# shift_sequencer

Fig. 1: shift_sequencer, a small window of the routed layout
Region (0, 23) to (25, 48) um. Cells in gray, sequential cells in the stronger gray; small squares are vias.
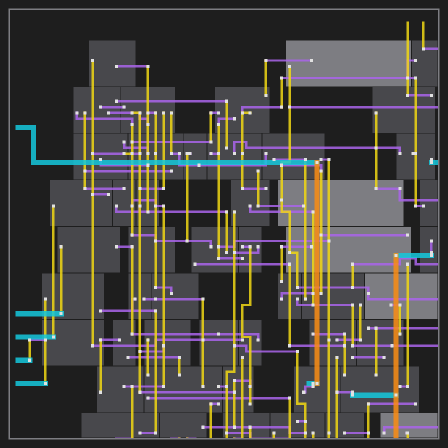

<file path="src/rtl/shift_sequencer.sv">
`timescale 1ns/1ps
`default_nettype none
// ============================================================================
// Module   : shift_sequencer
// Purpose  : Command-driven controller for a WIDTH-bit circular shift
//            register. Accepts LOAD / ROTL / ROTR / SETOE commands over a
//            valid/ready handshake, expands each rotate into single-step
//            S pulses and keeps a shadow copy of the register contents.
// Ports    : CLK, RST            - clock (rising edge), sync active-high reset
//            CMD_VALID/CMD_READY - command handshake
//            CMD_OP              - 00 LOAD, 01 ROTL, 10 ROTR, 11 SETOE
//            CMD_COUNT           - rotate amount (taken mod WIDTH)
//            CMD_DATA            - load value / bit 0 = new OE
//            S, D, OE            - register mode, load bus, output suppress
//            DONE                - one-cycle completion pulse
//            SHADOW/SHADOW_VALID - expected register contents and validity
// Revision : 1.0 - initial release
// ============================================================================
module shift_sequencer #(
    parameter int WIDTH    = 4,
    parameter int COUNT_W  = 3,
    parameter int SHORTEST = 1
) (
    input  logic               CLK,
    input  logic               RST,
    input  logic               CMD_VALID,
    output logic               CMD_READY,
    input  logic [1:0]         CMD_OP,
    input  logic [COUNT_W-1:0] CMD_COUNT,
    input  logic [WIDTH-1:0]   CMD_DATA,
    output logic [1:0]         S,
    output logic [WIDTH-1:0]   D,
    output logic               OE,
    output logic               DONE,
    output logic [WIDTH-1:0]   SHADOW,
    output logic               SHADOW_VALID
);

    // Rotate amounts live in the low log2(WIDTH) bits of CMD_COUNT.
    localparam int              c_KW   = $clog2(WIDTH);
    localparam logic [c_KW:0]   c_HALF = (c_KW+1)'(WIDTH/2);
    localparam logic [c_KW-1:0] c_ONE  = c_KW'(1);

    localparam logic [1:0] c_ST_IDLE  = 2'd0;
    localparam logic [1:0] c_ST_LOAD  = 2'd1;
    localparam logic [1:0] c_ST_SHIFT = 2'd2;

    localparam logic [1:0] c_OP_LOAD  = 2'b00;
    localparam logic [1:0] c_OP_SETOE = 2'b11;

    localparam logic [1:0] c_S_HOLD  = 2'b00;
    localparam logic [1:0] c_S_LEFT  = 2'b01;
    localparam logic [1:0] c_S_LOAD  = 2'b11;

    logic [1:0]       r_state;
    logic [1:0]       r_s;
    logic [WIDTH-1:0] r_d;
    logic             r_oe;
    logic             r_done;
    logic [WIDTH-1:0] r_shadow;
    logic             r_shadow_valid;
    logic [c_KW-1:0]  r_remain;

    logic [c_KW-1:0]  w_k_raw;
    logic             w_flip;
    logic [c_KW-1:0]  w_k;
    logic [1:0]       w_dir;
    logic [WIDTH-1:0] w_rotl;
    logic [WIDTH-1:0] w_rotr;
    logic             w_ready;
    logic             w_accept;
    logic             w_unused_count;

    // Bits of CMD_COUNT above log2(WIDTH) do not affect a circular rotate.
    assign w_unused_count = ^CMD_COUNT;

    assign w_k_raw = CMD_COUNT[c_KW-1:0];
    // Going the long way round by k equals going the other way by WIDTH-k.
    assign w_flip  = (SHORTEST != 0) && ({1'b0, w_k_raw} > c_HALF);
    // WIDTH is a power of two, so WIDTH-k is the two's complement of k.
    assign w_k     = w_flip ? (~w_k_raw + c_ONE) : w_k_raw;
    // ROTL/ROTR opcodes coincide with the left/right S codes; swapping the
    // two bits reverses direction.
    assign w_dir   = w_flip ? {CMD_OP[0], CMD_OP[1]} : CMD_OP;

    assign w_rotl  = {r_shadow[WIDTH-2:0], r_shadow[WIDTH-1]};
    assign w_rotr  = {r_shadow[0], r_shadow[WIDTH-1:1]};

    assign w_ready  = (r_state == c_ST_IDLE) && !RST;
    assign w_accept = CMD_VALID && w_ready;

    always_ff @(posedge CLK) begin
        if (RST) begin
            r_state        <= c_ST_IDLE;
            r_s            <= c_S_HOLD;
            r_d            <= '0;
            r_oe           <= 1'b1;
            r_done         <= 1'b0;
            r_shadow       <= '0;
            r_shadow_valid <= 1'b0;
            r_remain       <= '0;
        end else begin
            case (r_state)
                c_ST_IDLE: begin
                    r_s    <= c_S_HOLD;
                    r_d    <= '0;
                    r_done <= 1'b0;
                    if (w_accept) begin
                        case (CMD_OP)
                            c_OP_LOAD: begin
                                r_state <= c_ST_LOAD;
                                r_s     <= c_S_LOAD;
                                r_d     <= CMD_DATA;
                            end
                            c_OP_SETOE: begin
                                r_oe   <= CMD_DATA[0];
                                r_done <= 1'b1;
                            end
                            default: begin
                                if (w_k == '0) begin
                                    // Whole-turn rotate: completes at once.
                                    r_done <= 1'b1;
                                end else begin
                                    r_state  <= c_ST_SHIFT;
                                    r_s      <= w_dir;
                                    r_remain <= w_k;
                                end
                            end
                        endcase
                    end
                end
                c_ST_LOAD: begin
                    r_shadow       <= r_d;
                    r_shadow_valid <= 1'b1;
                    r_state        <= c_ST_IDLE;
                    r_s            <= c_S_HOLD;
                    r_d            <= '0;
                    r_done         <= 1'b1;
                end
                c_ST_SHIFT: begin
                    // Shadow tracks the register one step per S pulse.
                    r_shadow <= (r_s == c_S_LEFT) ? w_rotl : w_rotr;
                    r_done   <= 1'b0;
                    if (r_remain == c_ONE) begin
                        r_state <= c_ST_IDLE;
                        r_s     <= c_S_HOLD;
                        r_done  <= 1'b1;
                    end else begin
                        r_remain <= r_remain - c_ONE;
                    end
                end
                default: begin
                    r_state <= c_ST_IDLE;
                    r_s     <= c_S_HOLD;
                    r_d     <= '0;
                    r_done  <= 1'b0;
                end
            endcase
        end
    end

    assign CMD_READY    = w_ready;
    assign S            = r_s;
    assign D            = r_d;
    assign OE           = r_oe;
    assign DONE         = r_done;
    assign SHADOW       = r_shadow;
    assign SHADOW_VALID = r_shadow_valid;

endmodule
`default_nettype wire

</file>
<file path="config.mk">
export PLATFORM = sky130hd
export DESIGN_NAME = shift_sequencer
export DESIGN_NICKNAME = d
export VERILOG_FILES = /design/src/rtl/shift_sequencer.sv
export SDC_FILE = /design/constraint.sdc
export NUM_CORES = 1
export LEC_CHECK = 0
export CAP_MARGIN = 30
export CORE_UTILIZATION = 47
export DETAILED_ROUTE_END_ITERATION = 8
export PLACE_DENSITY_LB_ADDON = 0.12
export SKIP_LAST_GASP = 1
export SLEW_MARGIN = 20
export SYNTH_ARGS = -nofsm -noshare
export SYNTH_HDL_FRONTEND = slang
export SYNTH_SLANG_ARGS = --single-unit
export TNS_END_PERCENT = 100
</file>
<file path="constraint.sdc">
create_clock -name CLK -period 2 [get_ports CLK]
set_input_delay 0.4 -clock CLK [delete_from_list [all_inputs] [get_ports CLK]]
set_output_delay 0.4 -clock CLK [all_outputs]
set_load 0.01 [all_outputs]
</file>
# ec1_control_unit

$ cat src/rtl/ec1_pkg.sv
// ec1_pkg: shared opcode and state encodings for the EC-1 control unit
// Optional feature macro: EC1_STEP_EN (adds ST_STEPWAIT usage in the top)
package ec1_pkg;
   localparam logic [2:0] OP_NOP  = 3'b000;
   localparam logic [2:0] OP_IN   = 3'b011;
   localparam logic [2:0] OP_OUT  = 3'b100;
   localparam logic [2:0] OP_DEC  = 3'b101;
   localparam logic [2:0] OP_JNZ  = 3'b110;
   localparam logic [2:0] OP_HALT = 3'b111;
   typedef enum logic [2:0] {
      ST_START    = 3'd0,
      ST_FETCH    = 3'd1,
      ST_DECODE   = 3'd2,
      ST_EXEC     = 3'd3,
      ST_INWAIT   = 3'd4,
      ST_JWAIT    = 3'd5,
      ST_HALT     = 3'd6,
      ST_STEPWAIT = 3'd7
   } state_e;
   typedef struct packed {
      logic is_in;
      logic is_out;
      logic is_dec;
      logic is_jnz;
      logic is_halt;
   } opc_t;
endpackage

$ cat src/rtl/ec1_opcode_decode.sv
// ec1_opcode_decode: combinational IR[7:5] to one-hot instruction class
// Ports: opc_i (opcode in), dec_o (one-hot {is_in,is_out,is_dec,is_jnz,is_halt})
module ec1_opcode_decode
   import ec1_pkg::*;
#(
   parameter int OPC_W = 3
) (
   input  logic [OPC_W-1:0] opc_i,
   output opc_t             dec_o
);
   assign dec_o = '{
      is_in:   opc_i == OPC_W'(OP_IN),
      is_out:  opc_i == OPC_W'(OP_OUT),
      is_dec:  opc_i == OPC_W'(OP_DEC),
      is_jnz:  opc_i == OPC_W'(OP_JNZ),
      is_halt: opc_i == OPC_W'(OP_HALT)
   };
endmodule

$ cat src/rtl/ec1_control_unit.sv
// ec1_control_unit: fetch/decode/execute sequencer for the EC-1 accumulator CPU
// Ports: Clk, Reset (async active-low), IR75 opcode, Aneq0 flag, Enter handshake,
//        datapath strobes INmux/Aload/IRload/PCload/JNZmux, InReq, OutValid, Halt,
//        State (debug). Macro EC1_STEP_EN adds the Step input and STEPWAIT state.
module ec1_control_unit
   import ec1_pkg::*;
#(
   parameter int OPC_W = 3,
   parameter int ST_W  = 3
) (
   input  logic             Clk,
   input  logic             Reset,
   input  logic [OPC_W-1:0] IR75,
   input  logic             Aneq0,
   input  logic             Enter,
`ifdef EC1_STEP_EN
   input  logic             Step,
`endif
   output logic             INmux,
   output logic             Aload,
   output logic             IRload,
   output logic             PCload,
   output logic             JNZmux,
   output logic             InReq,
   output logic             OutValid,
   output logic             Halt,
   output logic [ST_W-1:0]  State
);
   state_e state_q, state_d, fetch_nx;
   opc_t   dec;
   logic   fetch_q, dec_a_q, jnz_q, inwait_q, outv_q, halt_q;
   ec1_opcode_decode #(.OPC_W(OPC_W)) u_dec (.opc_i(IR75), .dec_o(dec));
   // Every path back into FETCH passes through this gate so single-stepping can park the FSM
`ifdef EC1_STEP_EN
   assign fetch_nx = Step ? ST_FETCH : ST_STEPWAIT;
`else
   assign fetch_nx = ST_FETCH;
`endif
   always_comb begin
      state_d = state_q;
      case (state_q)
         ST_START:  state_d = fetch_nx;
         ST_FETCH:  state_d = ST_DECODE;
         ST_DECODE: state_d = dec.is_in ? ST_INWAIT : dec.is_halt ? ST_HALT : ST_EXEC;
         ST_EXEC:   state_d = (dec.is_jnz && Aneq0) ? ST_JWAIT : fetch_nx;
         ST_INWAIT: state_d = Enter ? fetch_nx : ST_INWAIT;
         ST_JWAIT:  state_d = fetch_nx;
         ST_HALT:   state_d = ST_HALT;
         default:   state_d = fetch_nx;
      endcase
   end
   // Moore strobes are registered from the next state; IR is stable from DECODE through EXEC
   always_ff @(posedge Clk or negedge Reset) begin
      if (!Reset) begin
         state_q  <= ST_START;
         fetch_q  <= 1'b0;
         dec_a_q  <= 1'b0;
         jnz_q    <= 1'b0;
         inwait_q <= 1'b0;
         outv_q   <= 1'b0;
         halt_q   <= 1'b0;
      end else begin
         state_q  <= state_d;
         fetch_q  <= state_d == ST_FETCH;
         dec_a_q  <= state_d == ST_EXEC && dec.is_dec;
         jnz_q    <= state_d == ST_EXEC && dec.is_jnz;
         inwait_q <= state_d == ST_INWAIT;
         outv_q   <= state_d == ST_EXEC && dec.is_out;
         halt_q   <= state_d == ST_HALT;
      end
   end
   // Only the JNZ load and the IN load follow their inputs combinationally
   assign INmux    = inwait_q;
   assign Aload    = dec_a_q | (inwait_q & Enter);
   assign IRload   = fetch_q;
   assign PCload   = fetch_q | (jnz_q & Aneq0);
   assign JNZmux   = jnz_q;
   assign InReq    = inwait_q;
   assign OutValid = outv_q;
   assign Halt     = halt_q;
   assign State    = ST_W'(state_q);
endmodule
$ cat config.mk
export PLATFORM = sky130hd
export DESIGN_NAME = ec1_control_unit
export DESIGN_NICKNAME = d
export VERILOG_FILES = /design/src/rtl/ec1_pkg.sv /design/src/rtl/ec1_opcode_decode.sv /design/src/rtl/ec1_control_unit.sv
export SDC_FILE = /design/constraint.sdc
export NUM_CORES = 1
export LEC_CHECK = 0
export CORE_AREA = 2 2 39 41
export DETAILED_ROUTE_END_ITERATION = 16
export DIE_AREA = 0 0 41 43
export HOLD_SLACK_MARGIN = 0.12
export SYNTH_ARGS = -nofsm -noshare
export SYNTH_HDL_FRONTEND = slang
export SYNTH_SLANG_ARGS = --single-unit
$ cat constraint.sdc
create_clock -name Clk -period 2.21 [get_ports Clk]
set_clock_uncertainty 0.1 [all_clocks]
set_input_delay 0.442 -clock Clk [delete_from_list [all_inputs] [get_ports Clk]]
set_output_delay 0.442 -clock Clk [all_outputs]
set_load 0.05 [all_outputs]
# tri_loc_ingest_flat

## src/rtl/tri_loc_ingest_if.sv

```systemverilog
`default_nettype none
// ============================================================================
//  Module      : tri_loc_ingest_if
//  Description : Bundles the anchor-config strobe, the range-sample stream and
//                the assembled trilateration frame. The master drives
//                configuration, samples and m_ready. The slave (the ingest
//                block) drives s_ready and the frame outputs.
//  Revision    : 1.0  initial release
// ============================================================================
interface tri_loc_ingest_if #(
    parameter int N = 8
);
    // Anchor coordinate configuration
    logic                cfg_we;
    logic [1:0]          cfg_id;
    logic signed [N-1:0] cfg_x;
    logic signed [N-1:0] cfg_y;

    // Range sample stream
    logic                s_valid;
    logic                s_ready;
    logic [1:0]          s_id;
    logic signed [N:0]   s_range;

    // Assembled frame
    logic                m_valid;
    logic                m_ready;
    logic signed [N-1:0] xA, yA, xB, yB, xC, yC;
    logic signed [N:0]   rA, rB, rC;

    // Status
    logic                err;
    logic [7:0]          drop_cnt;

    modport master (
        output cfg_we, cfg_id, cfg_x, cfg_y,
        output s_valid, s_id, s_range, m_ready,
        input  s_ready, m_valid,
        input  xA, yA, xB, yB, xC, yC, rA, rB, rC,
        input  err, drop_cnt
    );

    modport slave (
        input  cfg_we, cfg_id, cfg_x, cfg_y,
        input  s_valid, s_id, s_range, m_ready,
        output s_ready, m_valid,
        output xA, yA, xB, yB, xC, yC, rA, rB, rC,
        output err, drop_cnt
    );
endinterface
`default_nettype wire

```

## src/rtl/tri_loc_ingest.sv

```systemverilog
`default_nettype none
// ============================================================================
//  Module      : tri_loc_ingest
//  Description : Collects one range sample per anchor (A, B, C) into a frame.
//                The block presents each complete frame with the current
//                anchor coordinates on a valid/ready output slot. A sample
//                tagged id 3 or carrying a negative range is rejected and
//                raises the sticky err flag.
//                Optional macro TRILOC_TIMEOUT_EN adds an idle timer. The
//                timer discards a partial frame after TIMEOUT cycles without
//                a sample and counts each discard in drop_cnt (saturating).
//  Revision    : 1.0  initial release
// ============================================================================
module tri_loc_ingest #(
    parameter int N       = 8,
    parameter int TIMEOUT = 255
) (
    input  wire logic       clk,
    input  wire logic       rst,
    tri_loc_ingest_if.slave bus
);

    // Anchor coordinates, collected ranges and output frame (index 0=A,1=B,2=C)
    logic signed [N-1:0] r_ax  [3];
    logic signed [N-1:0] r_ay  [3];
    logic signed [N:0]   r_col [3];
    logic signed [N-1:0] r_ox  [3];
    logic signed [N-1:0] r_oy  [3];
    logic signed [N:0]   r_or  [3];

    logic [2:0] r_mask;
    logic       r_mvalid;
    logic       r_err;

    logic w_full;
    logic w_ready;
    logic w_acc;
    logic w_good;
    logic w_load;
    logic w_drop;

    // The collector state is encoded by the mask itself: 0 means EMPTY,
    // 7 means FULL, and any other value means PARTIAL.
    assign w_full  = &r_mask;
    assign w_ready = ~w_full;
    assign w_acc   = bus.s_valid & w_ready;
    assign w_good  = (bus.s_id != 2'd3) && !bus.s_range[N];
    // A full frame moves out when the output slot is empty or is being drained.
    assign w_load  = w_full && (!r_mvalid || bus.m_ready);

`ifdef TRILOC_TIMEOUT_EN
    localparam int c_idle_w = $clog2(TIMEOUT + 1);

    logic [c_idle_w-1:0] r_idle;
    logic [7:0]          r_drop;
    logic                w_partial;

    assign w_partial = (r_mask != 3'b000) && !w_full;
    assign w_drop    = w_partial && !w_acc && (r_idle == c_idle_w'(TIMEOUT - 1));

    // Idle timer for partial frames, and a saturating count of discarded frames
    always_ff @(posedge clk or posedge rst) begin
        if (rst) begin
            r_idle <= '0;
            r_drop <= 8'd0;
        end else if (!w_partial || w_acc || w_drop) begin
            r_idle <= '0;
            if (w_drop && r_drop != 8'hFF) begin
                r_drop <= r_drop + 8'd1;
            end
        end else begin
            r_idle <= r_idle + 1'b1;
        end
    end

    assign bus.drop_cnt = r_drop;
`else
    assign w_drop       = 1'b0;
    assign bus.drop_cnt = 8'd0;
`endif

    // Anchor coordinate registers. Writes to id 3 are ignored.
    always_ff @(posedge clk or posedge rst) begin
        if (rst) begin
            for (int i = 0; i < 3; i++) begin
                r_ax[i] <= '0;
                r_ay[i] <= '0;
            end
        end else if (bus.cfg_we) begin
            for (int i = 0; i < 3; i++) begin
                if (bus.cfg_id == 2'(i)) begin
                    r_ax[i] <= bus.cfg_x;
                    r_ay[i] <= bus.cfg_y;
                end
            end
        end
    end

    // Range collection. The latest sample for an id overwrites any earlier one.
    always_ff @(posedge clk or posedge rst) begin
        if (rst) begin
            for (int i = 0; i < 3; i++) begin
                r_col[i] <= '0;
            end
        end else if (w_acc && w_good) begin
            for (int i = 0; i < 3; i++) begin
                if (bus.s_id == 2'(i)) begin
                    r_col[i] <= bus.s_range;
                end
            end
        end
    end

    // Collection mask. It is cleared when the frame moves out or times out.
    always_ff @(posedge clk or posedge rst) begin
        if (rst) begin
            r_mask <= 3'b000;
        end else if (w_load || w_drop) begin
            r_mask <= 3'b000;
        end else if (w_acc && w_good) begin
            r_mask <= r_mask | (3'b001 << bus.s_id);
        end
    end

    // Sticky error flag for rejected samples
    always_ff @(posedge clk or posedge rst) begin
        if (rst) begin
            r_err <= 1'b0;
        end else if (w_acc && !w_good) begin
            r_err <= 1'b1;
        end
    end

    // Output slot. Loading captures the pre-edge coordinates, so a cfg write
    // in the same cycle does not reach this frame.
    always_ff @(posedge clk or posedge rst) begin
        if (rst) begin
            r_mvalid <= 1'b0;
            for (int i = 0; i < 3; i++) begin
                r_ox[i] <= '0;
                r_oy[i] <= '0;
                r_or[i] <= '0;
            end
        end else if (w_load) begin
            r_mvalid <= 1'b1;
            for (int i = 0; i < 3; i++) begin
                r_ox[i] <= r_ax[i];
                r_oy[i] <= r_ay[i];
                r_or[i] <= r_col[i];
            end
        end else if (bus.m_ready) begin
            r_mvalid <= 1'b0;
        end
    end

    assign bus.s_ready = w_ready;
    assign bus.m_valid = r_mvalid;
    assign bus.err     = r_err;
    assign bus.xA      = r_ox[0];
    assign bus.yA      = r_oy[0];
    assign bus.xB      = r_ox[1];
    assign bus.yB      = r_oy[1];
    assign bus.xC      = r_ox[2];
    assign bus.yC      = r_oy[2];
    assign bus.rA      = r_or[0];
    assign bus.rB      = r_or[1];
    assign bus.rC      = r_or[2];

endmodule
`default_nettype wire

```

## src/flat_wrapper.sv

```systemverilog
// flat-port wrapper written by rule: the top's interface ports become plain ports
module tri_loc_ingest_flat 
#(
    parameter int N       = 8,
    parameter int TIMEOUT = 255
)
  (clk, rst, bus_cfg_we, bus_cfg_id, bus_cfg_x, bus_cfg_y, bus_s_valid, bus_s_id, bus_s_range, bus_m_ready, bus_s_ready, bus_m_valid, bus_xA, bus_yA, bus_xB, bus_yB, bus_xC, bus_yC, bus_rA, bus_rB, bus_rC, bus_err, bus_drop_cnt);
  tri_loc_ingest_if #(.N(N)) bus_i ();
  input  wire logic clk;
  input  wire logic rst;
  input wire logic [$bits(bus_i.cfg_we)-1:0] bus_cfg_we;
  input wire logic [$bits(bus_i.cfg_id)-1:0] bus_cfg_id;
  input wire logic [$bits(bus_i.cfg_x)-1:0] bus_cfg_x;
  input wire logic [$bits(bus_i.cfg_y)-1:0] bus_cfg_y;
  input wire logic [$bits(bus_i.s_valid)-1:0] bus_s_valid;
  input wire logic [$bits(bus_i.s_id)-1:0] bus_s_id;
  input wire logic [$bits(bus_i.s_range)-1:0] bus_s_range;
  input wire logic [$bits(bus_i.m_ready)-1:0] bus_m_ready;
  output wire logic [$bits(bus_i.s_ready)-1:0] bus_s_ready;
  output wire logic [$bits(bus_i.m_valid)-1:0] bus_m_valid;
  output wire logic [$bits(bus_i.xA)-1:0] bus_xA;
  output wire logic [$bits(bus_i.yA)-1:0] bus_yA;
  output wire logic [$bits(bus_i.xB)-1:0] bus_xB;
  output wire logic [$bits(bus_i.yB)-1:0] bus_yB;
  output wire logic [$bits(bus_i.xC)-1:0] bus_xC;
  output wire logic [$bits(bus_i.yC)-1:0] bus_yC;
  output wire logic [$bits(bus_i.rA)-1:0] bus_rA;
  output wire logic [$bits(bus_i.rB)-1:0] bus_rB;
  output wire logic [$bits(bus_i.rC)-1:0] bus_rC;
  output wire logic [$bits(bus_i.err)-1:0] bus_err;
  output wire logic [$bits(bus_i.drop_cnt)-1:0] bus_drop_cnt;
  assign bus_i.cfg_we = bus_cfg_we;
  assign bus_i.cfg_id = bus_cfg_id;
  assign bus_i.cfg_x = bus_cfg_x;
  assign bus_i.cfg_y = bus_cfg_y;
  assign bus_i.s_valid = bus_s_valid;
  assign bus_i.s_id = bus_s_id;
  assign bus_i.s_range = bus_s_range;
  assign bus_i.m_ready = bus_m_ready;
  assign bus_s_ready = bus_i.s_ready;
  assign bus_m_valid = bus_i.m_valid;
  assign bus_xA = bus_i.xA;
  assign bus_yA = bus_i.yA;
  assign bus_xB = bus_i.xB;
  assign bus_yB = bus_i.yB;
  assign bus_xC = bus_i.xC;
  assign bus_yC = bus_i.yC;
  assign bus_rA = bus_i.rA;
  assign bus_rB = bus_i.rB;
  assign bus_rC = bus_i.rC;
  assign bus_err = bus_i.err;
  assign bus_drop_cnt = bus_i.drop_cnt;
  tri_loc_ingest #(.N(N), .TIMEOUT(TIMEOUT)) u_core (.clk(clk), .rst(rst), .bus(bus_i));
endmodule
```

## config.mk

```make
export PLATFORM = sky130hd
export DESIGN_NAME = tri_loc_ingest_flat
export DESIGN_NICKNAME = d
export VERILOG_FILES = /design/src/rtl/tri_loc_ingest_if.sv /design/src/rtl/tri_loc_ingest.sv /design/src/flat_wrapper.sv
export SDC_FILE = /design/constraint.sdc
export NUM_CORES = 1
export LEC_CHECK = 0
export CAP_MARGIN = 20
export CORE_ASPECT_RATIO = 0.75
export CORE_MARGIN = 8
export CORE_UTILIZATION = 40
export CTS_CLUSTER_SIZE = 12
export DETAILED_ROUTE_END_ITERATION = 8
export PLACE_DENSITY = 0.75
export SYNTH_ARGS = -nofsm -noshare
export SYNTH_HDL_FRONTEND = slang
export SYNTH_SLANG_ARGS = --single-unit
```

## constraint.sdc

```tcl
create_clock -name clk -period 6.5 [get_ports clk]
set_clock_uncertainty 0.1 [all_clocks]
set_input_delay 0.975 -clock clk [delete_from_list [all_inputs] [get_ports clk]]
set_output_delay 0.975 -clock clk [all_outputs]
set_load 0.1 [all_outputs]
```

# dm_arb

===== config.mk =====
export PLATFORM = sky130hd
export DESIGN_NAME = dm_arb
export DESIGN_NICKNAME = d
export VERILOG_FILES = /design/src/rtl/dm_pkg.sv /design/src/rtl/dm_arb_pick.sv /design/src/rtl/dm_arb.sv
export SDC_FILE = /design/constraint.sdc
export NUM_CORES = 1
export LEC_CHECK = 0
export CELL_PAD_IN_SITES_DETAIL_PLACEMENT = 0
export CELL_PAD_IN_SITES_GLOBAL_PLACEMENT = 1
export CORE_AREA = 5 5 132 97
export CTS_BUF_LIST = sky130_fd_sc_hd__clkbuf_8
export DETAILED_ROUTE_END_ITERATION = 8
export DIE_AREA = 0 0 137 102
export GPL_ROUTABILITY_DRIVEN = 0
export PLACE_DENSITY_LB_ADDON = 0.3
export SLEW_MARGIN = 10
export SYNTH_ARGS = -nofsm -noshare
export SYNTH_HDL_FRONTEND = slang
export SYNTH_SLANG_ARGS = --single-unit

===== constraint.sdc =====
create_clock -name clk -period 3.1 [get_ports clk]
set_input_delay 0.775 -clock clk [delete_from_list [all_inputs] [get_ports clk]]
set_output_delay 0.775 -clock clk [all_outputs]
set_load 0.05 [all_outputs]

===== src/rtl/dm_pkg.sv =====
// Shared definitions for the data-memory arbiter: widths, FSM encoding, port ids.
package dm_pkg;

  localparam int unsigned AW_DEF = 5;
  localparam int unsigned DW_DEF = 32;

  typedef enum logic [1:0] {
    IDLE    = 2'd0,
    ACC_CPU = 2'd1,
    ACC_DBG = 2'd2
  } state_e;

  // Port ids double as bit positions in the grant vector.
  localparam logic PORT_CPU = 1'b0;
  localparam logic PORT_DBG = 1'b1;

endpackage


===== src/rtl/dm_arb_pick.sv =====
// Combinational winner select between CPU and debug requesters.
// DM_ARB_RR_EN selects round-robin; otherwise the CPU has fixed priority.
module dm_arb_pick
  import dm_pkg::*;
(
`ifdef DM_ARB_RR_EN
  input  logic       last_winner,
`endif
  input  logic       cpu_req,
  input  logic       dbg_req,
  output logic [1:0] gnt_c
);

  always_comb begin
    gnt_c = 2'b00;
`ifdef DM_ARB_RR_EN
    // On contention the port that did not win last time goes first.
    if (cpu_req && dbg_req) begin
      if (last_winner == PORT_CPU) gnt_c[PORT_DBG] = 1'b1;
      else                         gnt_c[PORT_CPU] = 1'b1;
    end else if (cpu_req) begin
      gnt_c[PORT_CPU] = 1'b1;
    end else if (dbg_req) begin
      gnt_c[PORT_DBG] = 1'b1;
    end
`else
    if (cpu_req)      gnt_c[PORT_CPU] = 1'b1;
    else if (dbg_req) gnt_c[PORT_DBG] = 1'b1;
`endif
  end

endmodule


===== src/rtl/dm_arb.sv =====
// Two-port arbiter/sequencer for the data memory: one access per accepted command,
// registered ack two edges after grant. DM_ARB_RR_EN enables round-robin arbitration.
module dm_arb
  import dm_pkg::*;
#(
  parameter int unsigned AW = AW_DEF,
  parameter int unsigned DW = DW_DEF
) (
  input  logic          clk,
  input  logic          rst,
  input  logic          cpu_req,
  input  logic          cpu_we,
  input  logic [AW-1:0] cpu_addr,
  input  logic [DW-1:0] cpu_wdata,
  output logic          cpu_gnt,
  output logic          cpu_stall,
  output logic          cpu_ack,
  input  logic          dbg_req,
  input  logic          dbg_we,
  input  logic [AW-1:0] dbg_addr,
  input  logic [DW-1:0] dbg_wdata,
  output logic          dbg_gnt,
  output logic          dbg_ack,
  output logic [DW-1:0] rdata,
  output logic [AW-1:0] dm_addr,
  output logic [DW-1:0] dm_din,
  output logic          dm_we,
  output logic          dm_re,
  input  logic [DW-1:0] dm_dout
);

  state_e        state_q, state_d;
  logic          cmd_we_q, cmd_we_d;
  logic [AW-1:0] cmd_addr_q, cmd_addr_d;
  logic [DW-1:0] cmd_wdata_q, cmd_wdata_d;
  logic          cpu_ack_q, cpu_ack_d;
  logic          dbg_ack_q, dbg_ack_d;
  logic [DW-1:0] rdata_q, rdata_d;
  logic [1:0]    pick_gnt;
  logic          acc;
`ifdef DM_ARB_RR_EN
  logic          last_winner_q, last_winner_d;
`endif

  dm_arb_pick u_pick (
`ifdef DM_ARB_RR_EN
    .last_winner (last_winner_q),
`endif
    .cpu_req     (cpu_req),
    .dbg_req     (dbg_req),
    .gnt_c       (pick_gnt)
  );

  assign cpu_gnt   = pick_gnt[PORT_CPU] & ~rst;
  assign dbg_gnt   = pick_gnt[PORT_DBG] & ~rst;
  assign cpu_stall = cpu_req & ~cpu_gnt;
  assign cpu_ack   = cpu_ack_q;
  assign dbg_ack   = dbg_ack_q;
  assign rdata     = rdata_q;
  assign acc       = (state_q != IDLE);

  // State register
  always_ff @(posedge clk) begin
    if (rst) state_q <= IDLE;
    else     state_q <= state_d;
  end

  // Next state: every edge goes straight to the winner's access, or idle
  always_comb begin
    state_d = IDLE;
    if (cpu_gnt)      state_d = ACC_CPU;
    else if (dbg_gnt) state_d = ACC_DBG;
  end

  // Command, ack and read-data registers
  always_ff @(posedge clk) begin
    if (rst) begin
      cmd_we_q    <= 1'b0;
      cmd_addr_q  <= '0;
      cmd_wdata_q <= '0;
      cpu_ack_q   <= 1'b0;
      dbg_ack_q   <= 1'b0;
      rdata_q     <= '0;
`ifdef DM_ARB_RR_EN
      last_winner_q <= PORT_DBG;
`endif
    end else begin
      cmd_we_q    <= cmd_we_d;
      cmd_addr_q  <= cmd_addr_d;
      cmd_wdata_q <= cmd_wdata_d;
      cpu_ack_q   <= cpu_ack_d;
      dbg_ack_q   <= dbg_ack_d;
      rdata_q     <= rdata_d;
`ifdef DM_ARB_RR_EN
      last_winner_q <= last_winner_d;
`endif
    end
  end

  always_comb begin
    cmd_we_d    = cmd_we_q;
    cmd_addr_d  = cmd_addr_q;
    cmd_wdata_d = cmd_wdata_q;
    if (cpu_gnt) begin
      cmd_we_d    = cpu_we;
      cmd_addr_d  = cpu_addr;
      cmd_wdata_d = cpu_wdata;
    end else if (dbg_gnt) begin
      cmd_we_d    = dbg_we;
      cmd_addr_d  = dbg_addr;
      cmd_wdata_d = dbg_wdata;
    end
    cpu_ack_d = (state_q == ACC_CPU);
    dbg_ack_d = (state_q == ACC_DBG);
    rdata_d   = rdata_q;
    if (acc && !cmd_we_q) rdata_d = dm_dout;
`ifdef DM_ARB_RR_EN
    last_winner_d = last_winner_q;
    if (cpu_gnt)      last_winner_d = PORT_CPU;
    else if (dbg_gnt) last_winner_d = PORT_DBG;
`endif
  end

  // Memory-side outputs; reset squashes any access in flight
  always_comb begin
    dm_addr = cmd_addr_q;
    dm_din  = cmd_wdata_q;
    dm_we   = acc & cmd_we_q & ~rst;
    dm_re   = acc & ~cmd_we_q & ~rst;
  end

endmodule



==> gallery <==
Cells colored by class.
picture 1
(3 px per um)
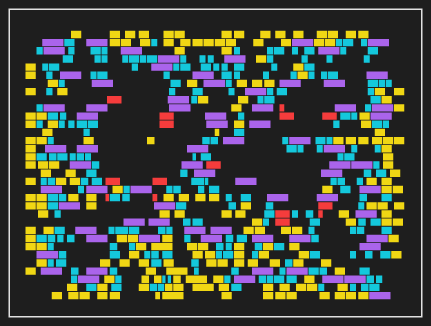
picture 2
(8 px per um)
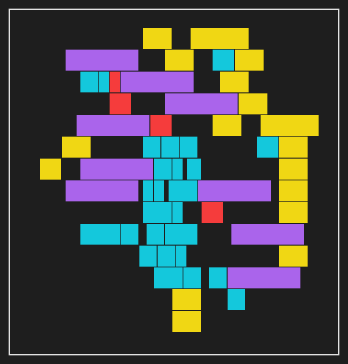
picture 3
(2 px per um)
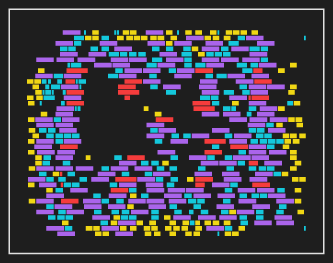
picture 4
(8 px per um)
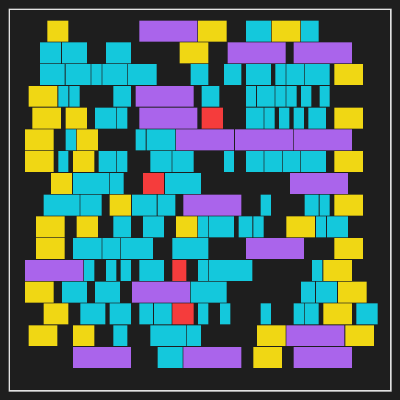
dm_arb -> picture 1
tri_loc_ingest_flat -> picture 3
ec1_control_unit -> picture 2
shift_sequencer -> picture 4
- fewest sequential cells: picture 2
- largest die: picture 3

Fig. 2: shift_sequencer, routing congestion
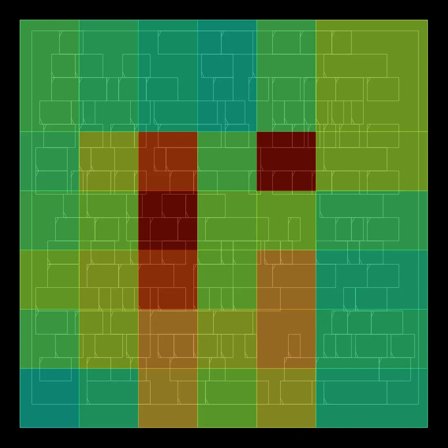
fin util: 67.3%
global routing usage on met2: 36.4%

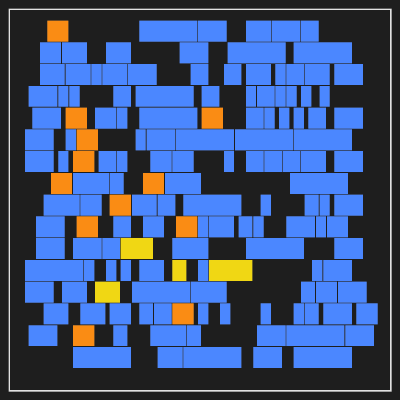
Fig. 3. Sizing map (shift_sequencer).
(8 px per um)
Key: _0 and _1 cells = blue [cells 132, share 89%]; _2 cells = yellow [cells 4, share 2.7%]; _3 and _4 cells = orange [cells 12, share 8.1%]
worst setup margin: 0.130 ns
count of non-CTS buffers in the layout: 33

About Fig. 1:
Key: metal 1 = purple; metal 3 = cyan; metal 4 = orange; metal 2 = yellow
Most frequent: buf_4 (6), clkdlybuf4s50_1 (5). Netlist names of flops here include S (2), r_remain (2). Sequential cells in the window: 4. 45 logic cells have their middle in the window.

==> changes_impl.md, shift_sequencer <==
### Changed

* Post-synth EDFFs at 0
* Top Layout Cells: 23 x clkdlybuf4s50_1, 17 x dfxtp_1, 13 x nand2_1
* Met3 Resource Use GR at 4.15%
* Clock buffers at 3
* CTS root buffer: clkbuf_4
* Top Ports at 26
* Worst Hold Class: reg2reg
* Hold Path Stages at 2
* Number of OpenROAD warnings at 31
* Status: finished clean
* Port Buffer Count at 24
* Simple share at 26.9%
* Critical Path Sink: CMD_READY
* Critical Path AT at 1.47 ns
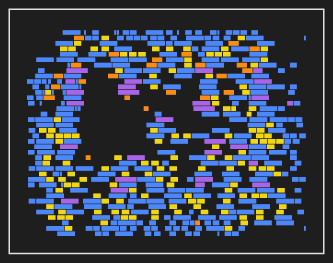
Fig. 4. Sizing map (tri_loc_ingest_flat).
(2 px per um)
Key: _3 and _4 cells = orange [cells 24, share 5.0%]; _2 cells = yellow [cells 135, share 28%]; _0 and _1 cells = blue [cells 293, share 61%]; _6 and larger = purple [cells 27, share 5.6%]

==> changes_impl.md, tri_loc_ingest_flat <==
### Changed

* Critical Path Sink: bus_s_ready
* CP Launch Type: register
* Max Freq at 0.299 GHz
* Tapcell Cnt at 200
* CTS sink count at 155
* Worst Reg-to-Reg Cells at 5
* Slew Limit Headroom at 29.9%
* Post-CTS Setup Bufs at 0
* FF-to-FF End: u_core.bus.yC[4]$_DFFE_PP0P_
* Seq share, synth at 65.4%
* Asr flop ratio synth at 100%
* CTS root buffer: clkbuf_16
* Proportion of layout cells with a drive suffix above 1 at 38.8%
* Simple share at 1.77%
* DP Worst Slack at 2.82 ns
* Cts bufs inserted at 17
* MUX area fraction at 28.9%
* Clock Path Buffers at 2
* Max Used Layer: met4
* TritonRoute pass-1 iters at 4
* Final-report setup violation count at 0
* Post-route cell area at 7840 sq um
* Fin. Hold Viols at 0
* Fin crit period at 3.34 ns
* Status: finished clean
* M1 WL at 5.49 mm
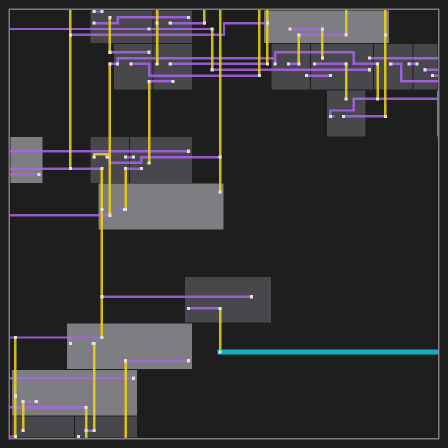
Fig. 5. A small window of the routed layout (dm_arb).
Region (22, 64) to (47, 89) um. Cells in gray, sequential cells in the stronger gray; small squares are vias.
Key: metal 2 = yellow; metal 1 = purple; metal 3 = cyan
15 logic cells have their middle in the window. Sequential cells in the window: 4. Most frequent: nand2b_1 (7), dfxtp_1 (4), mux2i_1 (3). Netlist names of flops here include rdata (4).

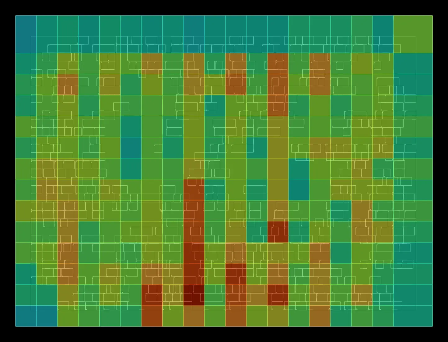
Fig. 6. Routing congestion (dm_arb).
grt met1 use: 17.1%
met3 Resource Use GR: 5.27%
GRT Total Usage: 14.1%
global routing usage on met2: 23.8%
fin util: 48.5%

==> changes_impl.md, dm_arb <==
### Changed

* Status: finished clean
* Via count at 2902
* Die x size at 137 um
* Worst Hold Launch: rdata[25]$_SDFFE_PP0P_
* Placeable core area at 11400 sq um
* RSZ-0062 raised after global routing: no
* Worst Hold Class: reg2reg
* Logic family by area: multiplexers
* Crit path max fanout at 5
* Mapped Nets at 437
* Top cells by area: dfxtp_1 43%, mux2i_1 20%, nand2b_1 12%
* ClkCell Share at 3.09%
* Clock Pin Slew Worst Setup and Hold Paths at 0.08 ns
* Simple share at 20.3%
* CTS sink count at 74
* Hold buffer count at CTS at 0
* Die area at 14000 sq um
* Critical Path AT at 1.83 ns
* Multi-input gate count at 221
* Remaining DRCs at 0
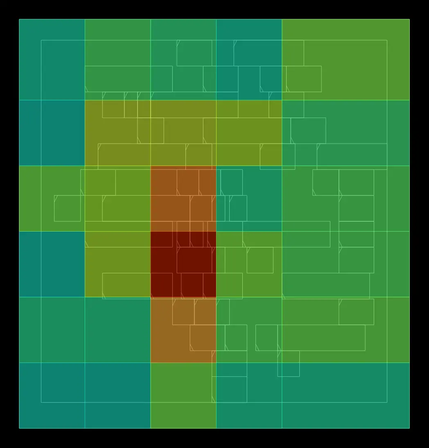
Fig. 7. Routing congestion (ec1_control_unit).
GRT Total Usage: 12.7%
global routing usage on met2: 17.2%

==> changes_impl.md, ec1_control_unit <==
### Changed

* Cells in synth_stat.txt at 36
* Clock Pin Slew Worst Setup and Hold Paths at 0.06 ns
* Proportion of layout cells with a drive suffix above 1 at 14.3%
* Comb. cell area at 169 sq um
* Detail Route met2 WL at 415 um
* Cell variety after synth at 17
* Inverter count at 1
* Vias in the first global route at 321
* Synth flops at 9
* Top cell family by delay on the critical path: buffers and inverters
* Largest register FFs at 3
* Top cell excl fill/tap: clkdlybuf4s50_1
* DR WL met3 at 53 um
* Final non-clock buffer share at 29.7%
* Clock buffers at 4
* Fin util at 45.7%
* Mapped Nets at 43
* Gate count after technology mapping at 36
* Grt met1 use at 17.3%
* Initial DRC count at 6
* Hold buffer count at CTS at 0
* Worst-skew pair later-pin latency at 0.25 ns
* Fin crit period at 2.10 ns
* Status: finished clean
* Worst Setup Path Type: reg2out
* CTS sink count at 9
* ClkCell Share at 4.16%
* Number of OpenROAD warnings at 26

# uart_tx_scheduler

Fig. 8: uart_tx_scheduler, sizing map
(6 px per um)
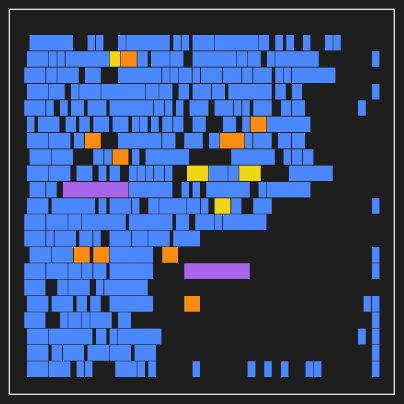

File: src/rtl/uart_tx_scheduler.sv
// Two-requester byte scheduler in front of a UART CSR bank. It programs the baud divisor
// after reset, then forwards one byte at a time and waits for tx_done or a timeout.
module uart_tx_scheduler #(
   parameter logic [3:0]  csr_addr = 4'h0,
   parameter int unsigned clk_freq = 100000000,
   parameter int unsigned baud     = 38400,
   parameter int unsigned timeout  = 65535
) (
   input  logic        sys_clk,
   input  logic        sys_rst_n,
   input  logic        req0_valid,
   input  logic [7:0]  req0_data,
   output logic        req0_ready,
   input  logic        req1_valid,
   input  logic [7:0]  req1_data,
   output logic        req1_ready,
   output logic [13:0] csr_a,
   output logic        csr_we,
   output logic [31:0] csr_di,
   input  logic        tx_done,
   output logic        busy,
   output logic        timeout_err
);

   localparam logic [15:0] DIVISOR = 16'(clk_freq / baud / 16);
   localparam logic [15:0] TO_LAST = 16'(timeout - 1);

   typedef enum logic [1:0] {
      S_INIT  = 2'd0,
      S_IDLE  = 2'd1,
      S_WRITE = 2'd2,
      S_WAIT  = 2'd3
   } state_t;

   state_t      state_q, state_d;
   logic        last_q, last_d;
   logic        id_q, id_d;
   logic [7:0]  byte_q, byte_d;
   logic [15:0] cnt_q, cnt_d;
   logic        err_q, err_d;

   logic        gnt0_s, gnt1_s;
   logic        we_s;
   logic [13:0] a_s;
   logic [31:0] di_s;

   // Next-state, arbitration and CSR drive decode
   always_comb begin
      state_d = state_q;
      last_d  = last_q;
      id_d    = id_q;
      byte_d  = byte_q;
      cnt_d   = cnt_q;
      err_d   = 1'b0;
      gnt0_s  = 1'b0;
      gnt1_s  = 1'b0;
      we_s    = 1'b0;
      a_s     = 14'd0;
      di_s    = 32'd0;
      case (state_q)
         S_INIT: begin
            we_s    = 1'b1;
            a_s     = {csr_addr, 9'd0, 1'b1};
            di_s    = {16'd0, DIVISOR};
            state_d = S_IDLE;
         end
         S_IDLE: begin
            // On a tie the requester that was not served last goes first.
            if (req0_valid && (!req1_valid || last_q)) begin
               gnt0_s  = 1'b1;
               byte_d  = req0_data;
               id_d    = 1'b0;
               state_d = S_WRITE;
            end else if (req1_valid) begin
               gnt1_s  = 1'b1;
               byte_d  = req1_data;
               id_d    = 1'b1;
               state_d = S_WRITE;
            end else begin
               state_d = S_IDLE;
            end
         end
         S_WRITE: begin
            we_s    = 1'b1;
            a_s     = {csr_addr, 10'd0};
            di_s    = {24'd0, byte_q};
            cnt_d   = 16'd0;
            state_d = S_WAIT;
         end
         S_WAIT: begin
            cnt_d = cnt_q + 16'd1;
            if (tx_done) begin
               last_d  = id_q;
               state_d = S_IDLE;
            end else if (cnt_q == TO_LAST) begin
               last_d  = id_q;
               err_d   = 1'b1;
               state_d = S_IDLE;
            end else begin
               state_d = S_WAIT;
            end
         end
         default: begin
            state_d = S_INIT;
         end
      endcase
   end

   // State register with synchronous active-low reset
   always_ff @(posedge sys_clk) begin
      if (!sys_rst_n) begin
         state_q <= S_INIT;
         last_q  <= 1'b1;
         id_q    <= 1'b0;
         byte_q  <= 8'd0;
         cnt_q   <= 16'd0;
         err_q   <= 1'b0;
      end else begin
         state_q <= state_d;
         last_q  <= last_d;
         id_q    <= id_d;
         byte_q  <= byte_d;
         cnt_q   <= cnt_d;
         err_q   <= err_d;
      end
   end

   // Reset is synchronous, so mask outputs while it is held to keep the bus quiet
   always_comb begin
      req0_ready  = gnt0_s & sys_rst_n;
      req1_ready  = gnt1_s & sys_rst_n;
      csr_we      = we_s & sys_rst_n;
      csr_a       = sys_rst_n ? a_s : 14'd0;
      csr_di      = sys_rst_n ? di_s : 32'd0;
      busy        = (state_q != S_IDLE) || !sys_rst_n;
      timeout_err = err_q;
   end

endmodule

File: config.mk
export PLATFORM = sky130hd
export DESIGN_NAME = uart_tx_scheduler
export DESIGN_NICKNAME = d
export VERILOG_FILES = /design/src/rtl/uart_tx_scheduler.sv
export SDC_FILE = /design/constraint.sdc
export NUM_CORES = 1
export LEC_CHECK = 0
export CORE_MARGIN = 2
export CORE_UTILIZATION = 45
export CTS_CLUSTER_SIZE = 16
export DETAILED_ROUTE_END_ITERATION = 7
export PLACE_DENSITY = 0.95
export SLEW_MARGIN = 20
export SYNTH_ARGS = -nofsm -noshare
export SYNTH_HDL_FRONTEND = slang
export SYNTH_SLANG_ARGS = --single-unit
File: constraint.sdc
create_clock -name sys_clk -period 2.5 [get_ports sys_clk]
set_input_delay 0.25 -clock sys_clk [delete_from_list [all_inputs] [get_ports sys_clk]]
set_output_delay 0.25 -clock sys_clk [all_outputs]
set_load 0.02 [all_outputs]
# adau_frame_rx

File: src/rtl/adau_pkg.sv
// Shared constants and state types for the ADAU acquisition UART link.
package adau_pkg;

    // Bit periods in system clocks, shared with the transmitter side
    localparam int unsigned FAST_clk = 48;
    localparam int unsigned SLOW_clk = 217;

    localparam logic [15:0] SYNC_WORD_DEF    = 16'hFF7F;
    localparam int unsigned CHANNELS_DEF     = 64;
    localparam int unsigned TIMEOUT_BITS_DEF = 32;

    typedef enum logic [1:0] {
        HUNT,
        DATA,
        CHECK
    } deframe_state_e;

    typedef enum logic [2:0] {
        U_IDLE,
        U_START,
        U_DATA,
        U_STOP,
        U_WAIT
    } uart_state_e;

endpackage

File: src/rtl/adau_uart_rx.sv
// 8N1 byte receiver: 2-FF synchroniser, mid-bit sampling, stop-bit check.
module adau_uart_rx
    import adau_pkg::*;
#(
    parameter int unsigned CLK_PER_BIT = FAST_clk
) (
    input  logic       clock,
    input  logic       reset,
    input  logic       rx,
    output logic [7:0] byte_data,
    output logic       byte_valid,
    output logic       frame_err,
    output logic       busy_c
);

    localparam int unsigned CNT_W = $clog2(CLK_PER_BIT);
    localparam int unsigned HALF  = CLK_PER_BIT / 2;

    logic        rx_meta_q, rx_sync_q;
    uart_state_e state_q, state_d;
    logic [CNT_W-1:0] cnt_q, cnt_d;
    logic [2:0]  bit_q, bit_d;
    logic [7:0]  shift_q, shift_d;
    logic        byte_valid_q, byte_valid_d;
    logic        frame_err_q, frame_err_d;

    // Line synchroniser, preset to idle-high
    always_ff @(posedge clock or negedge reset) begin
        if (!reset) begin
            rx_meta_q <= 1'b1;
            rx_sync_q <= 1'b1;
        end else begin
            rx_meta_q <= rx;
            rx_sync_q <= rx_meta_q;
        end
    end

    // Receiver state and datapath registers
    always_ff @(posedge clock or negedge reset) begin
        if (!reset) begin
            state_q      <= U_IDLE;
            cnt_q        <= '0;
            bit_q        <= '0;
            shift_q      <= '0;
            byte_valid_q <= 1'b0;
            frame_err_q  <= 1'b0;
        end else begin
            state_q      <= state_d;
            cnt_q        <= cnt_d;
            bit_q        <= bit_d;
            shift_q      <= shift_d;
            byte_valid_q <= byte_valid_d;
            frame_err_q  <= frame_err_d;
        end
    end

    // Start qualification, LSB-first data capture, stop-bit decision
    always_comb begin
        state_d      = state_q;
        cnt_d        = cnt_q;
        bit_d        = bit_q;
        shift_d      = shift_q;
        byte_valid_d = 1'b0;
        frame_err_d  = 1'b0;
        case (state_q)
            U_IDLE: begin
                if (!rx_sync_q) begin
                    state_d = U_START;
                    cnt_d   = '0;
                end
            end
            U_START: begin
                if (cnt_q == CNT_W'(HALF - 1)) begin
                    cnt_d = '0;
                    bit_d = '0;
                    state_d = rx_sync_q ? U_IDLE : U_DATA;
                end else begin
                    cnt_d = cnt_q + CNT_W'(1);
                end
            end
            U_DATA: begin
                if (cnt_q == CNT_W'(CLK_PER_BIT - 1)) begin
                    cnt_d   = '0;
                    shift_d = {rx_sync_q, shift_q[7:1]};
                    bit_d   = bit_q + 3'd1;
                    if (bit_q == 3'd7) begin
                        state_d = U_STOP;
                    end
                end else begin
                    cnt_d = cnt_q + CNT_W'(1);
                end
            end
            U_STOP: begin
                if (cnt_q == CNT_W'(CLK_PER_BIT - 1)) begin
                    cnt_d = '0;
                    if (rx_sync_q) begin
                        byte_valid_d = 1'b1;
                        state_d      = U_IDLE;
                    end else begin
                        frame_err_d = 1'b1;
                        state_d     = U_WAIT;
                    end
                end else begin
                    cnt_d = cnt_q + CNT_W'(1);
                end
            end
            U_WAIT: begin
                if (rx_sync_q) begin
                    state_d = U_IDLE;
                end
            end
            default: state_d = U_IDLE;
        endcase
    end

    assign byte_data  = shift_q;
    assign byte_valid = byte_valid_q;
    assign frame_err  = frame_err_q;
    assign busy_c     = (state_q != U_IDLE);

endmodule

File: src/rtl/adau_frame_rx.sv
// ADAU frame receiver: byte receiver, sync hunt, sample/channel deframing.
// Optional frame buffer enabled by defining ADAU_RX_FRAMEBUF_EN.
module adau_frame_rx
    import adau_pkg::*;
#(
    parameter int unsigned CLK_PER_BIT  = FAST_clk,
    parameter int unsigned CHANNELS     = CHANNELS_DEF,
    parameter logic [15:0] SYNC_WORD    = SYNC_WORD_DEF,
    parameter int unsigned TIMEOUT_BITS = TIMEOUT_BITS_DEF
) (
    input  logic                        clock,
    input  logic                        reset,
    input  logic                        rx,
    output logic [15:0]                 sample,
    output logic                        sample_valid,
    output logic [$clog2(CHANNELS)-1:0] channel,
    output logic                        frame_done,
    output logic                        locked,
    output logic                        sync_err,
    output logic [7:0]                  frame_err_cnt,
    input  logic [$clog2(CHANNELS)-1:0] rd_addr,
    output logic [15:0]                 rd_data
);

    localparam int unsigned CH_W     = $clog2(CHANNELS);
    localparam int unsigned TO_LIMIT = TIMEOUT_BITS * CLK_PER_BIT;
    localparam int unsigned TO_W     = $clog2(TO_LIMIT + 1);

    logic [7:0] byte_data;
    logic       byte_valid, frame_err, rx_busy_c;

    adau_uart_rx #(.CLK_PER_BIT(CLK_PER_BIT)) u_uart (
        .clock      (clock),
        .reset      (reset),
        .rx         (rx),
        .byte_data  (byte_data),
        .byte_valid (byte_valid),
        .frame_err  (frame_err),
        .busy_c     (rx_busy_c)
    );

    deframe_state_e dstate_q, dstate_d;
    logic [CH_W-1:0] chan_q, chan_d, channel_q, channel_d;
    logic        phase_q, phase_d;
    logic [7:0]  hi_q, hi_d;
    logic [15:0] window_q, window_d, sample_q, sample_d, word_c;
    logic [TO_W-1:0] gap_q, gap_d;
    logic        sample_valid_q, sample_valid_d, frame_done_q, frame_done_d;
    logic        locked_q, locked_d, sync_err_q, sync_err_d;
    logic [7:0]  frame_err_cnt_q, frame_err_cnt_d;

    // Deframer registers
    always_ff @(posedge clock or negedge reset) begin
        if (!reset) begin
            dstate_q        <= HUNT;
            chan_q          <= '0;
            phase_q         <= 1'b0;
            hi_q            <= '0;
            window_q        <= '0;
            gap_q           <= '0;
            sample_q        <= '0;
            channel_q       <= '0;
            sample_valid_q  <= 1'b0;
            frame_done_q    <= 1'b0;
            locked_q        <= 1'b0;
            sync_err_q      <= 1'b0;
            frame_err_cnt_q <= '0;
        end else begin
            dstate_q        <= dstate_d;
            chan_q          <= chan_d;
            phase_q         <= phase_d;
            hi_q            <= hi_d;
            window_q        <= window_d;
            gap_q           <= gap_d;
            sample_q        <= sample_d;
            channel_q       <= channel_d;
            sample_valid_q  <= sample_valid_d;
            frame_done_q    <= frame_done_d;
            locked_q        <= locked_d;
            sync_err_q      <= sync_err_d;
            frame_err_cnt_q <= frame_err_cnt_d;
        end
    end

    // Sync hunt, word packing, frame tracking and lock-loss detection
    always_comb begin
        dstate_d        = dstate_q;
        chan_d          = chan_q;
        phase_d         = phase_q;
        hi_d            = hi_q;
        window_d        = window_q;
        gap_d           = gap_q;
        sample_d        = sample_q;
        channel_d       = channel_q;
        sample_valid_d  = 1'b0;
        frame_done_d    = 1'b0;
        locked_d        = locked_q;
        sync_err_d      = 1'b0;
        frame_err_cnt_d = frame_err_cnt_q;
        word_c          = {hi_q, byte_data};

        if (byte_valid) begin
            window_d = {window_q[7:0], byte_data};
        end
        // A bad byte breaks the sliding window so it cannot pair with a later byte
        if (frame_err) begin
            window_d = '0;
            if (frame_err_cnt_q != 8'hFF) begin
                frame_err_cnt_d = frame_err_cnt_q + 8'd1;
            end
        end
        // Idle-line timer only runs while locked and the receiver is quiet
        if (dstate_q == HUNT || byte_valid || rx_busy_c) begin
            gap_d = '0;
        end else if (gap_q != TO_W'(TO_LIMIT)) begin
            gap_d = gap_q + TO_W'(1);
        end

        case (dstate_q)
            HUNT: begin
                if (byte_valid && ({window_q[7:0], byte_data} == SYNC_WORD)) begin
                    dstate_d = DATA;
                    locked_d = 1'b1;
                    chan_d   = '0;
                    phase_d  = 1'b0;
                end
            end
            DATA, CHECK: begin
                if (frame_err || (gap_q == TO_W'(TO_LIMIT))) begin
                    dstate_d = HUNT;
                    locked_d = 1'b0;
                    phase_d  = 1'b0;
                end else if (byte_valid) begin
                    if (!phase_q) begin
                        hi_d    = byte_data;
                        phase_d = 1'b1;
                    end else begin
                        phase_d = 1'b0;
                        if (dstate_q == DATA) begin
                            sample_d       = word_c;
                            channel_d      = chan_q;
                            sample_valid_d = 1'b1;
                            if (chan_q == CH_W'(CHANNELS - 1)) begin
                                frame_done_d = 1'b1;
                                dstate_d     = CHECK;
                            end else begin
                                chan_d = chan_q + CH_W'(1);
                            end
                        end else if (word_c == SYNC_WORD) begin
                            dstate_d = DATA;
                            chan_d   = '0;
                        end else begin
                            sync_err_d = 1'b1;
                            locked_d   = 1'b0;
                            dstate_d   = HUNT;
                        end
                    end
                end
            end
            default: dstate_d = HUNT;
        endcase
    end

    assign sample        = sample_q;
    assign sample_valid  = sample_valid_q;
    assign channel       = channel_q;
    assign frame_done    = frame_done_q;
    assign locked        = locked_q;
    assign sync_err      = sync_err_q;
    assign frame_err_cnt = frame_err_cnt_q;

`ifdef ADAU_RX_FRAMEBUF_EN
    logic [15:0] mem [CHANNELS];
    logic [15:0] rd_data_q, rd_data_d;

    // Frame buffer write port; contents deliberately survive reset
    always_ff @(posedge clock) begin
        if (sample_valid_q) begin
            mem[channel_q] <= sample_q;
        end
    end

    // Read port lookup
    always_comb begin
        rd_data_d = mem[rd_addr];
    end

    // Registered read data, old value on same-cycle write
    always_ff @(posedge clock or negedge reset) begin
        if (!reset) begin
            rd_data_q <= '0;
        end else begin
            rd_data_q <= rd_data_d;
        end
    end

    assign rd_data = rd_data_q;
`else
    logic unused_rd_addr;
    assign unused_rd_addr = ^rd_addr;
    assign rd_data        = '0;
`endif

endmodule

File: config.mk
export PLATFORM = sky130hd
export DESIGN_NAME = adau_frame_rx
export DESIGN_NICKNAME = d
export VERILOG_FILES = /design/src/rtl/adau_pkg.sv /design/src/rtl/adau_uart_rx.sv /design/src/rtl/adau_frame_rx.sv
export SDC_FILE = /design/constraint.sdc
export NUM_CORES = 1
export LEC_CHECK = 0
export CORE_MARGIN = 5
export CORE_UTILIZATION = 55
export CTS_CLUSTER_SIZE = 12
export DETAILED_ROUTE_END_ITERATION = 8
export GPL_ROUTABILITY_DRIVEN = 1
export PLACE_DENSITY = 0.78
export SLEW_MARGIN = 30
export SYNTH_ARGS = -nofsm -noshare
export SYNTH_HDL_FRONTEND = slang
export SYNTH_SLANG_ARGS = --single-unit
File: constraint.sdc
create_clock -name clock -period 3 [get_ports clock]
set_clock_uncertainty 0.15 [all_clocks]
set_input_delay 0.6 -clock clock [delete_from_list [all_inputs] [get_ports clock]]
set_output_delay 0.6 -clock clock [all_outputs]
set_load 0.02 [all_outputs]
# decode_stage

## config.mk

```make
export PLATFORM = sky130hd
export DESIGN_NAME = decode_stage
export DESIGN_NICKNAME = d
export VERILOG_FILES = /design/src/rtl/decode_stage_pkg.sv /design/src/rtl/decode_stage_imm_gen.sv /design/src/rtl/decode_stage.sv
export SDC_FILE = /design/constraint.sdc
export NUM_CORES = 1
export LEC_CHECK = 0
export CAP_MARGIN = 20
export CORE_MARGIN = 1
export CORE_UTILIZATION = 35
export CTS_CLUSTER_SIZE = 16
export DETAILED_ROUTE_END_ITERATION = 8
export GPL_TIMING_DRIVEN = 0
export PLACE_DENSITY = 0.66
export SYNTH_ARGS = -nofsm -noshare
export SYNTH_HDL_FRONTEND = slang
export SYNTH_SLANG_ARGS = --single-unit
export TNS_END_PERCENT = 100
```

## constraint.sdc

```tcl
create_clock -name clk -period 6.3 [get_ports clk]
set_input_delay 1.26 -clock clk [delete_from_list [all_inputs] [get_ports clk]]
set_output_delay 1.26 -clock clk [all_outputs]
set_load 0.05 [all_outputs]
```

## src/rtl/decode_stage_pkg.sv

```systemverilog
// Shared core package: decoded instruction record, FSM state type and
// RV64 base opcode constants used by decode and the ALU/execute stage.
package decode_stage_pkg;

    localparam int CORE_XLEN = 64;

    localparam logic [6:0] OP_OP     = 7'h33;
    localparam logic [6:0] OP_OP32   = 7'h3B;
    localparam logic [6:0] OP_IMM    = 7'h13;
    localparam logic [6:0] OP_IMM32  = 7'h1B;
    localparam logic [6:0] OP_LOAD   = 7'h03;
    localparam logic [6:0] OP_STORE  = 7'h23;
    localparam logic [6:0] OP_BRANCH = 7'h63;
    localparam logic [6:0] OP_LUI    = 7'h37;
    localparam logic [6:0] OP_AUIPC  = 7'h17;
    localparam logic [6:0] OP_JAL    = 7'h6F;
    localparam logic [6:0] OP_JALR   = 7'h67;
    localparam logic [6:0] OP_FENCE  = 7'h0F;
    localparam logic [6:0] OP_SYSTEM = 7'h73;

    localparam logic [6:0] F7_BASE = 7'h00;
    localparam logic [6:0] F7_ALT  = 7'h20;
    localparam logic [6:0] F7_MUL  = 7'h01;

    typedef enum logic {
        ST_EMPTY = 1'b0,
        ST_FULL  = 1'b1
    } dec_state_t;

    typedef struct packed {
        logic [6:0]           opcode;
        logic [4:0]           rd;
        logic [2:0]           funct3;
        logic [4:0]           rs1;
        logic [4:0]           rs2;
        logic [6:0]           funct7;
        logic [11:0]          imm;
        logic [CORE_XLEN-1:0] imm64;
        logic                 width_32;
        logic                 illegal;
        logic [CORE_XLEN-1:0] pc;
    } decoded_inst_t;

endpackage

```

## src/rtl/decode_stage_imm_gen.sv

```systemverilog
// Immediate generator: extracts the 12-bit ALU immediate (I/S formats only)
// and the fully sign-extended XLEN immediate for every instruction format.
module imm_gen
    import decode_stage_pkg::*;
#(
    parameter int XLEN = CORE_XLEN
) (
    input  logic [31:0]     i_instr,
    output logic [11:0]     o_imm,
    output logic [XLEN-1:0] o_imm64
);

    // Select the immediate layout from the opcode; R-type and unknown give 0
    always_comb begin
        o_imm   = 12'd0;
        o_imm64 = '0;
        case (i_instr[6:0])
            OP_IMM, OP_IMM32, OP_LOAD, OP_JALR, OP_FENCE, OP_SYSTEM: begin
                o_imm   = i_instr[31:20];
                o_imm64 = {{(XLEN-12){i_instr[31]}}, i_instr[31:20]};
            end
            OP_STORE: begin
                o_imm   = {i_instr[31:25], i_instr[11:7]};
                o_imm64 = {{(XLEN-12){i_instr[31]}}, i_instr[31:25], i_instr[11:7]};
            end
            OP_BRANCH: begin
                o_imm64 = {{(XLEN-13){i_instr[31]}}, i_instr[31], i_instr[7],
                           i_instr[30:25], i_instr[11:8], 1'b0};
            end
            OP_LUI, OP_AUIPC: begin
                o_imm64 = {{(XLEN-32){i_instr[31]}}, i_instr[31:12], 12'd0};
            end
            OP_JAL: begin
                o_imm64 = {{(XLEN-21){i_instr[31]}}, i_instr[31], i_instr[19:12],
                           i_instr[20], i_instr[30:21], 1'b0};
            end
            default: begin
                o_imm   = 12'd0;
                o_imm64 = '0;
            end
        endcase
    end

endmodule

```

## src/rtl/decode_stage.sv

```systemverilog
// RV64 decode stage: one-entry registered pipeline slot with valid/ready
// handshakes on both sides, flush for branch redirects, and legality checks.
// XLEN must match CORE_XLEN because the decoded record is a package type.
module decode_stage
    import decode_stage_pkg::*;
#(
    parameter int XLEN = CORE_XLEN
) (
    input  logic            clk,
    input  logic            reset,
    input  logic            in_valid,
    output logic            in_ready,
    input  logic [31:0]     in_instr,
    input  logic [XLEN-1:0] in_pc,
    output logic            out_valid,
    input  logic            out_ready,
    output decoded_inst_t   out_inst,
    input  logic            flush
);

    logic [11:0]     w_imm;
    logic [XLEN-1:0] w_imm64;
    logic [2:0]      w_funct3;
    logic [6:0]      w_funct7;
    logic            w_illegal;
    logic            w_accept;
    decoded_inst_t   w_dec;
    dec_state_t      r_state;
    decoded_inst_t   r_inst;

    assign w_funct3 = in_instr[14:12];
    assign w_funct7 = in_instr[31:25];

    imm_gen #(
        .XLEN(XLEN)
    ) u_imm_gen (
        .i_instr(in_instr),
        .o_imm  (w_imm),
        .o_imm64(w_imm64)
    );

    // Flag unknown opcodes, bad funct7 encodings and out-of-range 32-bit shifts
    always_comb begin
        w_illegal = 1'b0;
        case (in_instr[6:0])
            OP_OP: begin
                if (!(w_funct7 inside {F7_BASE, F7_ALT, F7_MUL})) w_illegal = 1'b1;
            end
            OP_OP32: begin
                if (!(w_funct7 inside {F7_BASE, F7_ALT, F7_MUL})) w_illegal = 1'b1;
                // No MULHW/MULHSUW/MULHUW exist in RV64M
                if (w_funct7 == F7_MUL && w_funct3 inside {3'd1, 3'd2, 3'd3}) w_illegal = 1'b1;
            end
            OP_IMM32: begin
                // SLLIW/SRLIW/SRAIW: shamt bit 5 set is reserved
                if ((w_funct3 == 3'd1 || w_funct3 == 3'd5) && in_instr[25]) w_illegal = 1'b1;
            end
            OP_IMM, OP_LOAD, OP_STORE, OP_BRANCH, OP_LUI, OP_AUIPC,
            OP_JAL, OP_JALR, OP_FENCE, OP_SYSTEM: w_illegal = 1'b0;
            default: w_illegal = 1'b1;
        endcase
        if (in_instr[1:0] != 2'b11) w_illegal = 1'b1;
    end

    // Assemble the decoded record from raw fields and the immediate generator
    always_comb begin
        w_dec          = '0;
        w_dec.opcode   = in_instr[6:0];
        w_dec.rd       = in_instr[11:7];
        w_dec.funct3   = w_funct3;
        w_dec.rs1      = in_instr[19:15];
        w_dec.rs2      = in_instr[24:20];
        w_dec.funct7   = w_funct7;
        w_dec.imm      = w_imm;
        w_dec.imm64    = w_imm64;
        w_dec.width_32 = (in_instr[6:0] == OP_OP32) || (in_instr[6:0] == OP_IMM32);
        w_dec.illegal  = w_illegal;
        w_dec.pc       = in_pc;
    end

    assign in_ready  = ((r_state == ST_EMPTY) || out_ready) && !flush;
    assign w_accept  = in_valid && in_ready;
    assign out_valid = (r_state == ST_FULL);
    assign out_inst  = r_inst;

    // Slot FSM: flush wins, then load on accept, else drain when consumed
    always_ff @(posedge clk or posedge reset) begin
        if (reset) begin
            r_state <= ST_EMPTY;
            r_inst  <= '0;
        end else if (flush) begin
            r_state <= ST_EMPTY;
        end else if (w_accept) begin
            r_state <= ST_FULL;
            r_inst  <= w_dec;
        end else if (r_state == ST_FULL && out_ready) begin
            r_state <= ST_EMPTY;
        end
    end

endmodule

```

# uart_receiver_flat

`config.mk`:
```
export PLATFORM = sky130hd
export DESIGN_NAME = uart_receiver_flat
export DESIGN_NICKNAME = d
export VERILOG_FILES = /design/src/rtl/uart_pkg.sv /design/src/rtl/uart_receiver_if.sv /design/src/rtl/uart_receiver_sync_2ff.sv /design/src/rtl/uart_receiver.sv /design/src/flat_wrapper.sv
export SDC_FILE = /design/constraint.sdc
export NUM_CORES = 1
export LEC_CHECK = 0
export CAP_MARGIN = 15
export CORE_MARGIN = 2
export CORE_UTILIZATION = 55
export DETAILED_ROUTE_END_ITERATION = 10
export GPL_ROUTABILITY_DRIVEN = 1
export PLACE_DENSITY = 0.78
export SKIP_LAST_GASP = 1
export SLEW_MARGIN = 10
export SYNTH_ARGS = -nofsm -noshare
export SYNTH_HDL_FRONTEND = slang
export SYNTH_HIERARCHICAL = 1
export SYNTH_SLANG_ARGS = --single-unit
```
`constraint.sdc`:
```
create_clock -name CLK -period 5.6 [get_ports CLK]
set_clock_uncertainty 0.1 [all_clocks]
set_input_delay 0.56 -clock CLK [delete_from_list [all_inputs] [get_ports CLK]]
set_output_delay 0.56 -clock CLK [all_outputs]
set_load 0.03 [all_outputs]
```
`src/rtl/uart_pkg.sv`:
```
// Shared UART definitions: receiver FSM state encoding and default baud divider.
package uart_pkg;

  localparam int DEFAULT_CLKS_PER_BIT = 868;

  typedef enum logic [2:0] {
    IDLE,
    START,
    DATA,
    STOP,
    CLEANUP
  } state_t;

endpackage

```
`src/rtl/uart_receiver_if.sv`:
```
// Byte-side bundle of the UART receiver: serial line in, byte strobe and mirrors out.
interface uart_receiver_if;

  logic       Rx_Serial_in;
  logic       Rx_DV_out;
  logic [7:0] Rx_Byte_out;
  logic [7:0] LED_out;

  // master: the receiver itself; slave: whatever drives the pin and consumes bytes
  modport master (
    input  Rx_Serial_in,
    output Rx_DV_out,
    output Rx_Byte_out,
    output LED_out
  );

  modport slave (
    output Rx_Serial_in,
    input  Rx_DV_out,
    input  Rx_Byte_out,
    input  LED_out
  );

endinterface

```
`src/rtl/uart_receiver_sync_2ff.sv`:
```
// Two-flop synchronizer for asynchronous inputs; resets to 1 so an idle UART line reads idle.
module sync_2ff (
  input  logic CLK,
  input  logic RST_N,
  input  logic d,
  output logic q
);

  logic meta;

  always_ff @(posedge CLK or negedge RST_N) begin
    if (!RST_N) begin
      meta <= 1'b1;
      q    <= 1'b1;
    end else begin
      meta <= d;
      q    <= meta;
    end
  end

endmodule

```
`src/rtl/uart_receiver.sv`:
```
// 8N1 UART receiver: samples mid-bit, validates start/stop bits, strobes each good byte.
module uart_receiver
  import uart_pkg::*;
#(
  parameter int CLKS_PER_BIT = DEFAULT_CLKS_PER_BIT
) (
  input  logic CLK,
  input  logic RST_N,
  uart_receiver_if.master rx_if
);

  localparam int CW = $clog2(CLKS_PER_BIT);
  localparam logic [CW-1:0] HALF_CNT = CW'((CLKS_PER_BIT - 1) / 2);
  localparam logic [CW-1:0] LAST_CNT = CW'(CLKS_PER_BIT - 1);

  logic          rx_s;
  state_t        state;
  logic [CW-1:0] clk_cnt;
  logic [2:0]    bit_idx;
  logic [7:0]    shift;
  logic          rx_dv;
  logic [7:0]    rx_byte;
  logic [7:0]    led;

  sync_2ff u_sync (
    .CLK   (CLK),
    .RST_N (RST_N),
    .d     (rx_if.Rx_Serial_in),
    .q     (rx_s)
  );

  always_ff @(posedge CLK or negedge RST_N) begin
    if (!RST_N) begin
      state   <= IDLE;
      clk_cnt <= '0;
      bit_idx <= '0;
      shift   <= '0;
      rx_dv   <= 1'b0;
      rx_byte <= '0;
      led     <= '0;
    end else begin
      rx_dv <= 1'b0;
      unique case (state)
        IDLE: begin
          clk_cnt <= '0;
          bit_idx <= '0;
          if (!rx_s) state <= START;
        end
        START: begin
          if (clk_cnt == HALF_CNT) begin
            // still low at mid start bit: real frame; otherwise a glitch
            clk_cnt <= '0;
            state   <= rx_s ? IDLE : DATA;
          end else begin
            clk_cnt <= clk_cnt + CW'(1);
          end
        end
        DATA: begin
          if (clk_cnt == LAST_CNT) begin
            clk_cnt        <= '0;
            shift[bit_idx] <= rx_s;
            if (bit_idx == 3'd7) begin
              bit_idx <= '0;
              state   <= STOP;
            end else begin
              bit_idx <= bit_idx + 3'd1;
            end
          end else begin
            clk_cnt <= clk_cnt + CW'(1);
          end
        end
        STOP: begin
          if (clk_cnt == LAST_CNT) begin
            clk_cnt <= '0;
            // a low stop bit is a framing error: drop the byte silently
            if (rx_s) begin
              rx_byte <= shift;
              led     <= shift;
              rx_dv   <= 1'b1;
            end
            state <= CLEANUP;
          end else begin
            clk_cnt <= clk_cnt + CW'(1);
          end
        end
        CLEANUP: begin
          state <= IDLE;
        end
        default: state <= IDLE;
      endcase
    end
  end

  assign rx_if.Rx_DV_out   = rx_dv;
  assign rx_if.Rx_Byte_out = rx_byte;
  assign rx_if.LED_out     = led;

endmodule

```
`src/flat_wrapper.sv`:
```
// flat-port wrapper written by rule: the top's interface ports become plain ports
module uart_receiver_flat import uart_pkg::*;
#(
  parameter int CLKS_PER_BIT = DEFAULT_CLKS_PER_BIT
)
  (CLK, RST_N, rx_if_Rx_Serial_in, rx_if_Rx_DV_out, rx_if_Rx_Byte_out, rx_if_LED_out);
  uart_receiver_if rx_if_i ();
  input  logic CLK;
  input  logic RST_N;
  input wire logic [$bits(rx_if_i.Rx_Serial_in)-1:0] rx_if_Rx_Serial_in;
  output wire logic [$bits(rx_if_i.Rx_DV_out)-1:0] rx_if_Rx_DV_out;
  output wire logic [$bits(rx_if_i.Rx_Byte_out)-1:0] rx_if_Rx_Byte_out;
  output wire logic [$bits(rx_if_i.LED_out)-1:0] rx_if_LED_out;
  assign rx_if_i.Rx_Serial_in = rx_if_Rx_Serial_in;
  assign rx_if_Rx_DV_out = rx_if_i.Rx_DV_out;
  assign rx_if_Rx_Byte_out = rx_if_i.Rx_Byte_out;
  assign rx_if_LED_out = rx_if_i.LED_out;
  uart_receiver #(.CLKS_PER_BIT(CLKS_PER_BIT)) u_core (.CLK(CLK), .RST_N(RST_N), .rx_if(rx_if_i));
endmodule
```

==> layout pictures side by side <==
A small window of the routed layout.
(a)
Region (3, 35) to (28, 60) um. Cells in gray, sequential cells in the stronger gray; small squares are vias.
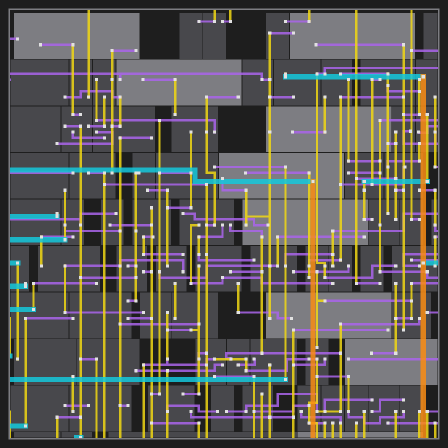
(b)
Region (21, 89) to (46, 114) um. Cells in gray, sequential cells in the stronger gray; small squares are vias.
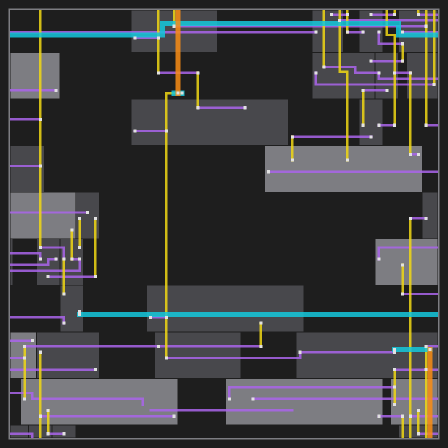
(c)
Region (3, 34) to (28, 59) um. Cells in gray, sequential cells in the stronger gray; small squares are vias.
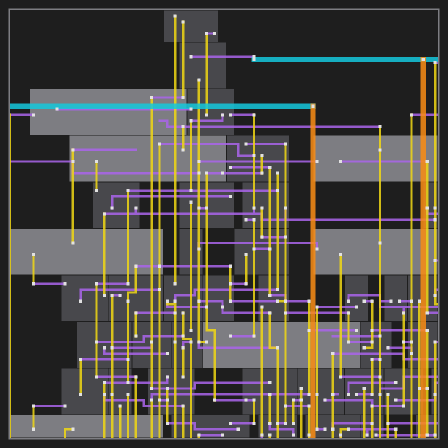
(d)
Region (13, 63) to (38, 88) um. Cells in gray, sequential cells in the stronger gray; small squares are vias.
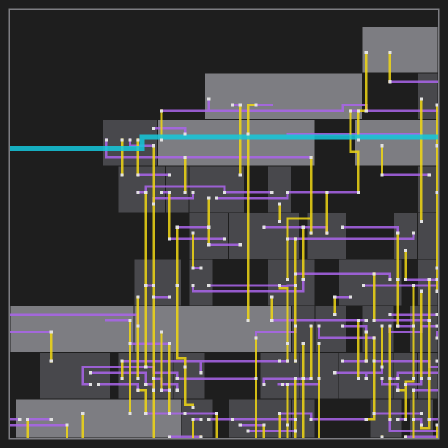
decode_stage: (b)
uart_tx_scheduler: (a)
adau_frame_rx: (d)
uart_receiver_flat: (c)

Key to (b):
Key: metal 1 = purple; metal 3 = cyan; metal 4 = orange; metal 2 = yellow
Sequential cells in the window: 3. 20 logic cells have their middle in the window. Most frequent: nand2_1 (6), clkdlybuf4s50_1 (4). Netlist names of flops here include out_inst (3).

Fig. 9: uart_tx_scheduler, cells colored by class
(6 px per um)
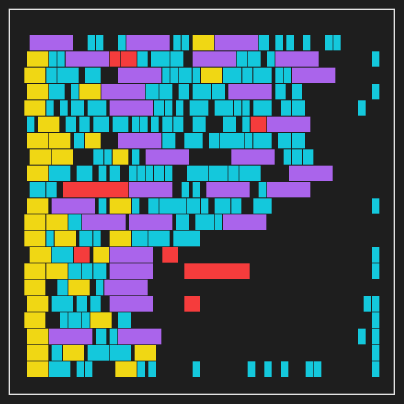
Key: flops = purple [cells 29, share of their area 30%]; clock drivers and dummy loads = red [cells 8, share of their area 5.3%]; combinational and other logic = cyan [cells 161, share of their area 46%]; other buffers and delay cells = yellow [cells 37, share of their area 19%]
fin util: 58.5%
Seq area share: 29.3%

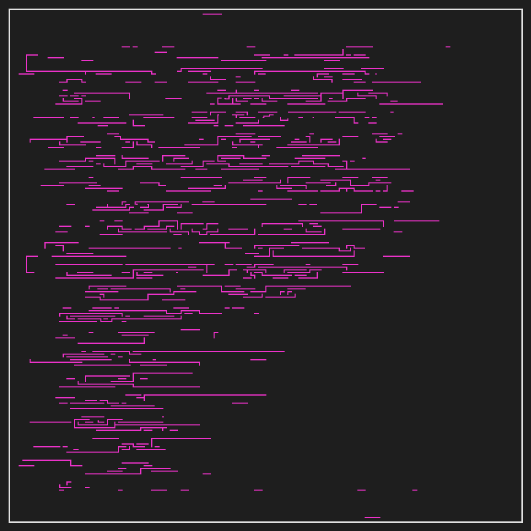
Fig. 10. Met1 routing (uart_tx_scheduler).
(8 px per um)
The longest straight run is 18.9 um. 206 nets have wire on it.
grt met1 use: 19.3%
Total Routed Length: 3.40 mm
via count: 1373

## Picture notes: Fig. 8
Key: _6 and larger = purple [cells 2, share 0.85%]; _3 and _4 cells = orange [cells 9, share 3.8%]; _2 cells = yellow [cells 4, share 1.7%]; _0 and _1 cells = blue [cells 220, share 94%]

==> changes_impl.md, uart_tx_scheduler <==
### Changed

* Number of max-cap violations at 0
* M1 WL at 1.41 mm
* Top cell family by delay on the critical path: buffers and inverters
* Reg2reg start: state_q[1]$_SDFF_PN0_
* LEAKAGE at 0.803 nW
* Area-dominant class: combinational gates
* Register share of total power at 42.5%
* Kind of end point of the critical path: primary output
* Status: finished clean
* Comb group at 0.000179 W
* DR vias/cell at 4.89
* Cells in synth_stat.txt at 195
* Switching Share at 26.0%
* Asr flop ratio synth at 0%
* Clock buffers at 5
* Fin. Hold Viols at 0
* Net Sw Power at 0.000300 W
* Count of non-CTS buffers in the layout at 37
* Detail Route met2 WL at 1.60 mm
* Combinational power share at 15.5%
* Clock Pin Slew Worst Setup and Hold Paths at 0.10 ns
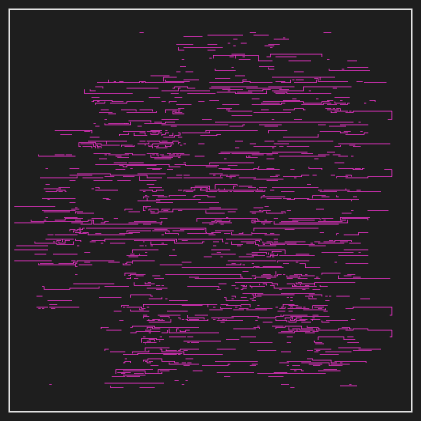
Fig. 11. Met1 routing (adau_frame_rx).
(4 px per um)
The wires run mostly horizontal. The layer holds 46% of the routed length. The layer carries 3570 um of wire.

==> changes_impl.md, adau_frame_rx <==
### Changed

* DP Worst Slack at 0.536 ns
* Least-Margin Pin Slew at 0.727 ns
* Most frequent cell after synthesis: dfrtp_1
* Largest net degree at the start of global routing at 47
* DP Area at 4890 sq um
* ClkCell Share at 3.72%
* Pwr per Cell Area at 452 nW/um^2
* Internal at 0.00167 W
* Fin. Hold Viols at 0
* Final-report setup violation count at 0
* Largest register FFs at 16
* Final hold slack at 0.0663 ns
* Combinational power share at 7.2%
* Worst-skew pair later-pin latency at 0.37 ns
* Status: finished clean
* Fin crit period at 2.47 ns
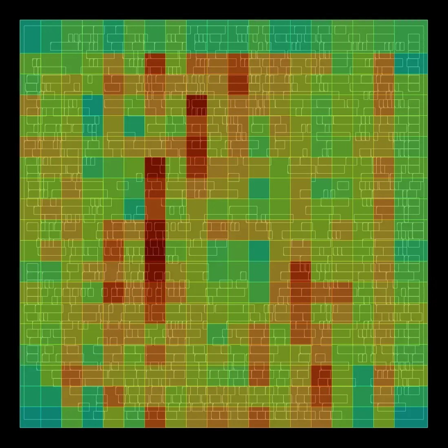
Fig. 12. Routing congestion (decode_stage).
met3 Resource Use GR: 4.98%
grt met1 use: 28.0%
global routing usage on met2: 34.6%
GRT Total Usage: 21.2%
fin util: 57.2%

==> changes_impl.md, decode_stage <==
### Changed

* Largest register FFs at 142
* Final Power at 0.00303 W
* CTS root buffer: clkbuf_16
* Initial Util at 35.9%
* Status: finished clean
* Switching Share at 33.8%
* Register share of total power at 35.5%
* Req. time, crit path at 5.04 ns
* First-pass GRT wire length at 29.5 mm
* Most used cell, CP: clkdlybuf4s50_1
* Net Sw Power at 0.00102 W
* Seq pwr at 0.00108 W
* Asr flop ratio synth at 100%
* Count of non-CTS buffers in the layout at 345
* Cell taking the most area after synthesis: dfrtp_1
* Comb group at 0.000894 W
* Cycle use final at 62.5%
* Worst Hold Class: reg2reg
* Worst path max stage delay at 0.80 ns
* GP Congestion at 0.813
* Slew Limit Headroom at 34.2%
* Dpl cells at 1140
* Detail Route met2 WL at 9.19 mm
* Fin. max-slew vios at 0
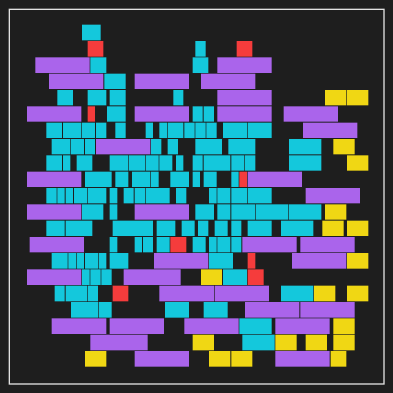
Fig. 13. Cells colored by class (uart_receiver_flat).
(6 px per um)
Key: combinational and other logic = cyan [cells 114, share of their area 43%]; flops = purple [cells 35, share of their area 44%]; clock drivers and dummy loads = red [cells 8, share of their area 2.5%]; other buffers and delay cells = yellow [cells 20, share of their area 10%]
row count: 21
placeable core area: 3280 sq um
Seq area share: 43.0%
fin util: 62.2%
post-route cell area: 2040 sq um

==> changes_impl.md, uart_receiver_flat <==
### Changed

* Status: finished clean
* DR vias/cell at 5.70
* Final hold slack at 0.264 ns
* GP Congestion at 0.791
* Reg with most FFs: u_core/clk_cnt
* Worst-path cell chain: ha_1 -> and4b_1 -> nand3_1 -> a22oi_1 -> o21ai_0
* Fin. Hold Viols at 0
* Initial DRC count at 64
* First-pass GRT wire length at 5.75 mm
* H-tree Lvls at 2
* Die x size at 62.2 um
* Max rail drop VDD at 0.143 mV
* Kind of end point of the critical path: register
* Top cell family by delay on the critical path: AND-OR/OR-AND gates
* Largest register FFs at 10
* Clock Pin Slew Worst Setup and Hold Paths at 0.09 ns
* ANT nets after route at 0
* Mean cell area of the mapped netlist at 11.2 sq um
* CTS sink count at 35
* Die area at 3870 sq um
* Top Usage Layer GRT: met2
* Crit path max fanout at 7
* Port Buffer Count at 19
* Final Power at 0.000390 W
* Worst-skew pair later-pin latency at 0.34 ns
* Clock Path Buffers at 2
* Top Layout Cells: 33 x dfrtp_1, 19 x clkdlybuf4s50_1, 12 x nand3_1


==> layout pictures side by side <==
Routing congestion.
panel A
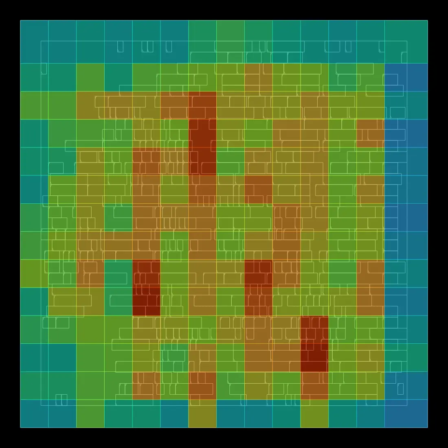
panel B
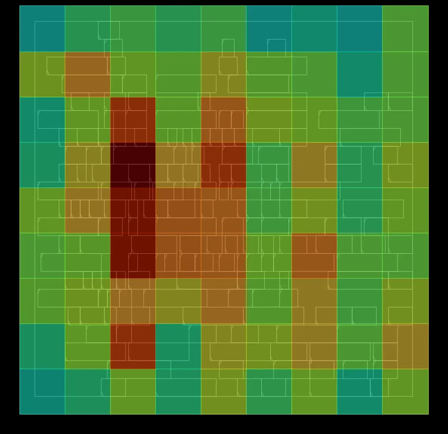
panel C
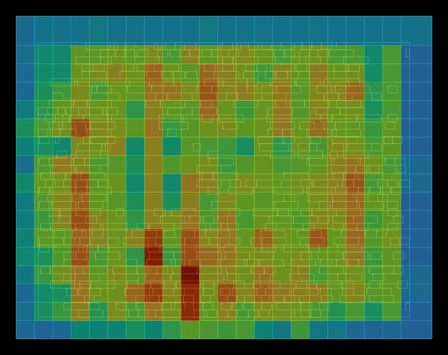
panel D
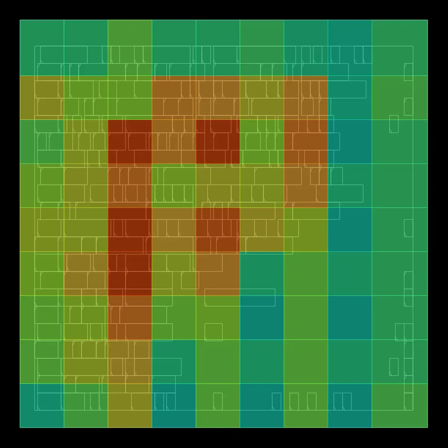
uart_receiver_flat -> panel B
tri_loc_ingest_flat -> panel C
uart_tx_scheduler -> panel D
adau_frame_rx -> panel A
The one with the lowest track usage is panel C.


==> notes/layouts.md <==
Pictures saved along the way, in no particular order.

Sizing map.
image #1
(4 px per um)
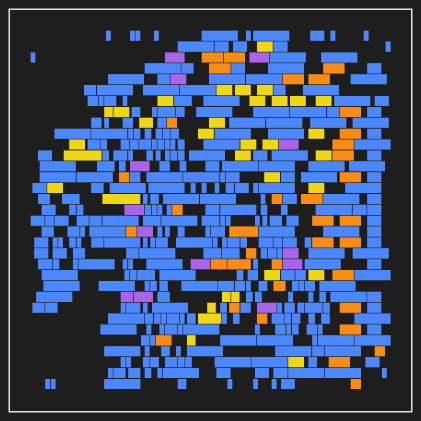
image #2
(3 px per um)
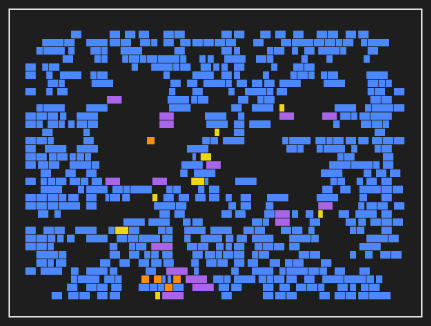
image #3
(3 px per um)
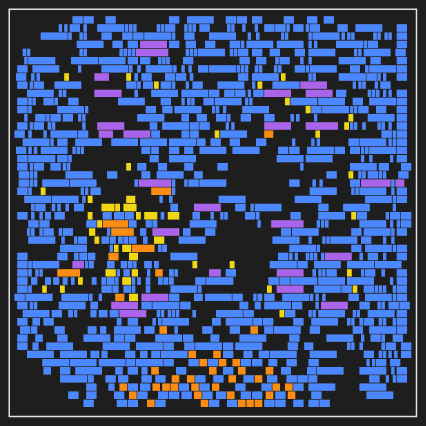
image #4
(6 px per um)
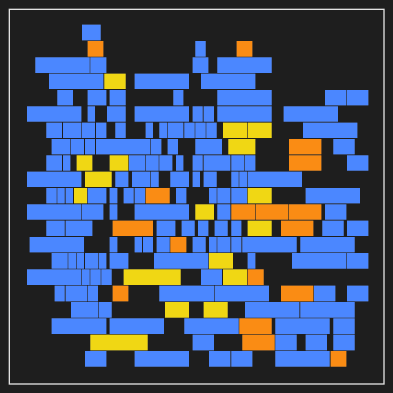
image #5
(8 px per um)
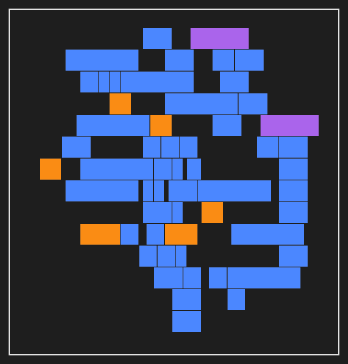
image #2 -> dm_arb
image #4 -> uart_receiver_flat
image #1 -> adau_frame_rx
image #3 -> decode_stage
image #5 -> ec1_control_unit
Of these, fewest cells: image #5

Power figures rest on the tool's default switching activity, not on a simulated workload.
